==================== ula_seq
$ cat config.mk
export PLATFORM = sky130hd
export DESIGN_NAME = ula_seq
export DESIGN_NICKNAME = d
export VERILOG_FILES = /design/src/rtl/ula_seq.sv
export SDC_FILE = /design/constraint.sdc
export NUM_CORES = 1
export LEC_CHECK = 0
export CAP_MARGIN = 20
export CORE_MARGIN = 1
export CORE_UTILIZATION = 29
export CTS_CLUSTER_DIAMETER = 40
export CTS_CLUSTER_SIZE = 25
export DETAILED_ROUTE_END_ITERATION = 10
export PLACE_DENSITY = 0.67
export RECOVER_POWER = 50
export SLEW_MARGIN = 5
export SYNTH_ARGS = -nofsm -noshare
export SYNTH_HDL_FRONTEND = slang
export SYNTH_SLANG_ARGS = --single-unit
$ cat constraint.sdc
create_clock -name clk -period 1.4 [get_ports clk]
set_clock_uncertainty 0.05 [all_clocks]
set_input_delay 0.28 -clock clk [delete_from_list [all_inputs] [get_ports clk]]
set_output_delay 0.28 -clock clk [all_outputs]
set_load 0.02 [all_outputs]
$ cat src/rtl/ula_seq.sv
// Sequencer/accumulator in front of the 4-bit combinational ALU: registers operands, captures result.
// Optional completed-operation counter enabled by defining ULA_SEQ_CNT_EN.
module ula_seq #(
  parameter int unsigned W = 4
) (
  input  logic         clk,
  input  logic         rst_n,
  input  logic         cmd_valid,
  output logic         cmd_ready,
  input  logic [2:0]   cmd_op,
  input  logic         cmd_use_acc,
  input  logic [W-1:0] cmd_a,
  input  logic [W-1:0] cmd_b,
  output logic [W-1:0] ula_a,
  output logic [W-1:0] ula_b,
  output logic [2:0]   ula_op,
  input  logic [W-1:0] ula_r,
  input  logic         ula_zero,
  output logic         res_valid,
  input  logic         res_ready,
  output logic [W-1:0] res_data,
  output logic         res_zero,
  output logic [W-1:0] acc,
  output logic [7:0]   op_count
);

  typedef enum logic [1:0] {
    IDLE = 2'd0,
    EXEC = 2'd1,
    RESP = 2'd2
  } state_t;

  state_t         state_q;
  logic [W-1:0]   a_q;
  logic [W-1:0]   b_q;
  logic [2:0]     op_q;
  logic [W-1:0]   acc_q;
  logic [W-1:0]   data_q;
  logic           zero_q;
  logic           valid_q;

`ifdef ULA_SEQ_CNT_EN
  localparam int unsigned CNT_W   = 8;
  localparam logic [CNT_W-1:0] CNT_MAX = '1;
  logic [CNT_W-1:0] cnt_q;
`endif

  // Ready depends on state alone so upstream never sees a valid->ready loop.
  assign cmd_ready = (state_q == IDLE);

  always_ff @(posedge clk) begin
    if (!rst_n) begin
      state_q <= IDLE;
      a_q     <= '0;
      b_q     <= '0;
      op_q    <= '0;
      acc_q   <= '0;
      data_q  <= '0;
      zero_q  <= 1'b0;
      valid_q <= 1'b0;
`ifdef ULA_SEQ_CNT_EN
      cnt_q   <= '0;
`endif
    end else begin
      case (state_q)
        IDLE: begin
          if (cmd_valid) begin
            op_q    <= cmd_op;
            b_q     <= cmd_b;
            a_q     <= cmd_use_acc ? acc_q : cmd_a;
            state_q <= EXEC;
          end
        end
        EXEC: begin
          acc_q   <= ula_r;
          data_q  <= ula_r;
          zero_q  <= ula_zero;
          valid_q <= 1'b1;
          state_q <= RESP;
`ifdef ULA_SEQ_CNT_EN
          if (cnt_q != CNT_MAX) cnt_q <= cnt_q + CNT_W'(1);
`endif
        end
        RESP: begin
          if (valid_q && res_ready) begin
            valid_q <= 1'b0;
            state_q <= IDLE;
          end
        end
        default: state_q <= IDLE;
      endcase
    end
  end

  assign ula_a     = a_q;
  assign ula_b     = b_q;
  assign ula_op    = op_q;
  assign acc       = acc_q;
  assign res_data  = data_q;
  assign res_zero  = zero_q;
  assign res_valid = valid_q;

`ifdef ULA_SEQ_CNT_EN
  assign op_count = cnt_q;
`else
  assign op_count = 8'd0;
`endif

endmodule
==================== hazard_stall_ctrl
`src/rtl/hazard_stall_ctrl.sv`:
```
// hazard_stall_ctrl: ID-stage load-use / MULT-DIV stall and branch flush control
// with a saturating stall-cycle counter.
module hazard_stall_ctrl #(
  parameter int MD_LATENCY = 32,
  parameter int CNT_W      = 6,
  parameter int PERF_W     = 32
) (
  input  logic              clock,
  input  logic              rst_n,
  input  logic [4:0]        ID_rs,
  input  logic [4:0]        ID_rt,
  input  logic              ID_uses_rt,
  input  logic              EX_MemRead,
  input  logic [4:0]        EX_rt,
  input  logic              ID_md_start,
  input  logic              ID_md_use,
  input  logic              ID_branch_tk,
  input  logic              ID_jump,
  output logic              PCWrite,
  output logic              IF_Flush,
  output logic              ID_EX_Bubble,
  output logic              md_busy,
  output logic [PERF_W-1:0] stall_cycles
);
  typedef enum logic {RUN, MD_BUSY} state_t;
  state_t state_q, state_d;
  logic [CNT_W-1:0] busy_cnt_q, busy_cnt_d;
  logic [PERF_W-1:0] stall_cycles_q, stall_cycles_d;
  logic load_use, md_hazard, stall;
  always_comb begin
    load_use  = EX_MemRead && (EX_rt != 5'd0) &&
                ((EX_rt == ID_rs) || (ID_uses_rt && (EX_rt == ID_rt)));
    md_hazard = (state_q == MD_BUSY) && (ID_md_use || ID_md_start);
    stall     = load_use || md_hazard;
    state_d    = state_q;
    busy_cnt_d = busy_cnt_q;
    if (state_q == RUN) begin
      if (ID_md_start && !stall) begin
        state_d    = MD_BUSY;
        busy_cnt_d = CNT_W'(MD_LATENCY - 1);
      end
    end else begin
      busy_cnt_d = busy_cnt_q - 1'b1;
      state_d    = (busy_cnt_q == CNT_W'(1)) ? RUN : MD_BUSY;
    end
    stall_cycles_d = (stall && stall_cycles_q != '1) ? stall_cycles_q + 1'b1 : stall_cycles_q;
  end
  always_ff @(posedge clock or negedge rst_n) begin
    if (!rst_n) begin
      state_q        <= RUN;
      busy_cnt_q     <= '0;
      stall_cycles_q <= '0;
    end else begin
      state_q        <= state_d;
      busy_cnt_q     <= busy_cnt_d;
      stall_cycles_q <= stall_cycles_d;
    end
  end
  // Reset overrides everything so IF/ID and ID/EX are held empty while rst_n is low.
  assign PCWrite      = rst_n && !stall;
  assign IF_Flush     = !rst_n || (!stall && (ID_branch_tk || ID_jump));
  assign ID_EX_Bubble = !rst_n || stall;
  assign md_busy      = rst_n && (state_q == MD_BUSY);
  assign stall_cycles = stall_cycles_q;
endmodule

```
`config.mk`:
```
export PLATFORM = sky130hd
export DESIGN_NAME = hazard_stall_ctrl
export DESIGN_NICKNAME = d
export VERILOG_FILES = /design/src/rtl/hazard_stall_ctrl.sv
export SDC_FILE = /design/constraint.sdc
export NUM_CORES = 1
export LEC_CHECK = 0
export CAP_MARGIN = 5
export CORE_MARGIN = 2
export CORE_UTILIZATION = 49
export CTS_CLUSTER_SIZE = 10
export DETAILED_ROUTE_END_ITERATION = 6
export PLACE_DENSITY = 0.81
export SLEW_MARGIN = 20
export SYNTH_ARGS = -nofsm -noshare
export SYNTH_HDL_FRONTEND = slang
export SYNTH_SLANG_ARGS = --single-unit
```
`constraint.sdc`:
```
create_clock -name clock -period 2.49 [get_ports clock]
set_clock_uncertainty 0.15 [all_clocks]
set_input_delay 0.3735 -clock clock [delete_from_list [all_inputs] [get_ports clock]]
set_output_delay 0.3735 -clock clock [all_outputs]
set_load 0.005 [all_outputs]
```
==================== uart_tx_arbiter
===== config.mk =====
export PLATFORM = sky130hd
export DESIGN_NAME = uart_tx_arbiter
export DESIGN_NICKNAME = d
export VERILOG_FILES = /design/src/rtl/uart_arb_pkg.sv /design/src/rtl/rr_arbiter.sv /design/src/rtl/uart_tx_arbiter.sv
export SDC_FILE = /design/constraint.sdc
export NUM_CORES = 1
export LEC_CHECK = 0
export CAP_MARGIN = 20
export CORE_UTILIZATION = 48
export DETAILED_ROUTE_END_ITERATION = 7
export GPL_TIMING_DRIVEN = 0
export HOLD_SLACK_MARGIN = 0.15
export PLACE_DENSITY = 0.86
export SYNTH_ARGS = -nofsm -noshare
export SYNTH_HDL_FRONTEND = slang
export SYNTH_SLANG_ARGS = --single-unit

===== constraint.sdc =====
create_clock -name clk1 -period 6.6 [get_ports clk1]
set_input_delay 0.99 -clock clk1 [delete_from_list [all_inputs] [get_ports clk1]]
set_output_delay 0.99 -clock clk1 [all_outputs]
set_load 0.05 [all_outputs]

===== src/rtl/uart_arb_pkg.sv =====
// Shared types and defaults for the UART transmit arbiter.
package uart_arb_pkg;

    typedef enum logic [1:0] {
        IDLE      = 2'd0,
        SEND      = 2'd1,
        WAIT_DONE = 2'd2
    } arb_state_e;

    localparam int DEF_NUM_REQ        = 4;
    localparam int DEF_DATA_LENGTH    = 8;
    localparam int DEF_TIMEOUT_CYCLES = 200000;

    // Width needed to hold an index in 0..n-1, never narrower than one bit.
    function automatic int idx_width(input int n);
        return (n <= 2) ? 1 : $clog2(n);
    endfunction

endpackage


===== src/rtl/rr_arbiter.sv =====
// Combinational round-robin search: the first set request above the pointer wins,
// wrapping around. The pointer register itself lives in the parent.
module rr_arbiter
    import uart_arb_pkg::*;
#(
    parameter int NUM_REQ = DEF_NUM_REQ,
    parameter int PTR_W   = idx_width(NUM_REQ)
) (
    input  logic [NUM_REQ-1:0] req_i,
    input  logic [PTR_W-1:0]   ptr_i,
    output logic               valid_o,
    output logic [NUM_REQ-1:0] winner_o,
    output logic [PTR_W-1:0]   winner_idx_o
);

    logic [PTR_W-1:0] cand;

    // Walk pointer+1, pointer+2, ... (mod NUM_REQ) and keep the first hit.
    always_comb begin
        valid_o      = 1'b0;
        winner_o     = '0;
        winner_idx_o = '0;
        cand         = '0;
        for (int i = 1; i <= NUM_REQ; i++) begin
            cand = PTR_W'((int'(ptr_i) + i) % NUM_REQ);
            if (!valid_o && req_i[cand]) begin
                valid_o        = 1'b1;
                winner_o[cand] = 1'b1;
                winner_idx_o   = cand;
            end
        end
    end

endmodule


===== src/rtl/uart_tx_arbiter.sv =====
// Round-robin arbiter sharing one UART transmitter between NUM_REQ clients.
// Optional stalled-frame watchdog is built when UART_ARB_TIMEOUT_EN is defined;
// otherwise timeout_err is tied low but the port remains.
module uart_tx_arbiter
    import uart_arb_pkg::*;
#(
    parameter int NUM_REQ        = DEF_NUM_REQ,
    parameter int Data_length    = DEF_DATA_LENGTH,
    parameter int TIMEOUT_CYCLES = DEF_TIMEOUT_CYCLES
) (
    input  logic                           clk1,
    input  logic                           rst,
    input  logic [NUM_REQ-1:0]             req,
    input  logic [NUM_REQ*Data_length-1:0] req_data,
    input  logic [NUM_REQ-1:0]             req_parity,
    output logic [NUM_REQ-1:0]             gnt,
    output logic [NUM_REQ-1:0]             done,
    input  logic                           baud_tick,
    input  logic                           tx_done,
    output logic [Data_length-1:0]         tx_data,
    output logic                           tx_send,
    output logic                           tx_parity_type,
    output logic                           busy,
    output logic                           timeout_err
);

    localparam int PTR_W = idx_width(NUM_REQ);

    // Elaboration-time sanity check on the configuration.
    if (NUM_REQ < 2 || NUM_REQ > 8 || TIMEOUT_CYCLES < 1 || Data_length < 1) begin : g_param_check
        $error("uart_tx_arbiter: invalid parameter set");
    end

    arb_state_e             state_q, state_d;
    logic [PTR_W-1:0]       ptr_q, ptr_d;
    logic [PTR_W-1:0]       owner_q, owner_d;
    logic [NUM_REQ-1:0]     gnt_q, gnt_d;
    logic [NUM_REQ-1:0]     done_q, done_d;
    logic [Data_length-1:0] tx_data_q, tx_data_d;
    logic                   tx_send_q, tx_send_d;
    logic                   tx_parity_q, tx_parity_d;
    logic                   baud_prev_q, txdone_prev_q;

    logic                   baud_rise, txdone_rise;
    logic                   arb_valid;
    logic [NUM_REQ-1:0]     win_onehot;
    logic [PTR_W-1:0]       win_idx;
    logic                   timeout_hit;

    assign baud_rise   = baud_tick & ~baud_prev_q;
    assign txdone_rise = tx_done & ~txdone_prev_q;

    rr_arbiter #(
        .NUM_REQ (NUM_REQ),
        .PTR_W   (PTR_W)
    ) u_rr (
        .req_i        (req),
        .ptr_i        (ptr_q),
        .valid_o      (arb_valid),
        .winner_o     (win_onehot),
        .winner_idx_o (win_idx)
    );

`ifdef UART_ARB_TIMEOUT_EN
    localparam int WD_W = idx_width(TIMEOUT_CYCLES);

    logic [WD_W-1:0] wd_q, wd_d;
    logic            timeout_err_q;

    assign timeout_hit = (state_q != IDLE) && (wd_q == WD_W'(TIMEOUT_CYCLES - 1));

    // Watchdog counts only while a frame is in flight; it restarts from zero on every grant.
    always_comb begin
        wd_d = wd_q + 1'b1;
        if (state_q == IDLE || state_d == IDLE) begin
            wd_d = '0;
        end
    end

    // Watchdog counter and its one-cycle expiry pulse.
    always_ff @(posedge clk1 or negedge rst) begin
        if (!rst) begin
            wd_q          <= '0;
            timeout_err_q <= 1'b0;
        end else begin
            wd_q          <= wd_d;
            timeout_err_q <= timeout_hit;
        end
    end

    assign timeout_err = timeout_err_q;
`else
    assign timeout_hit = 1'b0;
    assign timeout_err = 1'b0;
`endif

    // Next-state and registered-output logic; watchdog expiry beats frame events.
    always_comb begin
        state_d     = state_q;
        ptr_d       = ptr_q;
        owner_d     = owner_q;
        gnt_d       = '0;
        done_d      = '0;
        tx_data_d   = tx_data_q;
        tx_send_d   = tx_send_q;
        tx_parity_d = tx_parity_q;
        unique case (state_q)
            IDLE: begin
                if (arb_valid) begin
                    gnt_d       = win_onehot;
                    tx_data_d   = req_data[win_idx*Data_length +: Data_length];
                    tx_parity_d = req_parity[win_idx];
                    tx_send_d   = 1'b1;
                    owner_d     = win_idx;
                    state_d     = SEND;
                end
            end
            SEND: begin
                if (timeout_hit) begin
                    tx_send_d = 1'b0;
                    ptr_d     = owner_q;
                    state_d   = IDLE;
                end else if (baud_rise) begin
                    tx_send_d = 1'b0;
                    state_d   = WAIT_DONE;
                end
            end
            WAIT_DONE: begin
                if (timeout_hit) begin
                    ptr_d   = owner_q;
                    state_d = IDLE;
                end else if (txdone_rise) begin
                    done_d[owner_q] = 1'b1;
                    ptr_d           = owner_q;
                    state_d         = IDLE;
                end
            end
            default: begin
                tx_send_d = 1'b0;
                state_d   = IDLE;
            end
        endcase
    end

    // State, pointer, output and edge-detect registers.
    always_ff @(posedge clk1 or negedge rst) begin
        if (!rst) begin
            state_q       <= IDLE;
            ptr_q         <= PTR_W'(NUM_REQ - 1);
            owner_q       <= '0;
            gnt_q         <= '0;
            done_q        <= '0;
            tx_data_q     <= '0;
            tx_send_q     <= 1'b0;
            tx_parity_q   <= 1'b0;
            baud_prev_q   <= 1'b0;
            txdone_prev_q <= 1'b0;
        end else begin
            state_q       <= state_d;
            ptr_q         <= ptr_d;
            owner_q       <= owner_d;
            gnt_q         <= gnt_d;
            done_q        <= done_d;
            tx_data_q     <= tx_data_d;
            tx_send_q     <= tx_send_d;
            tx_parity_q   <= tx_parity_d;
            baud_prev_q   <= baud_tick;
            txdone_prev_q <= tx_done;
        end
    end

    assign gnt            = gnt_q;
    assign done           = done_q;
    assign tx_data        = tx_data_q;
    assign tx_send        = tx_send_q;
    assign tx_parity_type = tx_parity_q;
    assign busy           = (state_q != IDLE);

endmodule


==================== rate_sched
$ cat src/rtl/rate_pkg.sv
// rtl/rate_pkg.sv - rate encodings, FSM states and half-period lookup for rate_sched
package rate_pkg;

  typedef enum logic [1:0] {
    MODE_1HZ   = 2'd0,
    MODE_2HZ   = 2'd1,
    MODE_10HZ  = 2'd2,
    MODE_100HZ = 2'd3
  } mode_e;

  localparam logic [0:0] RUN  = 1'b0;
  localparam logic [0:0] WAIT = 1'b1;

  // Half-periods live as parameters of the instance, so they are passed in.
  function automatic int unsigned half_period(input logic [1:0] m,
                                              input int unsigned h0,
                                              input int unsigned h1,
                                              input int unsigned h2,
                                              input int unsigned h3);
    case (m)
      MODE_1HZ:  return h0;
      MODE_2HZ:  return h1;
      MODE_10HZ: return h2;
      default:   return h3;
    endcase
  endfunction

endpackage

$ cat src/rtl/sw_debounce.sv
// rtl/sw_debounce.sv - 2-flop synchroniser plus stability counter for board switches
module sw_debounce #(
  parameter int unsigned DEB_CYCLES = 500000,
  parameter int unsigned W          = 2,
  parameter int unsigned CNT_W      = 25
) (
  input  logic         clk,
  input  logic         reset,
  input  logic [W-1:0] sw_i,
  output logic [W-1:0] sw_stable_o
);

  // sw_stable is loaded on the same edge the count would reach DEB_CYCLES-1.
  localparam logic [CNT_W-1:0] LAST = CNT_W'((DEB_CYCLES > 1) ? DEB_CYCLES - 2 : 0);

  logic [W-1:0]     meta_q, sync_q, prev_q, stable_q, stable_d;
  logic [CNT_W-1:0] cnt_q, cnt_d;

  always_comb begin
    cnt_d    = '0;
    stable_d = stable_q;
    if (sync_q != stable_q && sync_q == prev_q) begin
      if (cnt_q == LAST) begin
        stable_d = sync_q;
      end else begin
        cnt_d = cnt_q + CNT_W'(1);
      end
    end
  end

  always_ff @(posedge clk or posedge reset) begin
    if (reset) begin
      meta_q   <= '0;
      sync_q   <= '0;
      prev_q   <= '0;
      cnt_q    <= '0;
      stable_q <= '0;
    end else begin
      meta_q   <= sw_i;
      sync_q   <= meta_q;
      prev_q   <= sync_q;
      cnt_q    <= cnt_d;
      stable_q <= stable_d;
    end
  end

  assign sw_stable_o = stable_q;

endmodule

$ cat src/rtl/rate_sched.sv
// rtl/rate_sched.sv - slow-clock divider whose rate changes only on a falling clk_Hz edge
module rate_sched
  import rate_pkg::*;
#(
  parameter int unsigned DEB_CYCLES = 500000,
  parameter int unsigned H0         = 25000000,
  parameter int unsigned H1         = 12500000,
  parameter int unsigned H2         = 2500000,
  parameter int unsigned H3         = 250000,
  parameter int unsigned CNT_W      = 25
) (
  input  logic       clk,
  input  logic       reset,
  input  logic [1:0] SW,
  output logic       clk_Hz,
  output logic       tick,
  output logic [1:0] mode,
  output logic       pending
);

  logic [1:0]       sw_stable;
  logic [CNT_W-1:0] cnt_q, cnt_d, hk_last;
  logic             clk_hz_q, clk_hz_d;
  logic             tick_q, tick_d;
  logic [1:0]       mode_q, mode_d;
  logic [0:0]       state_q, state_d;
  logic             wrap, apply;

  sw_debounce #(
    .DEB_CYCLES(DEB_CYCLES),
    .W         (2),
    .CNT_W     (CNT_W)
  ) u_sw_debounce (
    .clk        (clk),
    .reset      (reset),
    .sw_i       (SW),
    .sw_stable_o(sw_stable)
  );

  // A new rate is only taken on the wrap that ends a high phase, so the
  // current high phase always completes and the new low phase is full length.
  always_comb begin
    hk_last  = CNT_W'(half_period(mode_q, H0, H1, H2, H3) - 1);
    wrap     = (cnt_q == hk_last);
    apply    = wrap && clk_hz_q && (sw_stable != mode_q);
    cnt_d    = wrap ? '0 : cnt_q + CNT_W'(1);
    clk_hz_d = wrap ? ~clk_hz_q : clk_hz_q;
    tick_d   = wrap;
    mode_d   = apply ? sw_stable : mode_q;
    state_d  = (sw_stable != mode_d) ? WAIT : RUN;
  end

  always_ff @(posedge clk or posedge reset) begin
    if (reset) begin
      cnt_q    <= '0;
      clk_hz_q <= 1'b0;
      tick_q   <= 1'b0;
      mode_q   <= MODE_1HZ;
      state_q  <= RUN;
    end else begin
      cnt_q    <= cnt_d;
      clk_hz_q <= clk_hz_d;
      tick_q   <= tick_d;
      mode_q   <= mode_d;
      state_q  <= state_d;
    end
  end

  assign clk_Hz  = clk_hz_q;
  assign tick    = tick_q;
  assign mode    = mode_q;
  assign pending = (state_q == WAIT);

endmodule

$ cat config.mk
export PLATFORM = sky130hd
export DESIGN_NAME = rate_sched
export DESIGN_NICKNAME = d
export VERILOG_FILES = /design/src/rtl/rate_pkg.sv /design/src/rtl/sw_debounce.sv /design/src/rtl/rate_sched.sv
export SDC_FILE = /design/constraint.sdc
export NUM_CORES = 1
export LEC_CHECK = 0
export ABC_AREA = 1
export CORE_MARGIN = 5
export CORE_UTILIZATION = 30
export DETAILED_ROUTE_END_ITERATION = 12
export SLEW_MARGIN = 20
export SYNTH_ARGS = -nofsm -noshare
export SYNTH_HDL_FRONTEND = slang
export SYNTH_SLANG_ARGS = --single-unit
$ cat constraint.sdc
create_clock -name clk -period 2.8 [get_ports clk]
set_input_delay 0.56 -clock clk [delete_from_list [all_inputs] [get_ports clk]]
set_output_delay 0.56 -clock clk [all_outputs]
set_load 0.005 [all_outputs]
==================== sdram_arbiter
File: src/rtl/sdram_arbiter.sv
// Round-robin arbiter sharing one sdram_ctrl between the camera write port and the display read port.
// One transaction in flight at a time; all outputs registered; sticky timeout on a stalled controller.
//
// state         | meaning
// S_IDLE        | waiting for controller ready and a request; arbitrates and latches the command
// S_ISSUE       | o_ctrl_en high for this single cycle
// S_WAIT_ACCEPT | waiting for the controller to drop ready (command taken)
// S_WAIT_DONE   | read: waiting for dataval; write: waiting for ready to return
// S_ACK         | ack pulse on the granted port; last_grant updated
module sdram_arbiter #(
  parameter int ADDR_W         = 15,
  parameter int DATA_W         = 16,
  parameter int TIMEOUT_CYCLES = 1024
) (
  input  logic              i_clk,
  input  logic              i_rstn,
  input  logic              i_wr_req,
  input  logic [ADDR_W-1:0] i_wr_addr,
  input  logic [DATA_W-1:0] i_wr_data,
  output logic              o_wr_ack,
  input  logic              i_rd_req,
  input  logic [ADDR_W-1:0] i_rd_addr,
  output logic              o_rd_ack,
  output logic [DATA_W-1:0] o_rd_data,
  output logic [ADDR_W-1:0] o_ctrl_addr,
  output logic [DATA_W-1:0] o_ctrl_datain,
  output logic              o_ctrl_rw,
  output logic              o_ctrl_en,
  input  logic              i_ctrl_ready,
  input  logic              i_ctrl_dataval,
  input  logic [DATA_W-1:0] i_ctrl_dataout,
  output logic              o_busy,
  output logic              o_timeout
);

  localparam int CNT_W = $clog2(TIMEOUT_CYCLES) + 1;
  localparam logic [CNT_W-1:0] CNT_LAST = CNT_W'(TIMEOUT_CYCLES - 1);

  typedef enum logic [2:0] {
    S_IDLE,
    S_ISSUE,
    S_WAIT_ACCEPT,
    S_WAIT_DONE,
    S_ACK
  } state_t;

  state_t            r_state;
  state_t            w_next;
  logic [CNT_W-1:0]  r_cnt;
  logic              r_last_rd;
  logic              r_ctrl_en;
  logic [ADDR_W-1:0] r_ctrl_addr;
  logic [DATA_W-1:0] r_ctrl_datain;
  logic              r_ctrl_rw;
  logic              r_wr_ack;
  logic              r_rd_ack;
  logic [DATA_W-1:0] r_rd_data;
  logic              r_busy;
  logic              r_timeout;

  logic w_grant_go;
  logic w_grant_rd;
  logic w_done;
  logic w_expired;
  logic w_in_wait;
  logic w_enter_wait;
  logic w_to_ack;
  logic w_abort;
  logic w_capture;

  always_ff @(posedge i_clk or negedge i_rstn) begin
    if (!i_rstn) r_state <= S_IDLE;
    else         r_state <= w_next;
  end

  // Completion wins over timeout when both are seen in the same cycle.
  always_comb begin
    w_next = r_state;
    case (r_state)
      S_IDLE:        if (w_grant_go) w_next = S_ISSUE;
      S_ISSUE:       w_next = S_WAIT_ACCEPT;
      S_WAIT_ACCEPT: begin
        if (!i_ctrl_ready)  w_next = S_WAIT_DONE;
        else if (w_expired) w_next = S_ACK;
      end
      S_WAIT_DONE:   if (w_done || w_expired) w_next = S_ACK;
      S_ACK:         w_next = S_IDLE;
      default:       w_next = S_IDLE;
    endcase
  end

  always_comb begin
    w_grant_go   = (r_state == S_IDLE) && i_ctrl_ready && (i_wr_req || i_rd_req);
    // On a tie the port not granted last time wins.
    w_grant_rd   = i_rd_req && (!i_wr_req || !r_last_rd);
    w_done       = r_ctrl_rw ? i_ctrl_dataval : i_ctrl_ready;
    w_expired    = (r_cnt == CNT_LAST);
    w_in_wait    = (r_state == S_WAIT_ACCEPT) || (r_state == S_WAIT_DONE);
    w_enter_wait = (w_next != r_state) && ((w_next == S_WAIT_ACCEPT) || (w_next == S_WAIT_DONE));
    w_to_ack     = (w_next == S_ACK) && (r_state != S_ACK);
    w_abort      = w_expired && (((r_state == S_WAIT_ACCEPT) && i_ctrl_ready) ||
                                 ((r_state == S_WAIT_DONE) && !w_done));
    w_capture    = (r_state == S_WAIT_DONE) && r_ctrl_rw && i_ctrl_dataval;
  end

  always_ff @(posedge i_clk or negedge i_rstn) begin
    if (!i_rstn)           r_cnt <= '0;
    else if (w_enter_wait) r_cnt <= '0;
    else if (w_in_wait)    r_cnt <= r_cnt + CNT_W'(1);
  end

  always_ff @(posedge i_clk or negedge i_rstn) begin
    if (!i_rstn) begin
      r_ctrl_en     <= 1'b0;
      r_ctrl_addr   <= '0;
      r_ctrl_datain <= '0;
      r_ctrl_rw     <= 1'b0;
      r_wr_ack      <= 1'b0;
      r_rd_ack      <= 1'b0;
      r_rd_data     <= '0;
      r_busy        <= 1'b0;
      r_timeout     <= 1'b0;
      r_last_rd     <= 1'b0;
    end else begin
      r_ctrl_en <= w_grant_go;
      if (w_grant_go) begin
        r_ctrl_addr   <= w_grant_rd ? i_rd_addr : i_wr_addr;
        r_ctrl_datain <= i_wr_data;
        r_ctrl_rw     <= w_grant_rd;
      end
      r_wr_ack <= w_to_ack && !r_ctrl_rw;
      r_rd_ack <= w_to_ack && r_ctrl_rw;
      if (w_capture)                  r_rd_data <= i_ctrl_dataout;
      else if (w_abort && r_ctrl_rw)  r_rd_data <= '0;
      if (w_abort) r_timeout <= 1'b1;
      r_busy <= (w_next != S_IDLE);
      if (r_state == S_ACK) r_last_rd <= r_ctrl_rw;
    end
  end

  assign o_ctrl_en     = r_ctrl_en;
  assign o_ctrl_addr   = r_ctrl_addr;
  assign o_ctrl_datain = r_ctrl_datain;
  assign o_ctrl_rw     = r_ctrl_rw;
  assign o_wr_ack      = r_wr_ack;
  assign o_rd_ack      = r_rd_ack;
  assign o_rd_data     = r_rd_data;
  assign o_busy        = r_busy;
  assign o_timeout     = r_timeout;

endmodule

File: config.mk
export PLATFORM = sky130hd
export DESIGN_NAME = sdram_arbiter
export DESIGN_NICKNAME = d
export VERILOG_FILES = /design/src/rtl/sdram_arbiter.sv
export SDC_FILE = /design/constraint.sdc
export NUM_CORES = 1
export LEC_CHECK = 0
export CORE_MARGIN = 1.5
export CORE_UTILIZATION = 35
export CTS_BUF_LIST = sky130_fd_sc_hd__clkbuf_2
export DETAILED_ROUTE_END_ITERATION = 8
export PLACE_DENSITY = 0.73
export SLEW_MARGIN = 30
export SYNTH_ARGS = -nofsm -noshare
export SYNTH_HDL_FRONTEND = slang
export SYNTH_SLANG_ARGS = --single-unit
export TNS_END_PERCENT = 1
File: constraint.sdc
create_clock -name i_clk -period 3.5 [get_ports i_clk]
set_input_delay 0.875 -clock i_clk [delete_from_list [all_inputs] [get_ports i_clk]]
set_output_delay 0.875 -clock i_clk [all_outputs]
set_load 0.02 [all_outputs]
==> sdram_arbiter/placement.png <==
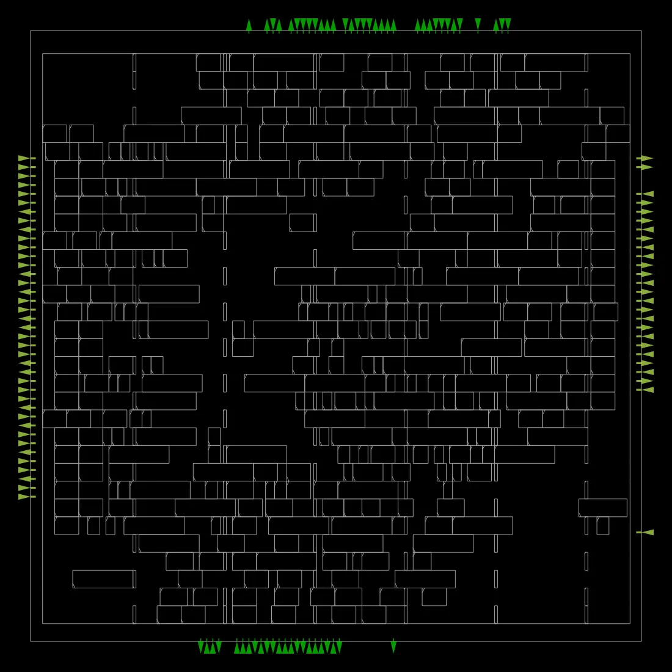
number of filler cells placed in the layout: 686
num rows: 32
share of the final layout cell area in sequential cells: 0.397
FFs & Latches: 68
fraction of the core area covered by cells at the end of the flow: 0.549

==> sdram_arbiter/wires.png <==
Bar = 20 um. Two of the layers only.
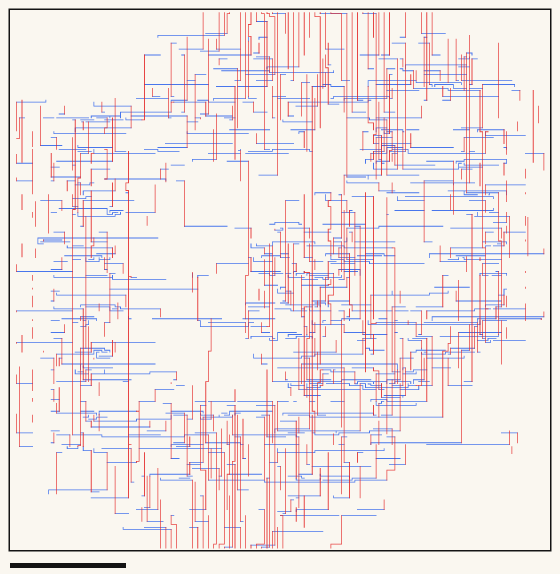
Blue stands for metal 1, wire length 2780 um. Red stands for metal 2, wire length 3080 um.
average routed wire per standard cell: 14.1 um
final wirelength: 6.41 mm
overall track demand over capacity in global routing: 0.155
Via Count: 2145

==> impl_metrics.csv, sdram_arbiter <==
group,metric,value,unit
outcome,run_status,"finished clean",
sta,post-route-worst-setup-slack,0.926,ns
global_routing,first_global_vias,2181,
final_layout,antenna_cells,0,
floorplanning,ios,121,
sta,min_period,2.57,ns
worst_hold_path,hp-class,"input port to async pin",
worst_setup_path,reg2reg_depth,4,
cts,cts_inserted_buffers,9,
worst_setup_path,critical_path_buf_inv_count,1,
final_layout,final-comb-area,1090,um2
final_layout,clk_share,0.0269,
synth,cell_type_with_the_largest_total_area_after_synthesis,"dfrtp_1",
worst_setup_path,cp_slowest_stage_delay,0.67,ns
worst_setup_path,timing.rr.start,"r_state[2]",
worst_setup_path,critPathRequiredTime,2.62,ns
synth,post-synth-top-area-fraction,0.596,
final_layout,sequential_cell_area_in_the_final_layout,1700,um2
global_routing,grt_use_met2,0.245,
synth,ys_cells,227,
sta,max_freq,389,MHz
power,netSwitchingPower,0.00125,W
sta,timing.hold.ws,0.358,ns
final_layout,inv_count,2,
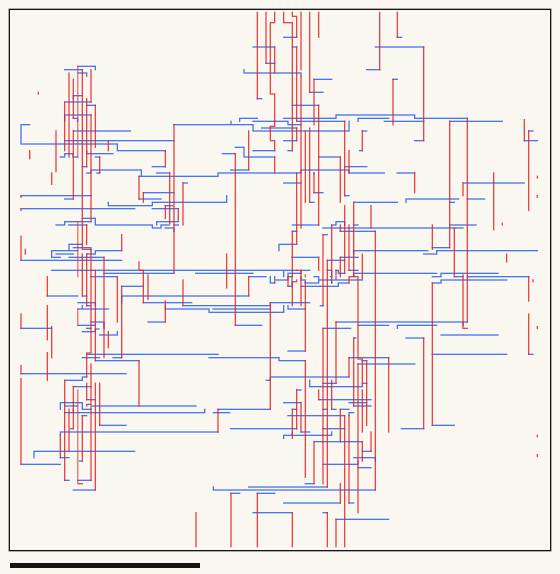
(ula_seq/wires.png)
Bar = 20 um. Two of the layers only.
Blue stands for metal 1, wire length 873 um. Red stands for metal 2, wire length 906 um.
Via Count: 733
average routed wire per standard cell: 11.8 um
overall track demand over capacity in global routing: 0.130
final wirelength: 1.95 mm

==> impl_metrics.csv, ula_seq <==
group,metric,value,unit
synth,netlist_area,870,um2
routing,post-route-drc-count,10,
power,power.static_leakage,0.602,nW
outcome,run_status,"complete, but fails checks",
power,power.share.clock,0.225,
floorplanning,floorplan.die.width,56.8,um
final_layout,inv_count,1,
synth,asyncSetResetFlopFracSynth,0,
worst_setup_path,timing.critical_path.to,"acc[0]",
power,irDropWorstVdd,0.407,mV
worst_setup_path,cp_slowest_cell,"dfxtp_1",
final_layout,final-comb-area,367,um2
outcome,violations,"design-rule violations",
synth,yosys_area,870,um2
cts,post-cts-setup-buffers,0,
final_layout,bufAreaShareNonClock,0.348,
cts,tritoncts,"done",
synth,top_cells_by_count,"19 x dfxtp_1, 13 x buf_4, 12 x nand2_1",
routing,wl_met2,906,um
global_routing,globalRouteMet3Util,0.0438,
synth,synth-seq-cells,19,
worst_setup_path,timing.critical_path.arrival,1.02,ns
routing,postRouteAntennaNets,0,
final_layout,nClkBuffers,4,
worst_setup_path,cp_slowest_stage_delay,0.38,ns
floorplanning,core_area,2810,um2
synth,enable_flop_cells,0,
place,hpwlAfterDp,1.48,mm
final_layout,sequential_cell_area_in_the_final_layout,380,um2
==> uart_tx_arbiter/wires.png <==
Bar = 20 um. Two of the layers only.
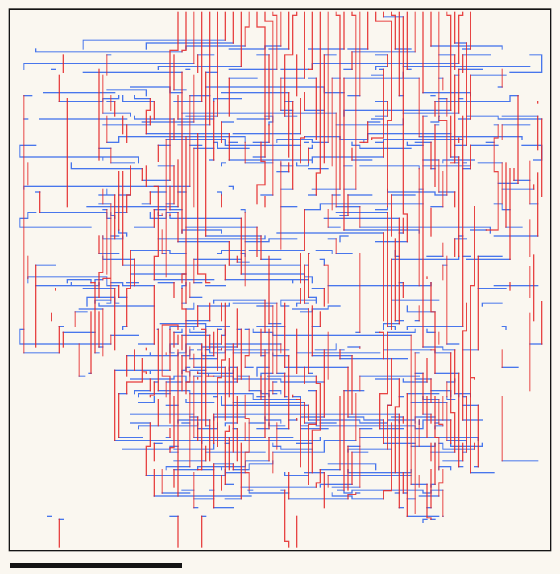
Blue stands for metal 1, wire length 1980 um. Red stands for metal 2, wire length 2250 um.
Via Count: 1660
average routed wire per standard cell: 15.1 um

==> uart_tx_arbiter/placement.png <==
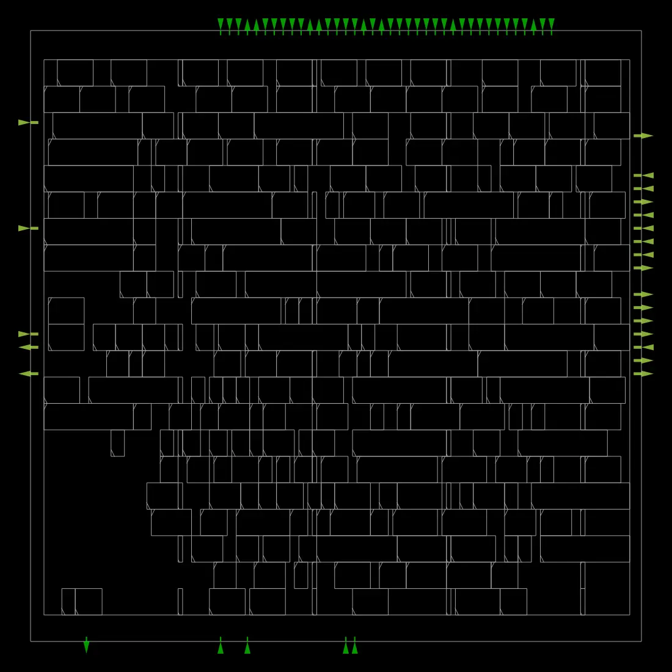
non-filler instance count after layout: 293
share of the final layout cell area in sequential cells: 0.257
total core area: 3440 um2

==> impl_metrics.csv, uart_tx_arbiter <==
group,metric,value,unit
outcome,run_status,"finished clean",
synth,yosys_area,1780,um2
global_routing,overflow,0,
place,post-place-cells,289,
final_layout,inv_count,6,
sta,worstMarginPinSlew,0.691,ns
sta,layout_worst_path_cycle_share,0.524,
routing,post-route-drc-count,0,
synth,synth.mux.area_fraction,0.157,
worst_setup_path,critPathTopFamily,"AND-OR/OR-AND gates",
final_layout,comb_area_share,0.397,
power,sw_frac_of_total,0.473,
final_layout,final-comb-area,1010,um2
final_layout,clk_share,0.0217,
final_layout,area_dominant_class,"combinational gates",
synth,synth-seq-cells,26,
routing,wl,4.43,mm
power,irDropWorstVdd,0.236,mV
place,dp_worst_setup_slack,3.10,ns
worst_setup_path,critPathMaxFanout,10,
synth,synth_cell_type_count,46,
global_routing,grt_busiest_layer,"met2",
sta,timing.max_slew.rel_slack,0.539,
routing,drtIter0Drc,70,
sta,timing.clock.skew,0.00434,ns
synth,synth-compound-area-share,0.185,
final_layout,postLayoutCellArea,2540,um2
worst_setup_path,chain_of_cells_forming_the_critical_path,"clkbuf_1 -> inv_1 -> ha_1 -> buf_2 -> mux2i_1 -> a22oi_1 -> nor2_1 -> o21ai_1 -> nand3b_1 -> o221ai_1",
==> hazard_stall_ctrl/placement_by_type.png <==
Bar = 20 um.
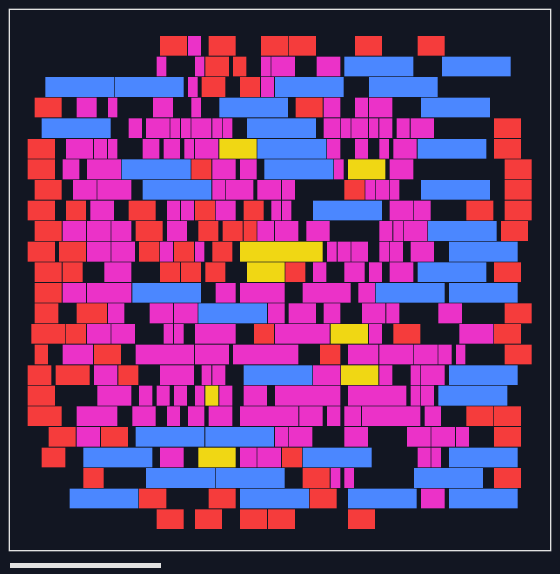
Red stands for remaining buffers and delay cells, cells 82. Magenta stands for combinational and other logic, cells 165. Blue stands for sequential cells, cells 39. Yellow stands for clock drivers and dummy loads, cells 8.
finished layout cell area: 3170 um2
total core area: 4350 um2
fraction of the core area covered by cells at the end of the flow: 0.727
num rows: 24
share of the final layout cell area in sequential cells: 0.308

==> impl_metrics.csv, hazard_stall_ctrl <==
group,metric,value,unit
outcome,run_status,"finished clean",
synth,synth_cell_type_count,44,
synth,flop_cell,"dfrtp_1",
power,pwr_density_cell,649,nW/um2
cts,hold_buffers,1,
place,dp_worst_setup_slack,-0.492,ns
final_layout,clk_share,0.0372,
synth,ys_cells,207,
cts,worst_skew_pair.late_latency,0.29,ns
floorplanning,floorplan.die.width,71.4,um
global_routing,grt_use_met2,0.346,
final_layout,largest_register_ffs,32,
worst_setup_path,cp_slowest_cell,"or4_4",
worst_setup_path,r2r_setup_slack,0.31,ns
global_routing,overflow,0,
worst_setup_path,path_depth,8,
routing,met1_length,2.12,mm
power,pwr.group.sequential,0.000877,W
==> rate_sched/wires.png <==
Bar = 20 um. Two of the layers only.
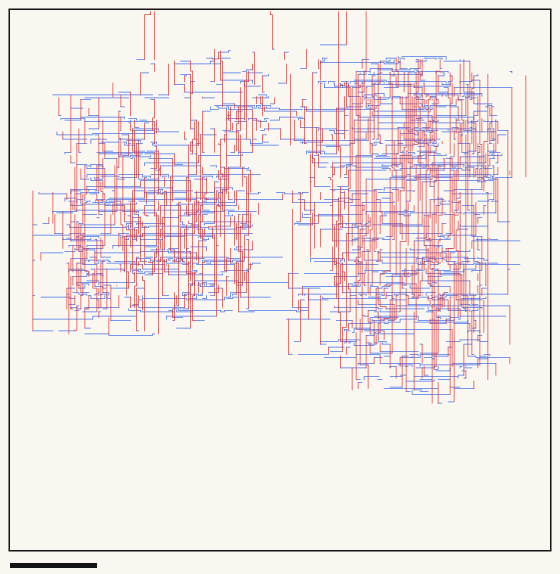
Red stands for metal 2, wire length 4520 um. Blue stands for metal 1, wire length 4230 um.
average routed wire per standard cell: 13.0 um
Via Count: 3451
overall track demand over capacity in global routing: 0.126
final wirelength: 9.46 mm

==> impl_metrics.csv, rate_sched <==
group,metric,value,unit
worst_setup_path,cp-start-kind,"register",
floorplanning,tapCellCount,172,
final_layout,area_dominant_class,"combinational gates",
synth,post_synth_fa_ha_maj_area_fraction,0.0350,
place,port-buffer-count,8,
cts,clock-sinks,63,
power,internal_power_component,0.00174,W
power,power.static_leakage,2.03,nW
sta,timing.max_slew.rel_slack,0.733,
routing,dr.max_layer_used,"met4",
worst_setup_path,timing.critical_path.to,"cnt_q[21]",
final_layout,inv_count,71,
worst_hold_path,hold_path.startpoint,"u_sw_debounce.meta_q[1]",
synth,cell_type_with_the_largest_total_area_after_synthesis,"dfrtp_1",
synth,synth-compound-area-share,0.0331,
worst_hold_path,hp-class,"register to register",
global_routing,grt_use_met2,0.205,
worst_setup_path,critPathMaxFanout,22,
global_routing,pin_count_of_the_biggest_net_entering_global_routing,64,
place,hpwlAfterDp,7.30,mm
worst_setup_path,chain_of_cells_forming_the_critical_path,"inv_1 -> ha_1 -> ha_1 -> inv_1 -> nand2_1 -> nand2_1 -> inv_1 -> nor3_1 -> nand2_1 -> nor2_1 -> nand2_1 -> inv_2 -> nor2_1",
synth,logic_family,"simple AND/OR/NAND/NOR gates",
outcome,run_status,"finished clean",
place,dp_worst_setup_slack,0.320,ns
routing,drtIter0Drc,362,
synth,synth-seq-cells,63,

==================== cube_sum_pipe
==> cube_sum_pipe/wires.png <==
Bar = 50 um. Two of the layers only.
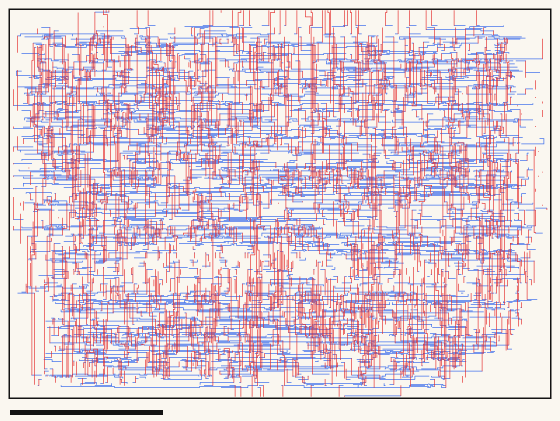

===== src/rtl/cube_sum_pipe.sv =====
// cube_sum_pipe: streaming sum-of-cubes over in_last-delimited frames, one {sum,count,ovf} record per frame.
// Build option CUBE_SUM_SAT_EN: sum/count saturate at all-ones instead of wrapping (ovf flags either way).
module cube_sum_pipe #(
   parameter int unsigned ACC_W = 40,
   parameter int unsigned CNT_W = 16
) (
   input  logic             clk,
   input  logic             rst,
   input  logic             in_valid,
   output logic             in_ready,
   input  logic [7:0]       in_data,
   input  logic             in_last,
   output logic             out_valid,
   input  logic             out_ready,
   output logic [ACC_W-1:0] out_sum,
   output logic [CNT_W-1:0] out_count,
   output logic             out_ovf
);

   localparam int unsigned X_W    = 8;
   localparam int unsigned SQ_W   = 2 * X_W;
   localparam int unsigned CUBE_W = 3 * X_W;   // 255^3 < 2^24, so the cube never needs more
   localparam int unsigned ACC_XW = ACC_W + 1;
   localparam int unsigned CNT_XW = CNT_W + 1;

   typedef enum logic {
      ST_IDLE = 1'b0,
      ST_HOLD = 1'b1
   } state_t;

   state_t              r_state;
   state_t              w_state_nxt;

   logic [X_W-1:0]      r_s1_x;
   logic                r_s1_last;
   logic                r_s1_v;
   logic [CUBE_W-1:0]   r_s2_cube;
   logic                r_s2_last;
   logic                r_s2_v;

   logic [ACC_W-1:0]    r_acc;
   logic [CNT_W-1:0]    r_cnt;
   logic                r_ovf;

   logic                w_stall;
   logic                w_xfer;
   logic                w_acc_fire;
   logic                w_close;
   logic [SQ_W-1:0]     w_sq;
   logic [CUBE_W-1:0]   w_cube;
   logic [ACC_XW-1:0]   w_acc_add;
   logic [CNT_XW-1:0]   w_cnt_add;
   logic [ACC_W-1:0]    w_acc_nxt;
   logic [CNT_W-1:0]    w_cnt_nxt;
   logic                w_ovf_nxt;

   // Handshake: everything freezes while a finished record waits for the consumer
   assign w_stall    = out_valid & ~out_ready;
   assign in_ready   = ~w_stall & ~rst;
   assign w_xfer     = in_valid & in_ready;
   assign w_acc_fire = r_s2_v & ~w_stall;
   assign w_close    = w_acc_fire & r_s2_last;

   assign w_sq   = SQ_W'(r_s1_x) * SQ_W'(r_s1_x);
   assign w_cube = CUBE_W'(w_sq) * CUBE_W'(r_s1_x);

   assign w_acc_add = ACC_XW'(r_acc) + ACC_XW'(r_s2_cube);
   assign w_cnt_add = CNT_XW'(r_cnt) + CNT_XW'(1);

`ifdef CUBE_SUM_SAT_EN
   assign w_acc_nxt = w_acc_add[ACC_W] ? {ACC_W{1'b1}} : w_acc_add[ACC_W-1:0];
   assign w_cnt_nxt = w_cnt_add[CNT_W] ? {CNT_W{1'b1}} : w_cnt_add[CNT_W-1:0];
`else
   assign w_acc_nxt = w_acc_add[ACC_W-1:0];
   assign w_cnt_nxt = w_cnt_add[CNT_W-1:0];
`endif

   assign w_ovf_nxt = r_ovf | w_acc_add[ACC_W] | w_cnt_add[CNT_W];

   // S1 operand register and S2 cube register
   always_ff @(posedge clk) begin
      if (rst) begin
         r_s1_x    <= '0;
         r_s1_last <= 1'b0;
         r_s1_v    <= 1'b0;
         r_s2_cube <= '0;
         r_s2_last <= 1'b0;
         r_s2_v    <= 1'b0;
      end else if (!w_stall) begin
         r_s1_x    <= in_data;
         r_s1_last <= in_last;
         r_s1_v    <= w_xfer;
         r_s2_cube <= w_cube;
         r_s2_last <= r_s1_last;
         r_s2_v    <= r_s1_v;
      end
   end

   // Frame accumulator; restarts from zero once a frame closes
   always_ff @(posedge clk) begin
      if (rst) begin
         r_acc <= '0;
         r_cnt <= '0;
         r_ovf <= 1'b0;
      end else if (w_acc_fire) begin
         if (r_s2_last) begin
            r_acc <= '0;
            r_cnt <= '0;
            r_ovf <= 1'b0;
         end else begin
            r_acc <= w_acc_nxt;
            r_cnt <= w_cnt_nxt;
            r_ovf <= w_ovf_nxt;
         end
      end
   end

   // Output record, stable until the next close
   always_ff @(posedge clk) begin
      if (rst) begin
         out_sum   <= '0;
         out_count <= '0;
         out_ovf   <= 1'b0;
      end else if (w_close) begin
         out_sum   <= w_acc_nxt;
         out_count <= w_cnt_nxt;
         out_ovf   <= w_ovf_nxt;
      end
   end

   always_ff @(posedge clk) begin
      if (rst) begin
         r_state <= ST_IDLE;
      end else begin
         r_state <= w_state_nxt;
      end
   end

   // A close in HOLD can only happen with out_ready=1, so HOLD simply persists
   always_comb begin
      w_state_nxt = r_state;
      case (r_state)
         ST_IDLE: if (w_close) w_state_nxt = ST_HOLD;
         ST_HOLD: if (out_ready && !w_close) w_state_nxt = ST_IDLE;
         default: w_state_nxt = ST_IDLE;
      endcase
   end

   always_comb begin
      out_valid = 1'b0;
      if (r_state == ST_HOLD) out_valid = 1'b1;
   end

endmodule

===== config.mk =====
export PLATFORM = sky130hd
export DESIGN_NAME = cube_sum_pipe
export DESIGN_NICKNAME = d
export VERILOG_FILES = /design/src/rtl/cube_sum_pipe.sv
export SDC_FILE = /design/constraint.sdc
export NUM_CORES = 1
export LEC_CHECK = 0
export CAP_MARGIN = 15
export CORE_AREA = 2 2 175 125
export CTS_CLUSTER_DIAMETER = 120
export DETAILED_ROUTE_END_ITERATION = 10
export DIE_AREA = 0 0 177 127
export PLACE_DENSITY_LB_ADDON = 0.08
export SETUP_SLACK_MARGIN = 0.2
export SKIP_CTS_REPAIR_TIMING = 1
export SLEW_MARGIN = 30
export SYNTH_ARGS = -nofsm -noshare
export SYNTH_HDL_FRONTEND = slang
export SYNTH_SLANG_ARGS = --single-unit

===== constraint.sdc =====
create_clock -name clk -period 20.2 [get_ports clk]
set_input_delay 3.03 -clock clk [delete_from_list [all_inputs] [get_ports clk]]
set_output_delay 3.03 -clock clk [all_outputs]
set_load 0.02 [all_outputs]

==================== fetch_queue_flat
`src/rtl/fetch_queue_if.sv`:
```
// Fetch/decode interface of the instruction queue: CCM request/response on one side,
// decode valid/ready handshake on the other.
interface fetch_queue_if #(
  parameter int unsigned ADDR_WIDTH = 11,
  parameter int unsigned DATA_WIDTH = 32
);
  logic                  flush;
  logic [ADDR_WIDTH-1:0] fetch_pc;
  logic                  fetch_req;
  logic                  rsp_valid;
  logic [DATA_WIDTH-1:0] rsp_data;
  logic                  id_valid;
  logic [DATA_WIDTH-1:0] id_instr;
  logic [ADDR_WIDTH-1:0] id_pc;
  logic                  id_ready;
  logic                  rsp_err;

  // Environment side: PC/CCM controller and decode stage.
  modport master (
    output flush, fetch_pc, rsp_valid, rsp_data, id_ready,
    input  fetch_req, id_valid, id_instr, id_pc, rsp_err
  );

  // Queue side.
  modport slave (
    input  flush, fetch_pc, rsp_valid, rsp_data, id_ready,
    output fetch_req, id_valid, id_instr, id_pc, rsp_err
  );
endinterface

```
`src/rtl/fetch_queue.sv`:
```
// Instruction queue between fetch and decode: issues one-word CCM reads under a credit
// rule, pairs each 1-cycle response with its PC and buffers pairs in a circular FIFO.
module fetch_queue #(
  parameter int unsigned          ADDR_WIDTH = 11,
  parameter int unsigned          DATA_WIDTH = 32,
  parameter int unsigned          DEPTH      = 4,
  parameter logic [DATA_WIDTH-1:0] NOP_INSTR = DATA_WIDTH'(32'h00000013)
) (
  input logic          clk,
  input logic          rst,
  fetch_queue_if.slave bus
);

  localparam int unsigned PTR_W = $clog2(DEPTH);
  localparam int unsigned CNT_W = PTR_W + 1;

  typedef struct packed {
    logic [ADDR_WIDTH-1:0] pc;
    logic [DATA_WIDTH-1:0] instr;
  } entry_t;

  entry_t                mem_q [DEPTH];
  logic [PTR_W-1:0]      wr_ptr_q, wr_ptr_d;
  logic [PTR_W-1:0]      rd_ptr_q, rd_ptr_d;
  logic [CNT_W-1:0]      count_q, count_d;
  logic                  inflight_q, inflight_d;
  logic [ADDR_WIDTH-1:0] inflight_pc_q, inflight_pc_d;
  logic                  drop_q, drop_d;
  logic                  rsp_err_q, rsp_err_d;
  logic                  mask_q, mask_d;

  logic credit_ok_c;
  logic fetch_req_c;
  logic head_valid_c;
  logic push_c;
  logic pop_c;

  // Queued words plus the in-flight word may never exceed the queue depth.
  assign credit_ok_c  = (count_q + CNT_W'(inflight_q)) < CNT_W'(DEPTH);
  assign fetch_req_c  = !rst && !bus.flush && credit_ok_c;
  assign head_valid_c = (count_q != '0);
  assign push_c       = bus.rsp_valid && inflight_q && !drop_q && !bus.flush;
  assign pop_c        = head_valid_c && bus.id_ready && !bus.flush;

  always_comb begin
    wr_ptr_d      = wr_ptr_q;
    rd_ptr_d      = rd_ptr_q;
    count_d       = count_q;
    inflight_d    = inflight_q;
    inflight_pc_d = inflight_pc_q;
    drop_d        = drop_q;
    mask_d        = 1'b0;
    // A response nobody asked for is sticky, except right after reset.
    rsp_err_d     = rsp_err_q | (bus.rsp_valid && !inflight_q && !drop_q && !mask_q);

    if (bus.flush) begin
      wr_ptr_d   = '0;
      rd_ptr_d   = '0;
      count_d    = '0;
      inflight_d = 1'b0;
      drop_d     = (inflight_q || drop_q) && !bus.rsp_valid;
    end else begin
      inflight_d = fetch_req_c;
      if (fetch_req_c) begin
        inflight_pc_d = bus.fetch_pc;
      end
      if (bus.rsp_valid && drop_q) begin
        drop_d = 1'b0;
      end
      if (push_c) begin
        wr_ptr_d = wr_ptr_q + PTR_W'(1);
      end
      if (pop_c) begin
        rd_ptr_d = rd_ptr_q + PTR_W'(1);
      end
      count_d = count_q + CNT_W'(push_c) - CNT_W'(pop_c);
    end
  end

  always_ff @(posedge clk) begin
    if (rst) begin
      wr_ptr_q      <= '0;
      rd_ptr_q      <= '0;
      count_q       <= '0;
      inflight_q    <= 1'b0;
      inflight_pc_q <= '0;
      drop_q        <= 1'b0;
      rsp_err_q     <= 1'b0;
      mask_q        <= 1'b1;
    end else begin
      wr_ptr_q      <= wr_ptr_d;
      rd_ptr_q      <= rd_ptr_d;
      count_q       <= count_d;
      inflight_q    <= inflight_d;
      inflight_pc_q <= inflight_pc_d;
      drop_q        <= drop_d;
      rsp_err_q     <= rsp_err_d;
      mask_q        <= mask_d;
    end
  end

  // Payload storage needs no reset; id_valid masks stale entries.
  always_ff @(posedge clk) begin
    if (!rst && push_c) begin
      mem_q[wr_ptr_q] <= '{pc: inflight_pc_q, instr: bus.rsp_data};
    end
  end

  assign bus.fetch_req = fetch_req_c;
  assign bus.id_valid  = head_valid_c;
  assign bus.id_instr  = head_valid_c ? mem_q[rd_ptr_q].instr : NOP_INSTR;
  assign bus.id_pc     = head_valid_c ? mem_q[rd_ptr_q].pc : '0;
  assign bus.rsp_err   = rsp_err_q;

endmodule

```
`src/flat_wrapper.sv`:
```
// flat-port wrapper written by rule: the top's interface ports become plain ports
module fetch_queue_flat 
#(
  parameter int unsigned          ADDR_WIDTH = 11,
  parameter int unsigned          DATA_WIDTH = 32,
  parameter int unsigned          DEPTH      = 4,
  parameter logic [DATA_WIDTH-1:0] NOP_INSTR = DATA_WIDTH'(32'h00000013)
)
  (clk, rst, bus_flush, bus_fetch_pc, bus_rsp_valid, bus_rsp_data, bus_id_ready, bus_fetch_req, bus_id_valid, bus_id_instr, bus_id_pc, bus_rsp_err);
  fetch_queue_if #(.ADDR_WIDTH(ADDR_WIDTH), .DATA_WIDTH(DATA_WIDTH)) bus_i ();
  input logic clk;
  input logic rst;
  input wire logic [$bits(bus_i.flush)-1:0] bus_flush;
  input wire logic [$bits(bus_i.fetch_pc)-1:0] bus_fetch_pc;
  input wire logic [$bits(bus_i.rsp_valid)-1:0] bus_rsp_valid;
  input wire logic [$bits(bus_i.rsp_data)-1:0] bus_rsp_data;
  input wire logic [$bits(bus_i.id_ready)-1:0] bus_id_ready;
  output wire logic [$bits(bus_i.fetch_req)-1:0] bus_fetch_req;
  output wire logic [$bits(bus_i.id_valid)-1:0] bus_id_valid;
  output wire logic [$bits(bus_i.id_instr)-1:0] bus_id_instr;
  output wire logic [$bits(bus_i.id_pc)-1:0] bus_id_pc;
  output wire logic [$bits(bus_i.rsp_err)-1:0] bus_rsp_err;
  assign bus_i.flush = bus_flush;
  assign bus_i.fetch_pc = bus_fetch_pc;
  assign bus_i.rsp_valid = bus_rsp_valid;
  assign bus_i.rsp_data = bus_rsp_data;
  assign bus_i.id_ready = bus_id_ready;
  assign bus_fetch_req = bus_i.fetch_req;
  assign bus_id_valid = bus_i.id_valid;
  assign bus_id_instr = bus_i.id_instr;
  assign bus_id_pc = bus_i.id_pc;
  assign bus_rsp_err = bus_i.rsp_err;
  fetch_queue #(.ADDR_WIDTH(ADDR_WIDTH), .DATA_WIDTH(DATA_WIDTH), .DEPTH(DEPTH), .NOP_INSTR(NOP_INSTR)) u_core (.clk(clk), .rst(rst), .bus(bus_i));
endmodule
```
`config.mk`:
```
export PLATFORM = sky130hd
export DESIGN_NAME = fetch_queue_flat
export DESIGN_NICKNAME = d
export VERILOG_FILES = /design/src/rtl/fetch_queue_if.sv /design/src/rtl/fetch_queue.sv /design/src/flat_wrapper.sv
export SDC_FILE = /design/constraint.sdc
export NUM_CORES = 1
export LEC_CHECK = 0
export ABC_CLOCK_PERIOD_IN_PS = 6700
export CORE_UTILIZATION = 51
export DETAILED_ROUTE_END_ITERATION = 16
export PLACE_DENSITY_LB_ADDON = 0.3
export SLEW_MARGIN = 20
export SYNTH_ARGS = -nofsm -noshare
export SYNTH_HDL_FRONTEND = slang
export SYNTH_SLANG_ARGS = --single-unit
```
`constraint.sdc`:
```
create_clock -name clk -period 6.7 [get_ports clk]
set_clock_uncertainty 0.2 [all_clocks]
set_input_delay 1.34 -clock clk [delete_from_list [all_inputs] [get_ports clk]]
set_output_delay 1.34 -clock clk [all_outputs]
set_load 0.02 [all_outputs]
```
==================== lane_scroll_ctrl
[src/rtl/lane_pkg.sv]
// rtl/lane_pkg.sv - shared constants, FSM encoding and dash clipping helper for the lane scroller
package lane_pkg;

    localparam int LANE_PERIOD   = 104;
    localparam int LANE_DASH_LEN = 64;
    localparam int LANE_V_ACTIVE = 480;

    // start > end, so a hidden dash never matches any row in the renderer
    localparam logic [9:0] HIDDEN_START = 10'h3FF;
    localparam logic [9:0] HIDDEN_END   = 10'h000;

    typedef enum logic [1:0] {
        ST_IDLE   = 2'd0,
        ST_STEP   = 2'd1,
        ST_CALC   = 2'd2,
        ST_COMMIT = 2'd3
    } lane_state_t;

    typedef struct packed {
        logic [9:0] r_start;
        logic [9:0] r_end;
    } dash_t;

    // raw: signed top row of the dash; dash_m1: dash height - 1; v_max: last visible row
    function automatic dash_t clip_dash(input logic signed [10:0] raw,
                                        input logic signed [10:0] dash_m1,
                                        input logic signed [10:0] v_max);
        logic signed [10:0] rend;
        dash_t              d;
        rend = raw + dash_m1;
        if (rend < 11'sd0 || raw > v_max) begin
            d.r_start = HIDDEN_START;
            d.r_end   = HIDDEN_END;
        end else begin
            d.r_start = (raw < 11'sd0) ? 10'd0 : raw[9:0];
            d.r_end   = (rend > v_max) ? v_max[9:0] : rend[9:0];
        end
        return d;
    endfunction

endpackage

[src/rtl/lane_dash_clip.sv]
// rtl/lane_dash_clip.sv - combinational clip of one dash's raw row offset to the visible area
//
// Ports:
//   raw      in  11 signed top row of the dash (may be negative or beyond the screen)
//   r_start  out 10 clipped first row, HIDDEN_START when fully off-screen
//   r_end    out 10 clipped last row, HIDDEN_END when fully off-screen
module lane_dash_clip
    import lane_pkg::*;
#(
    parameter int DASH_LEN = LANE_DASH_LEN,
    parameter int V_ACTIVE = LANE_V_ACTIVE
) (
    input  logic signed [10:0] raw,
    output logic [9:0]         r_start,
    output logic [9:0]         r_end
);

    localparam logic signed [10:0] DASH_M1 = 11'(DASH_LEN - 1);
    localparam logic signed [10:0] V_MAX   = 11'(V_ACTIVE - 1);

    dash_t d;

    assign d       = clip_dash(raw, DASH_M1, V_MAX);
    assign r_start = d.r_start;
    assign r_end   = d.r_end;

endmodule

[src/rtl/lane_scroll_ctrl.sv]
// rtl/lane_scroll_ctrl.sv - per-frame scroll, speed ramp and atomic commit of six lane dash row extents
//
// Ports:
//   clk            in  1  pixel clock
//   reset_n        in  1  synchronous active-low reset
//   frame_tick     in  1  one-cycle pulse per frame
//   run            in  1  game running; 0 ramps speed to zero
//   target_speed   in  4  requested rows per frame
//   lineN_r_start  out 10 dash N first row (N = 1..6)
//   lineN_r_end    out 10 dash N last row
//   line_cX_*      out 10 constant column bounds of lane lines 1 and 2
//   cur_speed      out 4  current ramped speed
//   busy           out 1  update in progress
//   update_done    out 1  one-cycle pulse after the outputs change
module lane_scroll_ctrl
    import lane_pkg::*;
#(
    parameter int PERIOD      = LANE_PERIOD,
    parameter int DASH_LEN    = LANE_DASH_LEN,
    parameter int V_ACTIVE    = LANE_V_ACTIVE,
    parameter int RAMP_FRAMES = 8,
    parameter int C1_START    = 212,
    parameter int C1_END      = 215,
    parameter int C2_START    = 424,
    parameter int C2_END      = 427
) (
    input  logic       clk,
    input  logic       reset_n,
    input  logic       frame_tick,
    input  logic       run,
    input  logic [3:0] target_speed,
    output logic [9:0] line1_r_start,
    output logic [9:0] line1_r_end,
    output logic [9:0] line2_r_start,
    output logic [9:0] line2_r_end,
    output logic [9:0] line3_r_start,
    output logic [9:0] line3_r_end,
    output logic [9:0] line4_r_start,
    output logic [9:0] line4_r_end,
    output logic [9:0] line5_r_start,
    output logic [9:0] line5_r_end,
    output logic [9:0] line6_r_start,
    output logic [9:0] line6_r_end,
    output logic [9:0] line_c1_start,
    output logic [9:0] line_c1_end,
    output logic [9:0] line_c2_start,
    output logic [9:0] line_c2_end,
    output logic [3:0] cur_speed,
    output logic       busy,
    output logic       update_done
);

    localparam int                 RW        = (RAMP_FRAMES > 1) ? $clog2(RAMP_FRAMES) : 1;
    localparam logic [RW-1:0]      RAMP_LAST = RW'(RAMP_FRAMES - 1);
    localparam logic signed [10:0] PERIOD_S  = 11'(PERIOD);
    localparam logic signed [10:0] DASH_M1   = 11'(DASH_LEN - 1);
    localparam logic signed [10:0] V_MAX     = 11'(V_ACTIVE - 1);

    lane_state_t        state_q, state_d;
    logic [6:0]         offset_q;
    logic [3:0]         speed_q;
    logic [RW-1:0]      ramp_cnt_q;
    logic               pending_q;
    logic [2:0]         idx_q;
    logic signed [10:0] raw_q;
    logic               done_q;
    logic [9:0]         sh_start [0:5];
    logic [9:0]         sh_end   [0:5];
    logic [9:0]         out_start[0:5];
    logic [9:0]         out_end  [0:5];

    logic [7:0]         sum;
    logic [6:0]         next_offset;
    logic [3:0]         goal;
    logic [9:0]         clip_start, clip_end;
    dash_t              rst_pat [0:5];

    // Offset-0 pattern, restored by reset so the renderer always sees a sane frame
    for (genvar g = 0; g < 6; g++) begin : g_rst_pat
        assign rst_pat[g] = clip_dash(11'(g * PERIOD - PERIOD), DASH_M1, V_MAX);
    end

    // Speed never reaches PERIOD, so one conditional subtract keeps the offset in range
    assign sum         = {1'b0, offset_q} + {4'b0, speed_q};
    assign next_offset = (sum >= 8'(PERIOD)) ? 7'(sum - 8'(PERIOD)) : sum[6:0];
    assign goal        = run ? target_speed : 4'd0;

    // raw_q walks from offset - PERIOD upward by PERIOD, one dash per CALC cycle
    lane_dash_clip #(
        .DASH_LEN (DASH_LEN),
        .V_ACTIVE (V_ACTIVE)
    ) u_clip (
        .raw     (raw_q),
        .r_start (clip_start),
        .r_end   (clip_end)
    );

    always_comb begin
        state_d = state_q;
        case (state_q)
            ST_IDLE:   if (frame_tick) state_d = ST_STEP;
            ST_STEP:   state_d = ST_CALC;
            ST_CALC:   if (idx_q == 3'd5) state_d = ST_COMMIT;
            // A tick landing on the commit cycle is served straight away
            ST_COMMIT: state_d = (pending_q || frame_tick) ? ST_STEP : ST_IDLE;
            default:   state_d = ST_IDLE;
        endcase
    end

    always_ff @(posedge clk) begin
        if (!reset_n) begin
            state_q    <= ST_IDLE;
            offset_q   <= 7'd0;
            speed_q    <= 4'd0;
            ramp_cnt_q <= '0;
            pending_q  <= 1'b0;
            idx_q      <= 3'd0;
            raw_q      <= '0;
            done_q     <= 1'b0;
            for (int i = 0; i < 6; i++) begin
                sh_start[i]  <= rst_pat[i].r_start;
                sh_end[i]    <= rst_pat[i].r_end;
                out_start[i] <= rst_pat[i].r_start;
                out_end[i]   <= rst_pat[i].r_end;
            end
        end else begin
            state_q <= state_d;
            done_q  <= (state_q == ST_COMMIT);

            if (state_q == ST_IDLE || state_q == ST_COMMIT) begin
                pending_q <= 1'b0;
            end else if (frame_tick) begin
                pending_q <= 1'b1;
            end

            case (state_q)
                ST_STEP: begin
                    offset_q <= next_offset;
                    raw_q    <= $signed({4'b0, next_offset}) - PERIOD_S;
                    idx_q    <= 3'd0;
                    if (ramp_cnt_q == RAMP_LAST) begin
                        ramp_cnt_q <= '0;
                        if (speed_q < goal) begin
                            speed_q <= speed_q + 4'd1;
                        end else if (speed_q > goal) begin
                            speed_q <= speed_q - 4'd1;
                        end
                    end else begin
                        ramp_cnt_q <= ramp_cnt_q + 1'b1;
                    end
                end
                ST_CALC: begin
                    sh_start[idx_q] <= clip_start;
                    sh_end[idx_q]   <= clip_end;
                    raw_q           <= raw_q + PERIOD_S;
                    idx_q           <= idx_q + 3'd1;
                end
                ST_COMMIT: begin
                    for (int i = 0; i < 6; i++) begin
                        out_start[i] <= sh_start[i];
                        out_end[i]   <= sh_end[i];
                    end
                end
                default: ;
            endcase
        end
    end

    assign line1_r_start = out_start[0];
    assign line1_r_end   = out_end[0];
    assign line2_r_start = out_start[1];
    assign line2_r_end   = out_end[1];
    assign line3_r_start = out_start[2];
    assign line3_r_end   = out_end[2];
    assign line4_r_start = out_start[3];
    assign line4_r_end   = out_end[3];
    assign line5_r_start = out_start[4];
    assign line5_r_end   = out_end[4];
    assign line6_r_start = out_start[5];
    assign line6_r_end   = out_end[5];

    assign line_c1_start = 10'(C1_START);
    assign line_c1_end   = 10'(C1_END);
    assign line_c2_start = 10'(C2_START);
    assign line_c2_end   = 10'(C2_END);

    assign cur_speed   = speed_q;
    assign busy        = (state_q != ST_IDLE);
    assign update_done = done_q;

endmodule

[config.mk]
export PLATFORM = sky130hd
export DESIGN_NAME = lane_scroll_ctrl
export DESIGN_NICKNAME = d
export VERILOG_FILES = /design/src/rtl/lane_pkg.sv /design/src/rtl/lane_dash_clip.sv /design/src/rtl/lane_scroll_ctrl.sv
export SDC_FILE = /design/constraint.sdc
export NUM_CORES = 1
export LEC_CHECK = 0
export CAP_MARGIN = 20
export CORE_MARGIN = 1.5
export CORE_UTILIZATION = 58
export CTS_BUF_LIST = sky130_fd_sc_hd__clkbuf_16
export DETAILED_ROUTE_END_ITERATION = 12
export PLACE_DENSITY = 0.88
export SLEW_MARGIN = 10
export SYNTH_ARGS = -nofsm -noshare
export SYNTH_HDL_FRONTEND = slang
export SYNTH_HIERARCHICAL = 1
export SYNTH_SLANG_ARGS = --single-unit
[constraint.sdc]
create_clock -name clk -period 7 [get_ports clk]
set_clock_uncertainty 0.05 [all_clocks]
set_input_delay 0.7 -clock clk [delete_from_list [all_inputs] [get_ports clk]]
set_output_delay 0.7 -clock clk [all_outputs]
set_load 0.005 [all_outputs]
==================== freq_div_prog
==> config.mk <==
export PLATFORM = sky130hd
export DESIGN_NAME = freq_div_prog
export DESIGN_NICKNAME = d
export VERILOG_FILES = /design/src/rtl/freq_div_prog.sv
export SDC_FILE = /design/constraint.sdc
export NUM_CORES = 1
export LEC_CHECK = 0
export ABC_CLOCK_PERIOD_IN_PS = 2700
export CAP_MARGIN = 20
export CORE_MARGIN = 5
export CORE_UTILIZATION = 52
export CTS_CLUSTER_DIAMETER = 120
export DETAILED_ROUTE_END_ITERATION = 12
export GPL_TIMING_DRIVEN = 0
export PLACE_DENSITY = 0.84
export SYNTH_ARGS = -nofsm -noshare
export SYNTH_HDL_FRONTEND = slang
export SYNTH_SLANG_ARGS = --single-unit
==> constraint.sdc <==
create_clock -name clk -period 2.7 [get_ports clk]
set_input_delay 0.675 -clock clk [delete_from_list [all_inputs] [get_ports clk]]
set_output_delay 0.675 -clock clk [all_outputs]
set_load 0.02 [all_outputs]
==> src/rtl/freq_div_prog.sv <==
// Runtime-programmable integer clock divider with glitch-free divisor reload and a rising-edge tick.
// Optional macro DUTY50_EN adds a negedge flop so odd divisors produce an exact 50% duty cycle.
module freq_div_prog #(
  parameter int DIV_W       = 8,
  parameter int DEFAULT_DIV = 4
) (
  input  logic             clk,
  input  logic             rst_n,
  input  logic             en,
  input  logic [DIV_W-1:0] div_val,
  input  logic             div_load,
  output logic             clk_out,
  output logic             tick,
  output logic             div_busy,
  output logic             cfg_err
);

  localparam logic [DIV_W-1:0] RST_DIV = DIV_W'(DEFAULT_DIV);
  localparam logic [DIV_W-1:0] RST_CNT = DIV_W'(DEFAULT_DIV - 1);
  localparam logic [DIV_W-1:0] ONE     = DIV_W'(1);
  localparam logic [DIV_W-1:0] TWO     = DIV_W'(2);

  logic [DIV_W-1:0] cnt;
  logic [DIV_W-1:0] n_act;
  logic [DIV_W-1:0] pend_val;
  logic [DIV_W-1:0] last;
  logic [DIV_W-1:0] cnt_nx;
  logic [DIV_W-1:0] n_nx;
  logic [DIV_W-1:0] half_nx;
  logic             wrap;
  logic             legal;
  logic             clk_pos;

  // The high/low split is derived from the divisor that owns the coming period,
  // so a freshly applied divisor shapes its very first cycle.
  always_comb begin
    last    = n_act - ONE;
    wrap    = (cnt == last);
    cnt_nx  = wrap ? '0 : cnt + ONE;
    n_nx    = (wrap && div_busy) ? pend_val : n_act;
    half_nx = n_nx >> 1;
    legal   = (div_val >= TWO);
  end

  always_ff @(posedge clk or negedge rst_n) begin
    if (!rst_n) begin
      cnt     <= RST_CNT;
      n_act   <= RST_DIV;
      clk_pos <= 1'b0;
      tick    <= 1'b0;
    end else if (en) begin
      cnt     <= cnt_nx;
      n_act   <= n_nx;
      clk_pos <= (cnt_nx < half_nx);
      tick    <= (cnt_nx == '0);
    end else begin
      tick    <= 1'b0;
    end
  end

  // A load landing on an applying wrap refills the pending slot, so busy stays set.
  always_ff @(posedge clk or negedge rst_n) begin
    if (!rst_n) begin
      pend_val <= RST_DIV;
      div_busy <= 1'b0;
      cfg_err  <= 1'b0;
    end else begin
      cfg_err <= div_load && !legal;
      if (div_load && legal) begin
        pend_val <= div_val;
        div_busy <= 1'b1;
      end else if (en && wrap && div_busy) begin
        div_busy <= 1'b0;
      end
    end
  end

`ifdef DUTY50_EN
  logic clk_neg;

  // Half a cycle of extension on odd divisors balances the extra low cycle.
  always_ff @(negedge clk or negedge rst_n) begin
    if (!rst_n) begin
      clk_neg <= 1'b0;
    end else begin
      clk_neg <= n_act[0] & clk_pos;
    end
  end

  assign clk_out = clk_pos | clk_neg;
`else
  assign clk_out = clk_pos;
`endif

endmodule

==> freq_div_prog/clk_routes.png <==
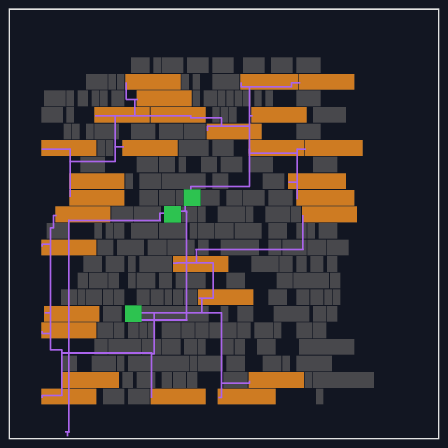
Green stands for clock drivers, count 3. Purple stands for clock wires, length 354 um. Orange stands for flip-flops, count 28.
There are 4 routed clock nets.
Post-Route Skew: 0.00738 ns
reported clock group power: 0.000283 W

==> freq_div_prog/placement_by_type.png <==
Bar = 20 um.
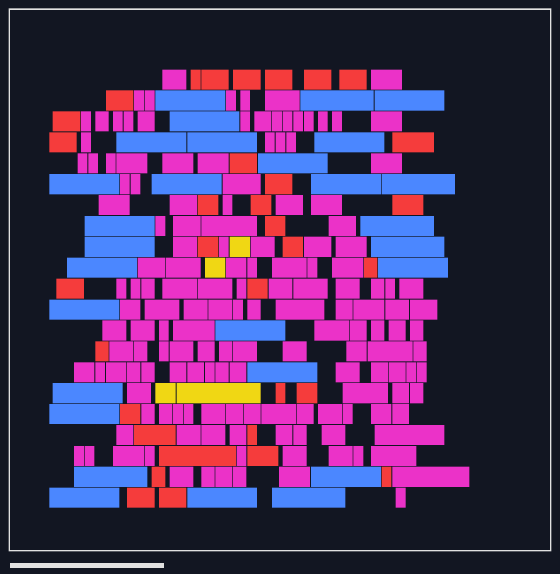
Yellow stands for clock drivers and dummy loads, cells 4. Blue stands for sequential cells, cells 28. Red stands for remaining buffers and delay cells, cells 33. Magenta stands for combinational and other logic, cells 155.
finished layout cell area: 2270 um2
total core area: 3420 um2
share of the final layout cell area in sequential cells: 0.311
fraction of the core area covered by cells at the end of the flow: 0.666
num rows: 21

==> impl_metrics.csv, freq_div_prog <==
group,metric,value,unit
global_routing,grt_use_total,0.191,
routing,via_per_inst,5.75,
synth,cell_type_with_the_largest_total_area_after_synthesis,"dfrtp_1",
cts,cts_inserted_buffers,3,
global_routing,grt_use_met2,0.312,
synth,yosys_warnings,0,
final_layout,layout.cells.most_common_list,"32 x nand2_1, 22 x dfrtp_1, 13 x clkdlybuf4s50_1",
sta,layout_worst_path_cycle_share,1.12,
power,internal_power_component,0.000953,W
outcome,run_status,"complete, but fails checks",
synth,mappedNetlistNets,216,
outcome,violations,"negative setup slack",
synth,post_synth_fa_ha_maj_area_fraction,0.0530,
cts,postCtsResizedCells,7,
power,power-top-group,"combinational logic",
power,power.static_leakage,1.04,nW
cts,ctsRootBufferMaster,"clkbuf_4",
final_layout,inv_count,5,
worst_setup_path,cp-startpoint,"n_act[1]",
final_layout,seq_cell_count,28,
sta,number_of_endpoints_failing_setup_at_the_final_stage,1,
final_layout,area_growth,20.5,%
sta,post-route-worst-setup-slack,-0.334,ns
routing,dr.max_layer_used,"met4",
synth,ys_cells,196,
routing,wl_met2,2.23,mm
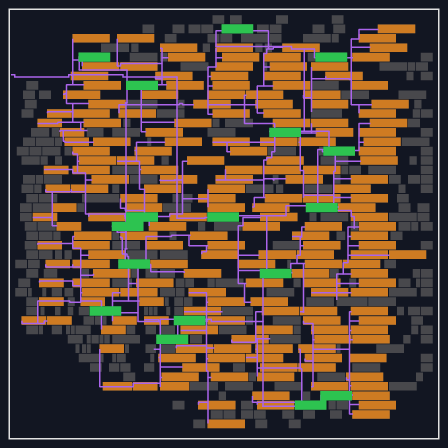
(fetch_queue_flat/clk_routes.png)
Orange stands for flip-flops, count 196. Purple stands for clock wires, length 1870 um. Green stands for clock drivers, count 17.
Position of the flops: widely spread.
insertion delay to the later sink of the worst-skew pair: 0.43 ns
fraction of power consumed by the clock network: 0.426

==> fetch_queue_flat/placement_by_type.png <==
Bar = 20 um.
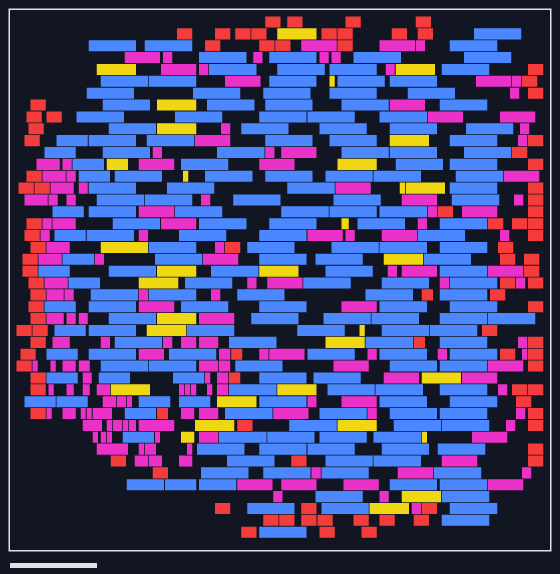
Blue stands for sequential cells, cells 196. Magenta stands for combinational and other logic, cells 159. Yellow stands for clock drivers and dummy loads, cells 32. Red stands for remaining buffers and delay cells, cells 98.
share of the final layout cell area in sequential cells: 0.607
fraction of the core area covered by cells at the end of the flow: 0.644

==> impl_metrics.csv, fetch_queue_flat <==
group,metric,value,unit
final_layout,sequential_cell_area_in_the_final_layout,5650,um2
final_layout,buffers,98,
synth,ys_cells,372,
routing,dr.max_layer_used,"met5",
final_layout,instances_no_fill,669,
worst_setup_path,r2r_setup_slack,4.16,ns
final_layout,clk_share,0.0700,
worst_setup_path,critPathMostFrequentCell,"clkdlybuf4s50_1",
final_layout,largest_register_ffs,172,
sta,rsz0062_at_grt,"false",
routing,post-route-drc-count,0,
synth,top_cells_by_count,"172 x edfxtp_1, 51 x nor2b_1, 43 x mux4_2",
synth,synthesis.instances,372,
synth,logic_family,"multiplexers",
synth,asyncSetResetFlopFracSynth,0,
final_layout,largestRegisters,"u_core.mem_q: 172 flops, u_core.inflight_pc_q: 11 flops, u_core.count_q: 3 flops",
worst_hold_path,whs_path_depth,2,
synth,enable_flop_cells,172,
outcome,run_status,"finished clean",
worst_setup_path,ff_to_ff_end,"u_core.count_q[2]",
synth,synth_area_per_cell,20.3,um2
place,port-buffer-count,93,
synth,synthTopCellsByArea,"edfxtp_1 68%, mux4_2 13%, dfxtp_1 6.4%",
floorplanning,tapCellCount,184,
floorplanning,floorplanUtilization,0.522,
routing,vias,3633,
floorplanning,row_count,44,
routing,drtIter0Drc,239,
final_layout,inv_count,8,
power,pwr.group.sequential,0.00135,W
power,p_total,0.00250,W
cts,tritoncts,"done",
sta,min_period,4.82,ns
worst_setup_path,timing.rr.start,"u_core.count_q[1]",
place,dp_worst_setup_slack,1.86,ns
sta,number_of_endpoints_failing_setup_at_the_final_stage,0,
==> lane_scroll_ctrl/wires.png <==
Bar = 50 um. Two of the layers only.
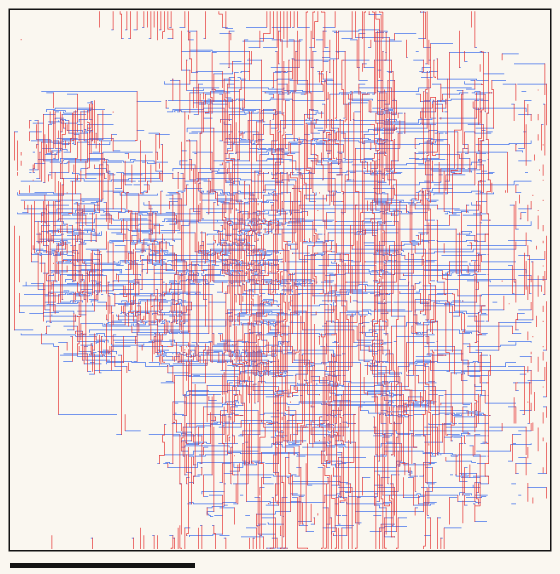
Red stands for metal 2, wire length 12500 um. Blue stands for metal 1, wire length 9440 um.
overall track demand over capacity in global routing: 0.231
average routed wire per standard cell: 18.6 um

==> impl_metrics.csv, lane_scroll_ctrl <==
group,metric,value,unit
outcome,run_status,"finished clean",
place,dp_worst_setup_slack,3.36,ns
synth,flop_cell,"edfxtp_1",
global_routing,overflow,0,
synth,most_common_cell,"edfxtp_1",
power,combinationalPowerShare,0.181,
power,irDropWorstVdd,0.186,mV
routing,post-route-drc-count,0,
final_layout,finalCoreUtilization,0.708,
final_layout,num-nets-final,1084,
routing,wl,24.8,mm
worst_setup_path,timing.critical_path.arrival,3.72,ns
worst_setup_path,critPathMaxFanout,22,
final_layout,comb_area_share,0.246,
final_layout,number_of_filler_cells_placed_in_the_layout,1224,
synth,synthesis.instances,933,
sta,timing.max_slew.rel_slack,0.250,
cts,ctsRootBufferMaster,"clkbuf_16",
synth,synth_simple_gate_area_share,0.163,
final_layout,bufAreaShareNonClock,0.0993,
cts,worst_skew_pair.late_latency,0.52,ns
cts,postCtsResizedCells,0,
final_layout,antenna_cells,0,
worst_setup_path,chain_of_cells_forming_the_critical_path,"inv_1 -> ha_1 -> buf_4 -> nand2_1 -> nor2_1 -> nand3_1 -> nand2_1",
worst_setup_path,cp_slowest_stage_delay,1.05,ns
==> cube_sum_pipe/placement_by_type.png <==
Bar = 50 um.
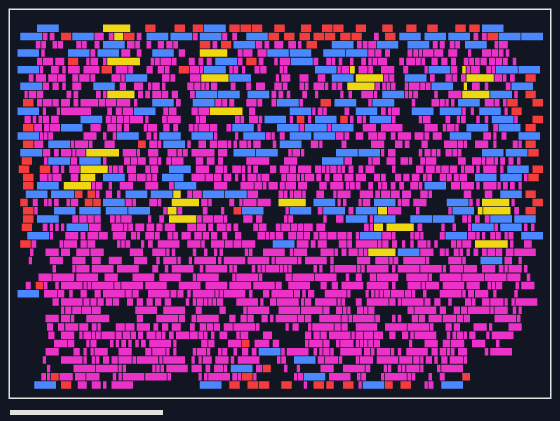
Blue stands for sequential cells, cells 151. Yellow stands for clock drivers and dummy loads, cells 31. Red stands for remaining buffers and delay cells, cells 86. Magenta stands for combinational and other logic, cells 1301.
total core area: 20600 um2
share of the final layout cell area in sequential cells: 0.213
fraction of the core area covered by cells at the end of the flow: 0.688
num rows: 44
finished layout cell area: 14200 um2

About cube_sum_pipe/wires.png:
Red stands for metal 2, wire length 13000 um. Blue stands for metal 1, wire length 15000 um.
average routed wire per standard cell: 16.3 um
overall track demand over capacity in global routing: 0.284
final wirelength: 30.1 mm

==> impl_metrics.csv, cube_sum_pipe <==
group,metric,value,unit
sta,report.final.hold_viol_count,0,
sta,slew_violations,0,
final_layout,num-nets-final,1767,
cts,clock-sinks,151,
synth,synthTopCellsByArea,"dfxtp_1 24%, fa_1 16%, ha_1 9.5%",
synth,synth.mux.area_fraction,0.0134,
power,netSwitchingPower,0.000311,W
floorplanning,tapCellCount,276,
place,routabilityCongestion,0.888,
floorplanning,ios,72,
final_layout,buffers,86,
final_layout,final-comb-area,8890,um2
final_layout,bufAreaShareNonClock,0.0578,
synth,ys_cells,1538,
final_layout,instances_no_fill,1845,
final_layout,area_growth,11.5,%
worst_setup_path,ff_to_ff_end,"r_s2_cube[23]",
worst_setup_path,worst-setup-path-type,"register to register",
power,pwr.group.sequential,0.000323,W
worst_setup_path,cp-start-kind,"register",
routing,drtIter0Drc,834,
outcome,run_status,"finished clean",
worst_setup_path,cp-startpoint,"r_s1_x[3]",
cts,ctsRootBufferMaster,"clkbuf_16",
worst_setup_path,critPathRequiredTime,20.52,ns
routing,route.met3.wl,1.81,mm
worst_setup_path,reg2reg_depth,32,
place,dp_worst_setup_slack,11.12,ns
final_layout,nClkBuffers,20,
cts,worst_skew_pair.late_latency,0.44,ns
final_layout,clk_share,0.0436,
power,power_frac_seq,0.341,
synth,synth-seq-cells,151,
final_layout,antenna_cells,0,
routing,vias,10653,

==> screenshots <==
PDN straps and rails.
panel A
Bar = 20 um. Pins as bars on the die edge. Tap cells in grey.
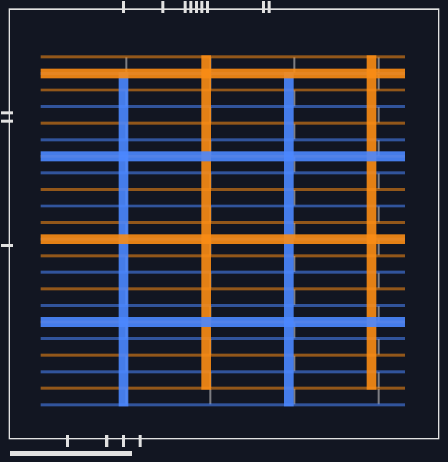
panel B
Bar = 50 um. Pins as bars on the die edge. Tap cells in grey.
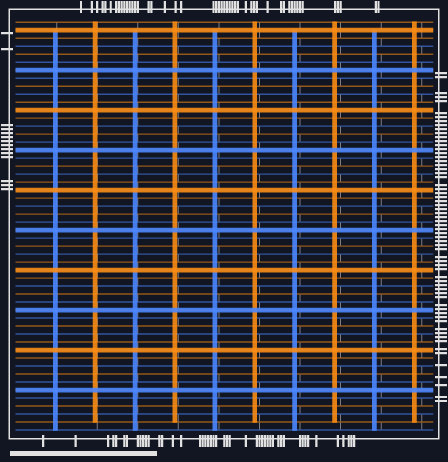
panel C
Bar = 50 um. Pins as bars on the die edge. Tap cells in grey.
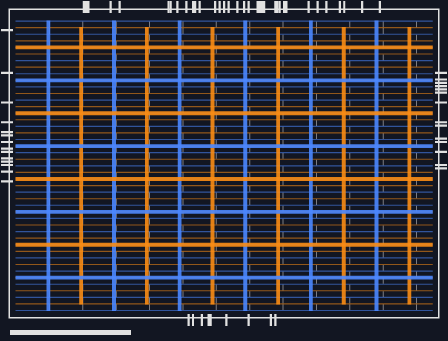
panel D
Bar = 20 um. Pins as bars on the die edge. Tap cells in grey.
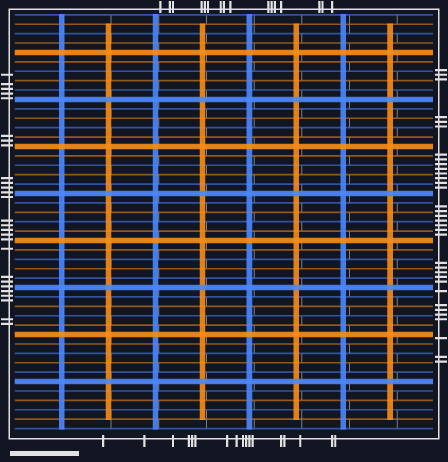
- most pins: panel B
panel B: lane_scroll_ctrl
panel A: freq_div_prog
panel C: cube_sum_pipe
panel D: fetch_queue_flat



==> layout pictures side by side <==
Cell placement.
(a)
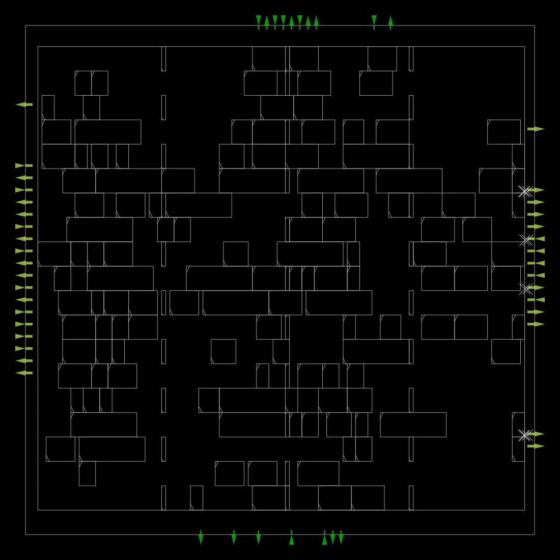
(b)
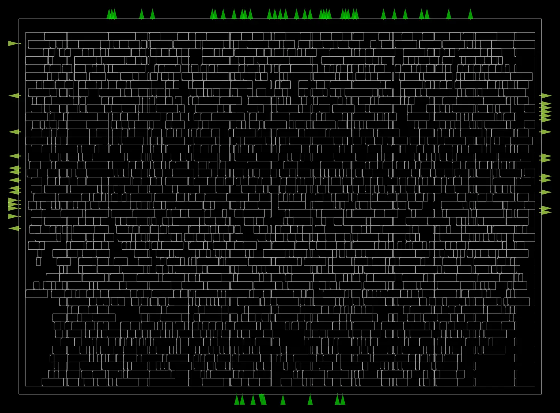
(c)
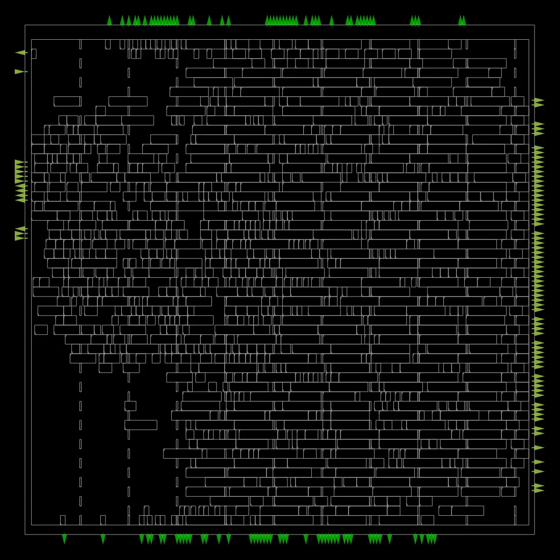
(d)
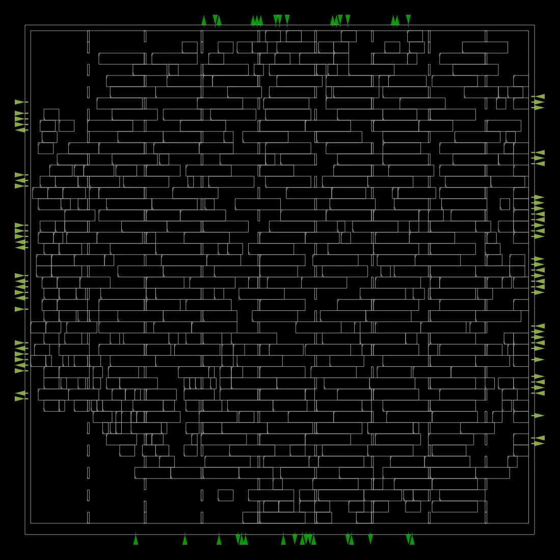
(e)
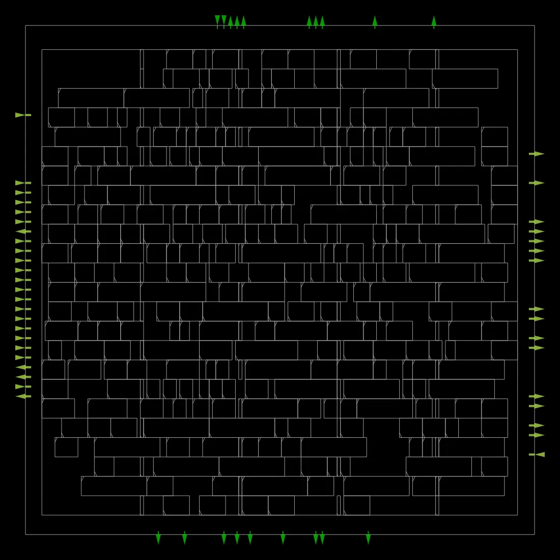
(f)
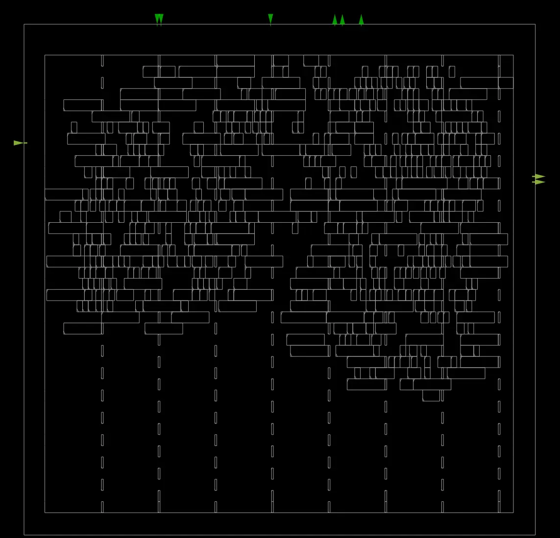
(a) -> ula_seq
(d) -> fetch_queue_flat
(e) -> hazard_stall_ctrl
(c) -> lane_scroll_ctrl
(f) -> rate_sched
(b) -> cube_sum_pipe
The one with the fewest cells is (a).


==> layout pictures side by side <==
PDN straps and rails.
Bar = 20 um. Pins as bars on the die edge. Tap cells in grey.
picture 1
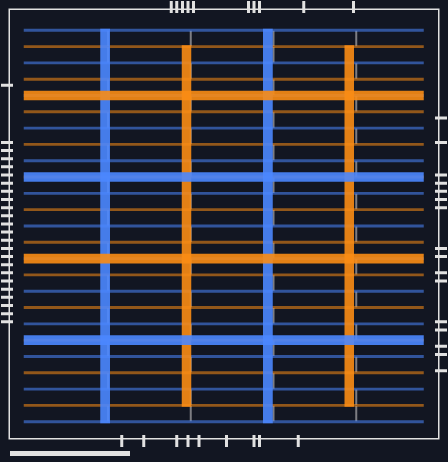
picture 2
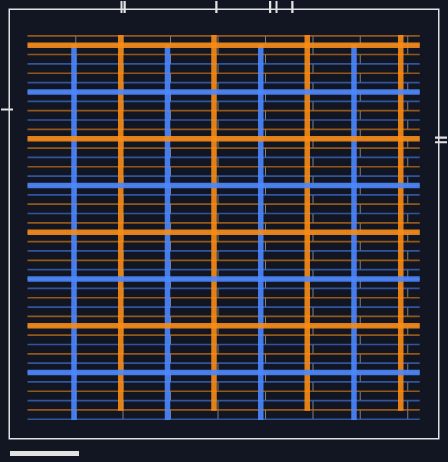
picture 3
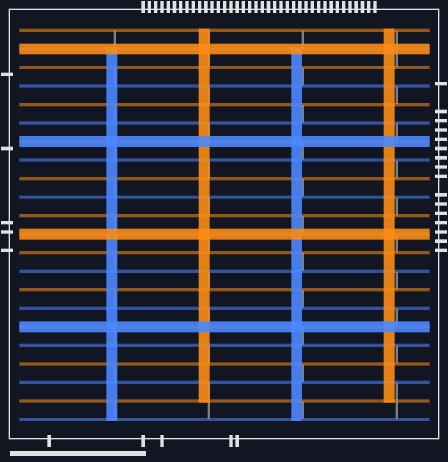
picture 4
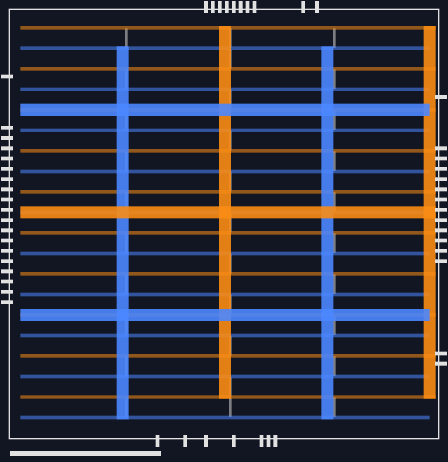
picture 5
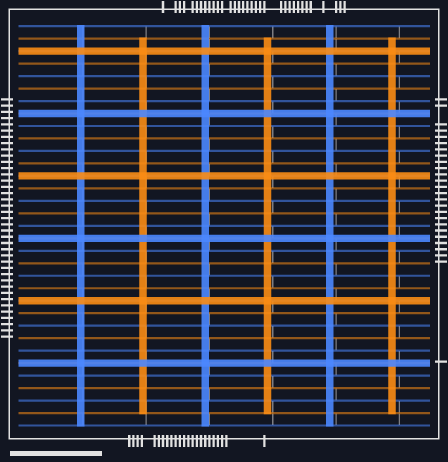
Picture 2 is rate_sched.
Picture 5 is sdram_arbiter.
Picture 1 is hazard_stall_ctrl.
Picture 4 is ula_seq.
Picture 3 is uart_tx_arbiter.
The one with the smallest die is picture 4.

Key to picture 2:
Blue stands for VSS. Orange stands for VDD.
172 tap cells. 8 straps on met4. 42 met1 rails follow the rows. 8 straps on met5. 9 signal pins sit on the boundary.

Power is estimated from default activity; no workload was simulated.
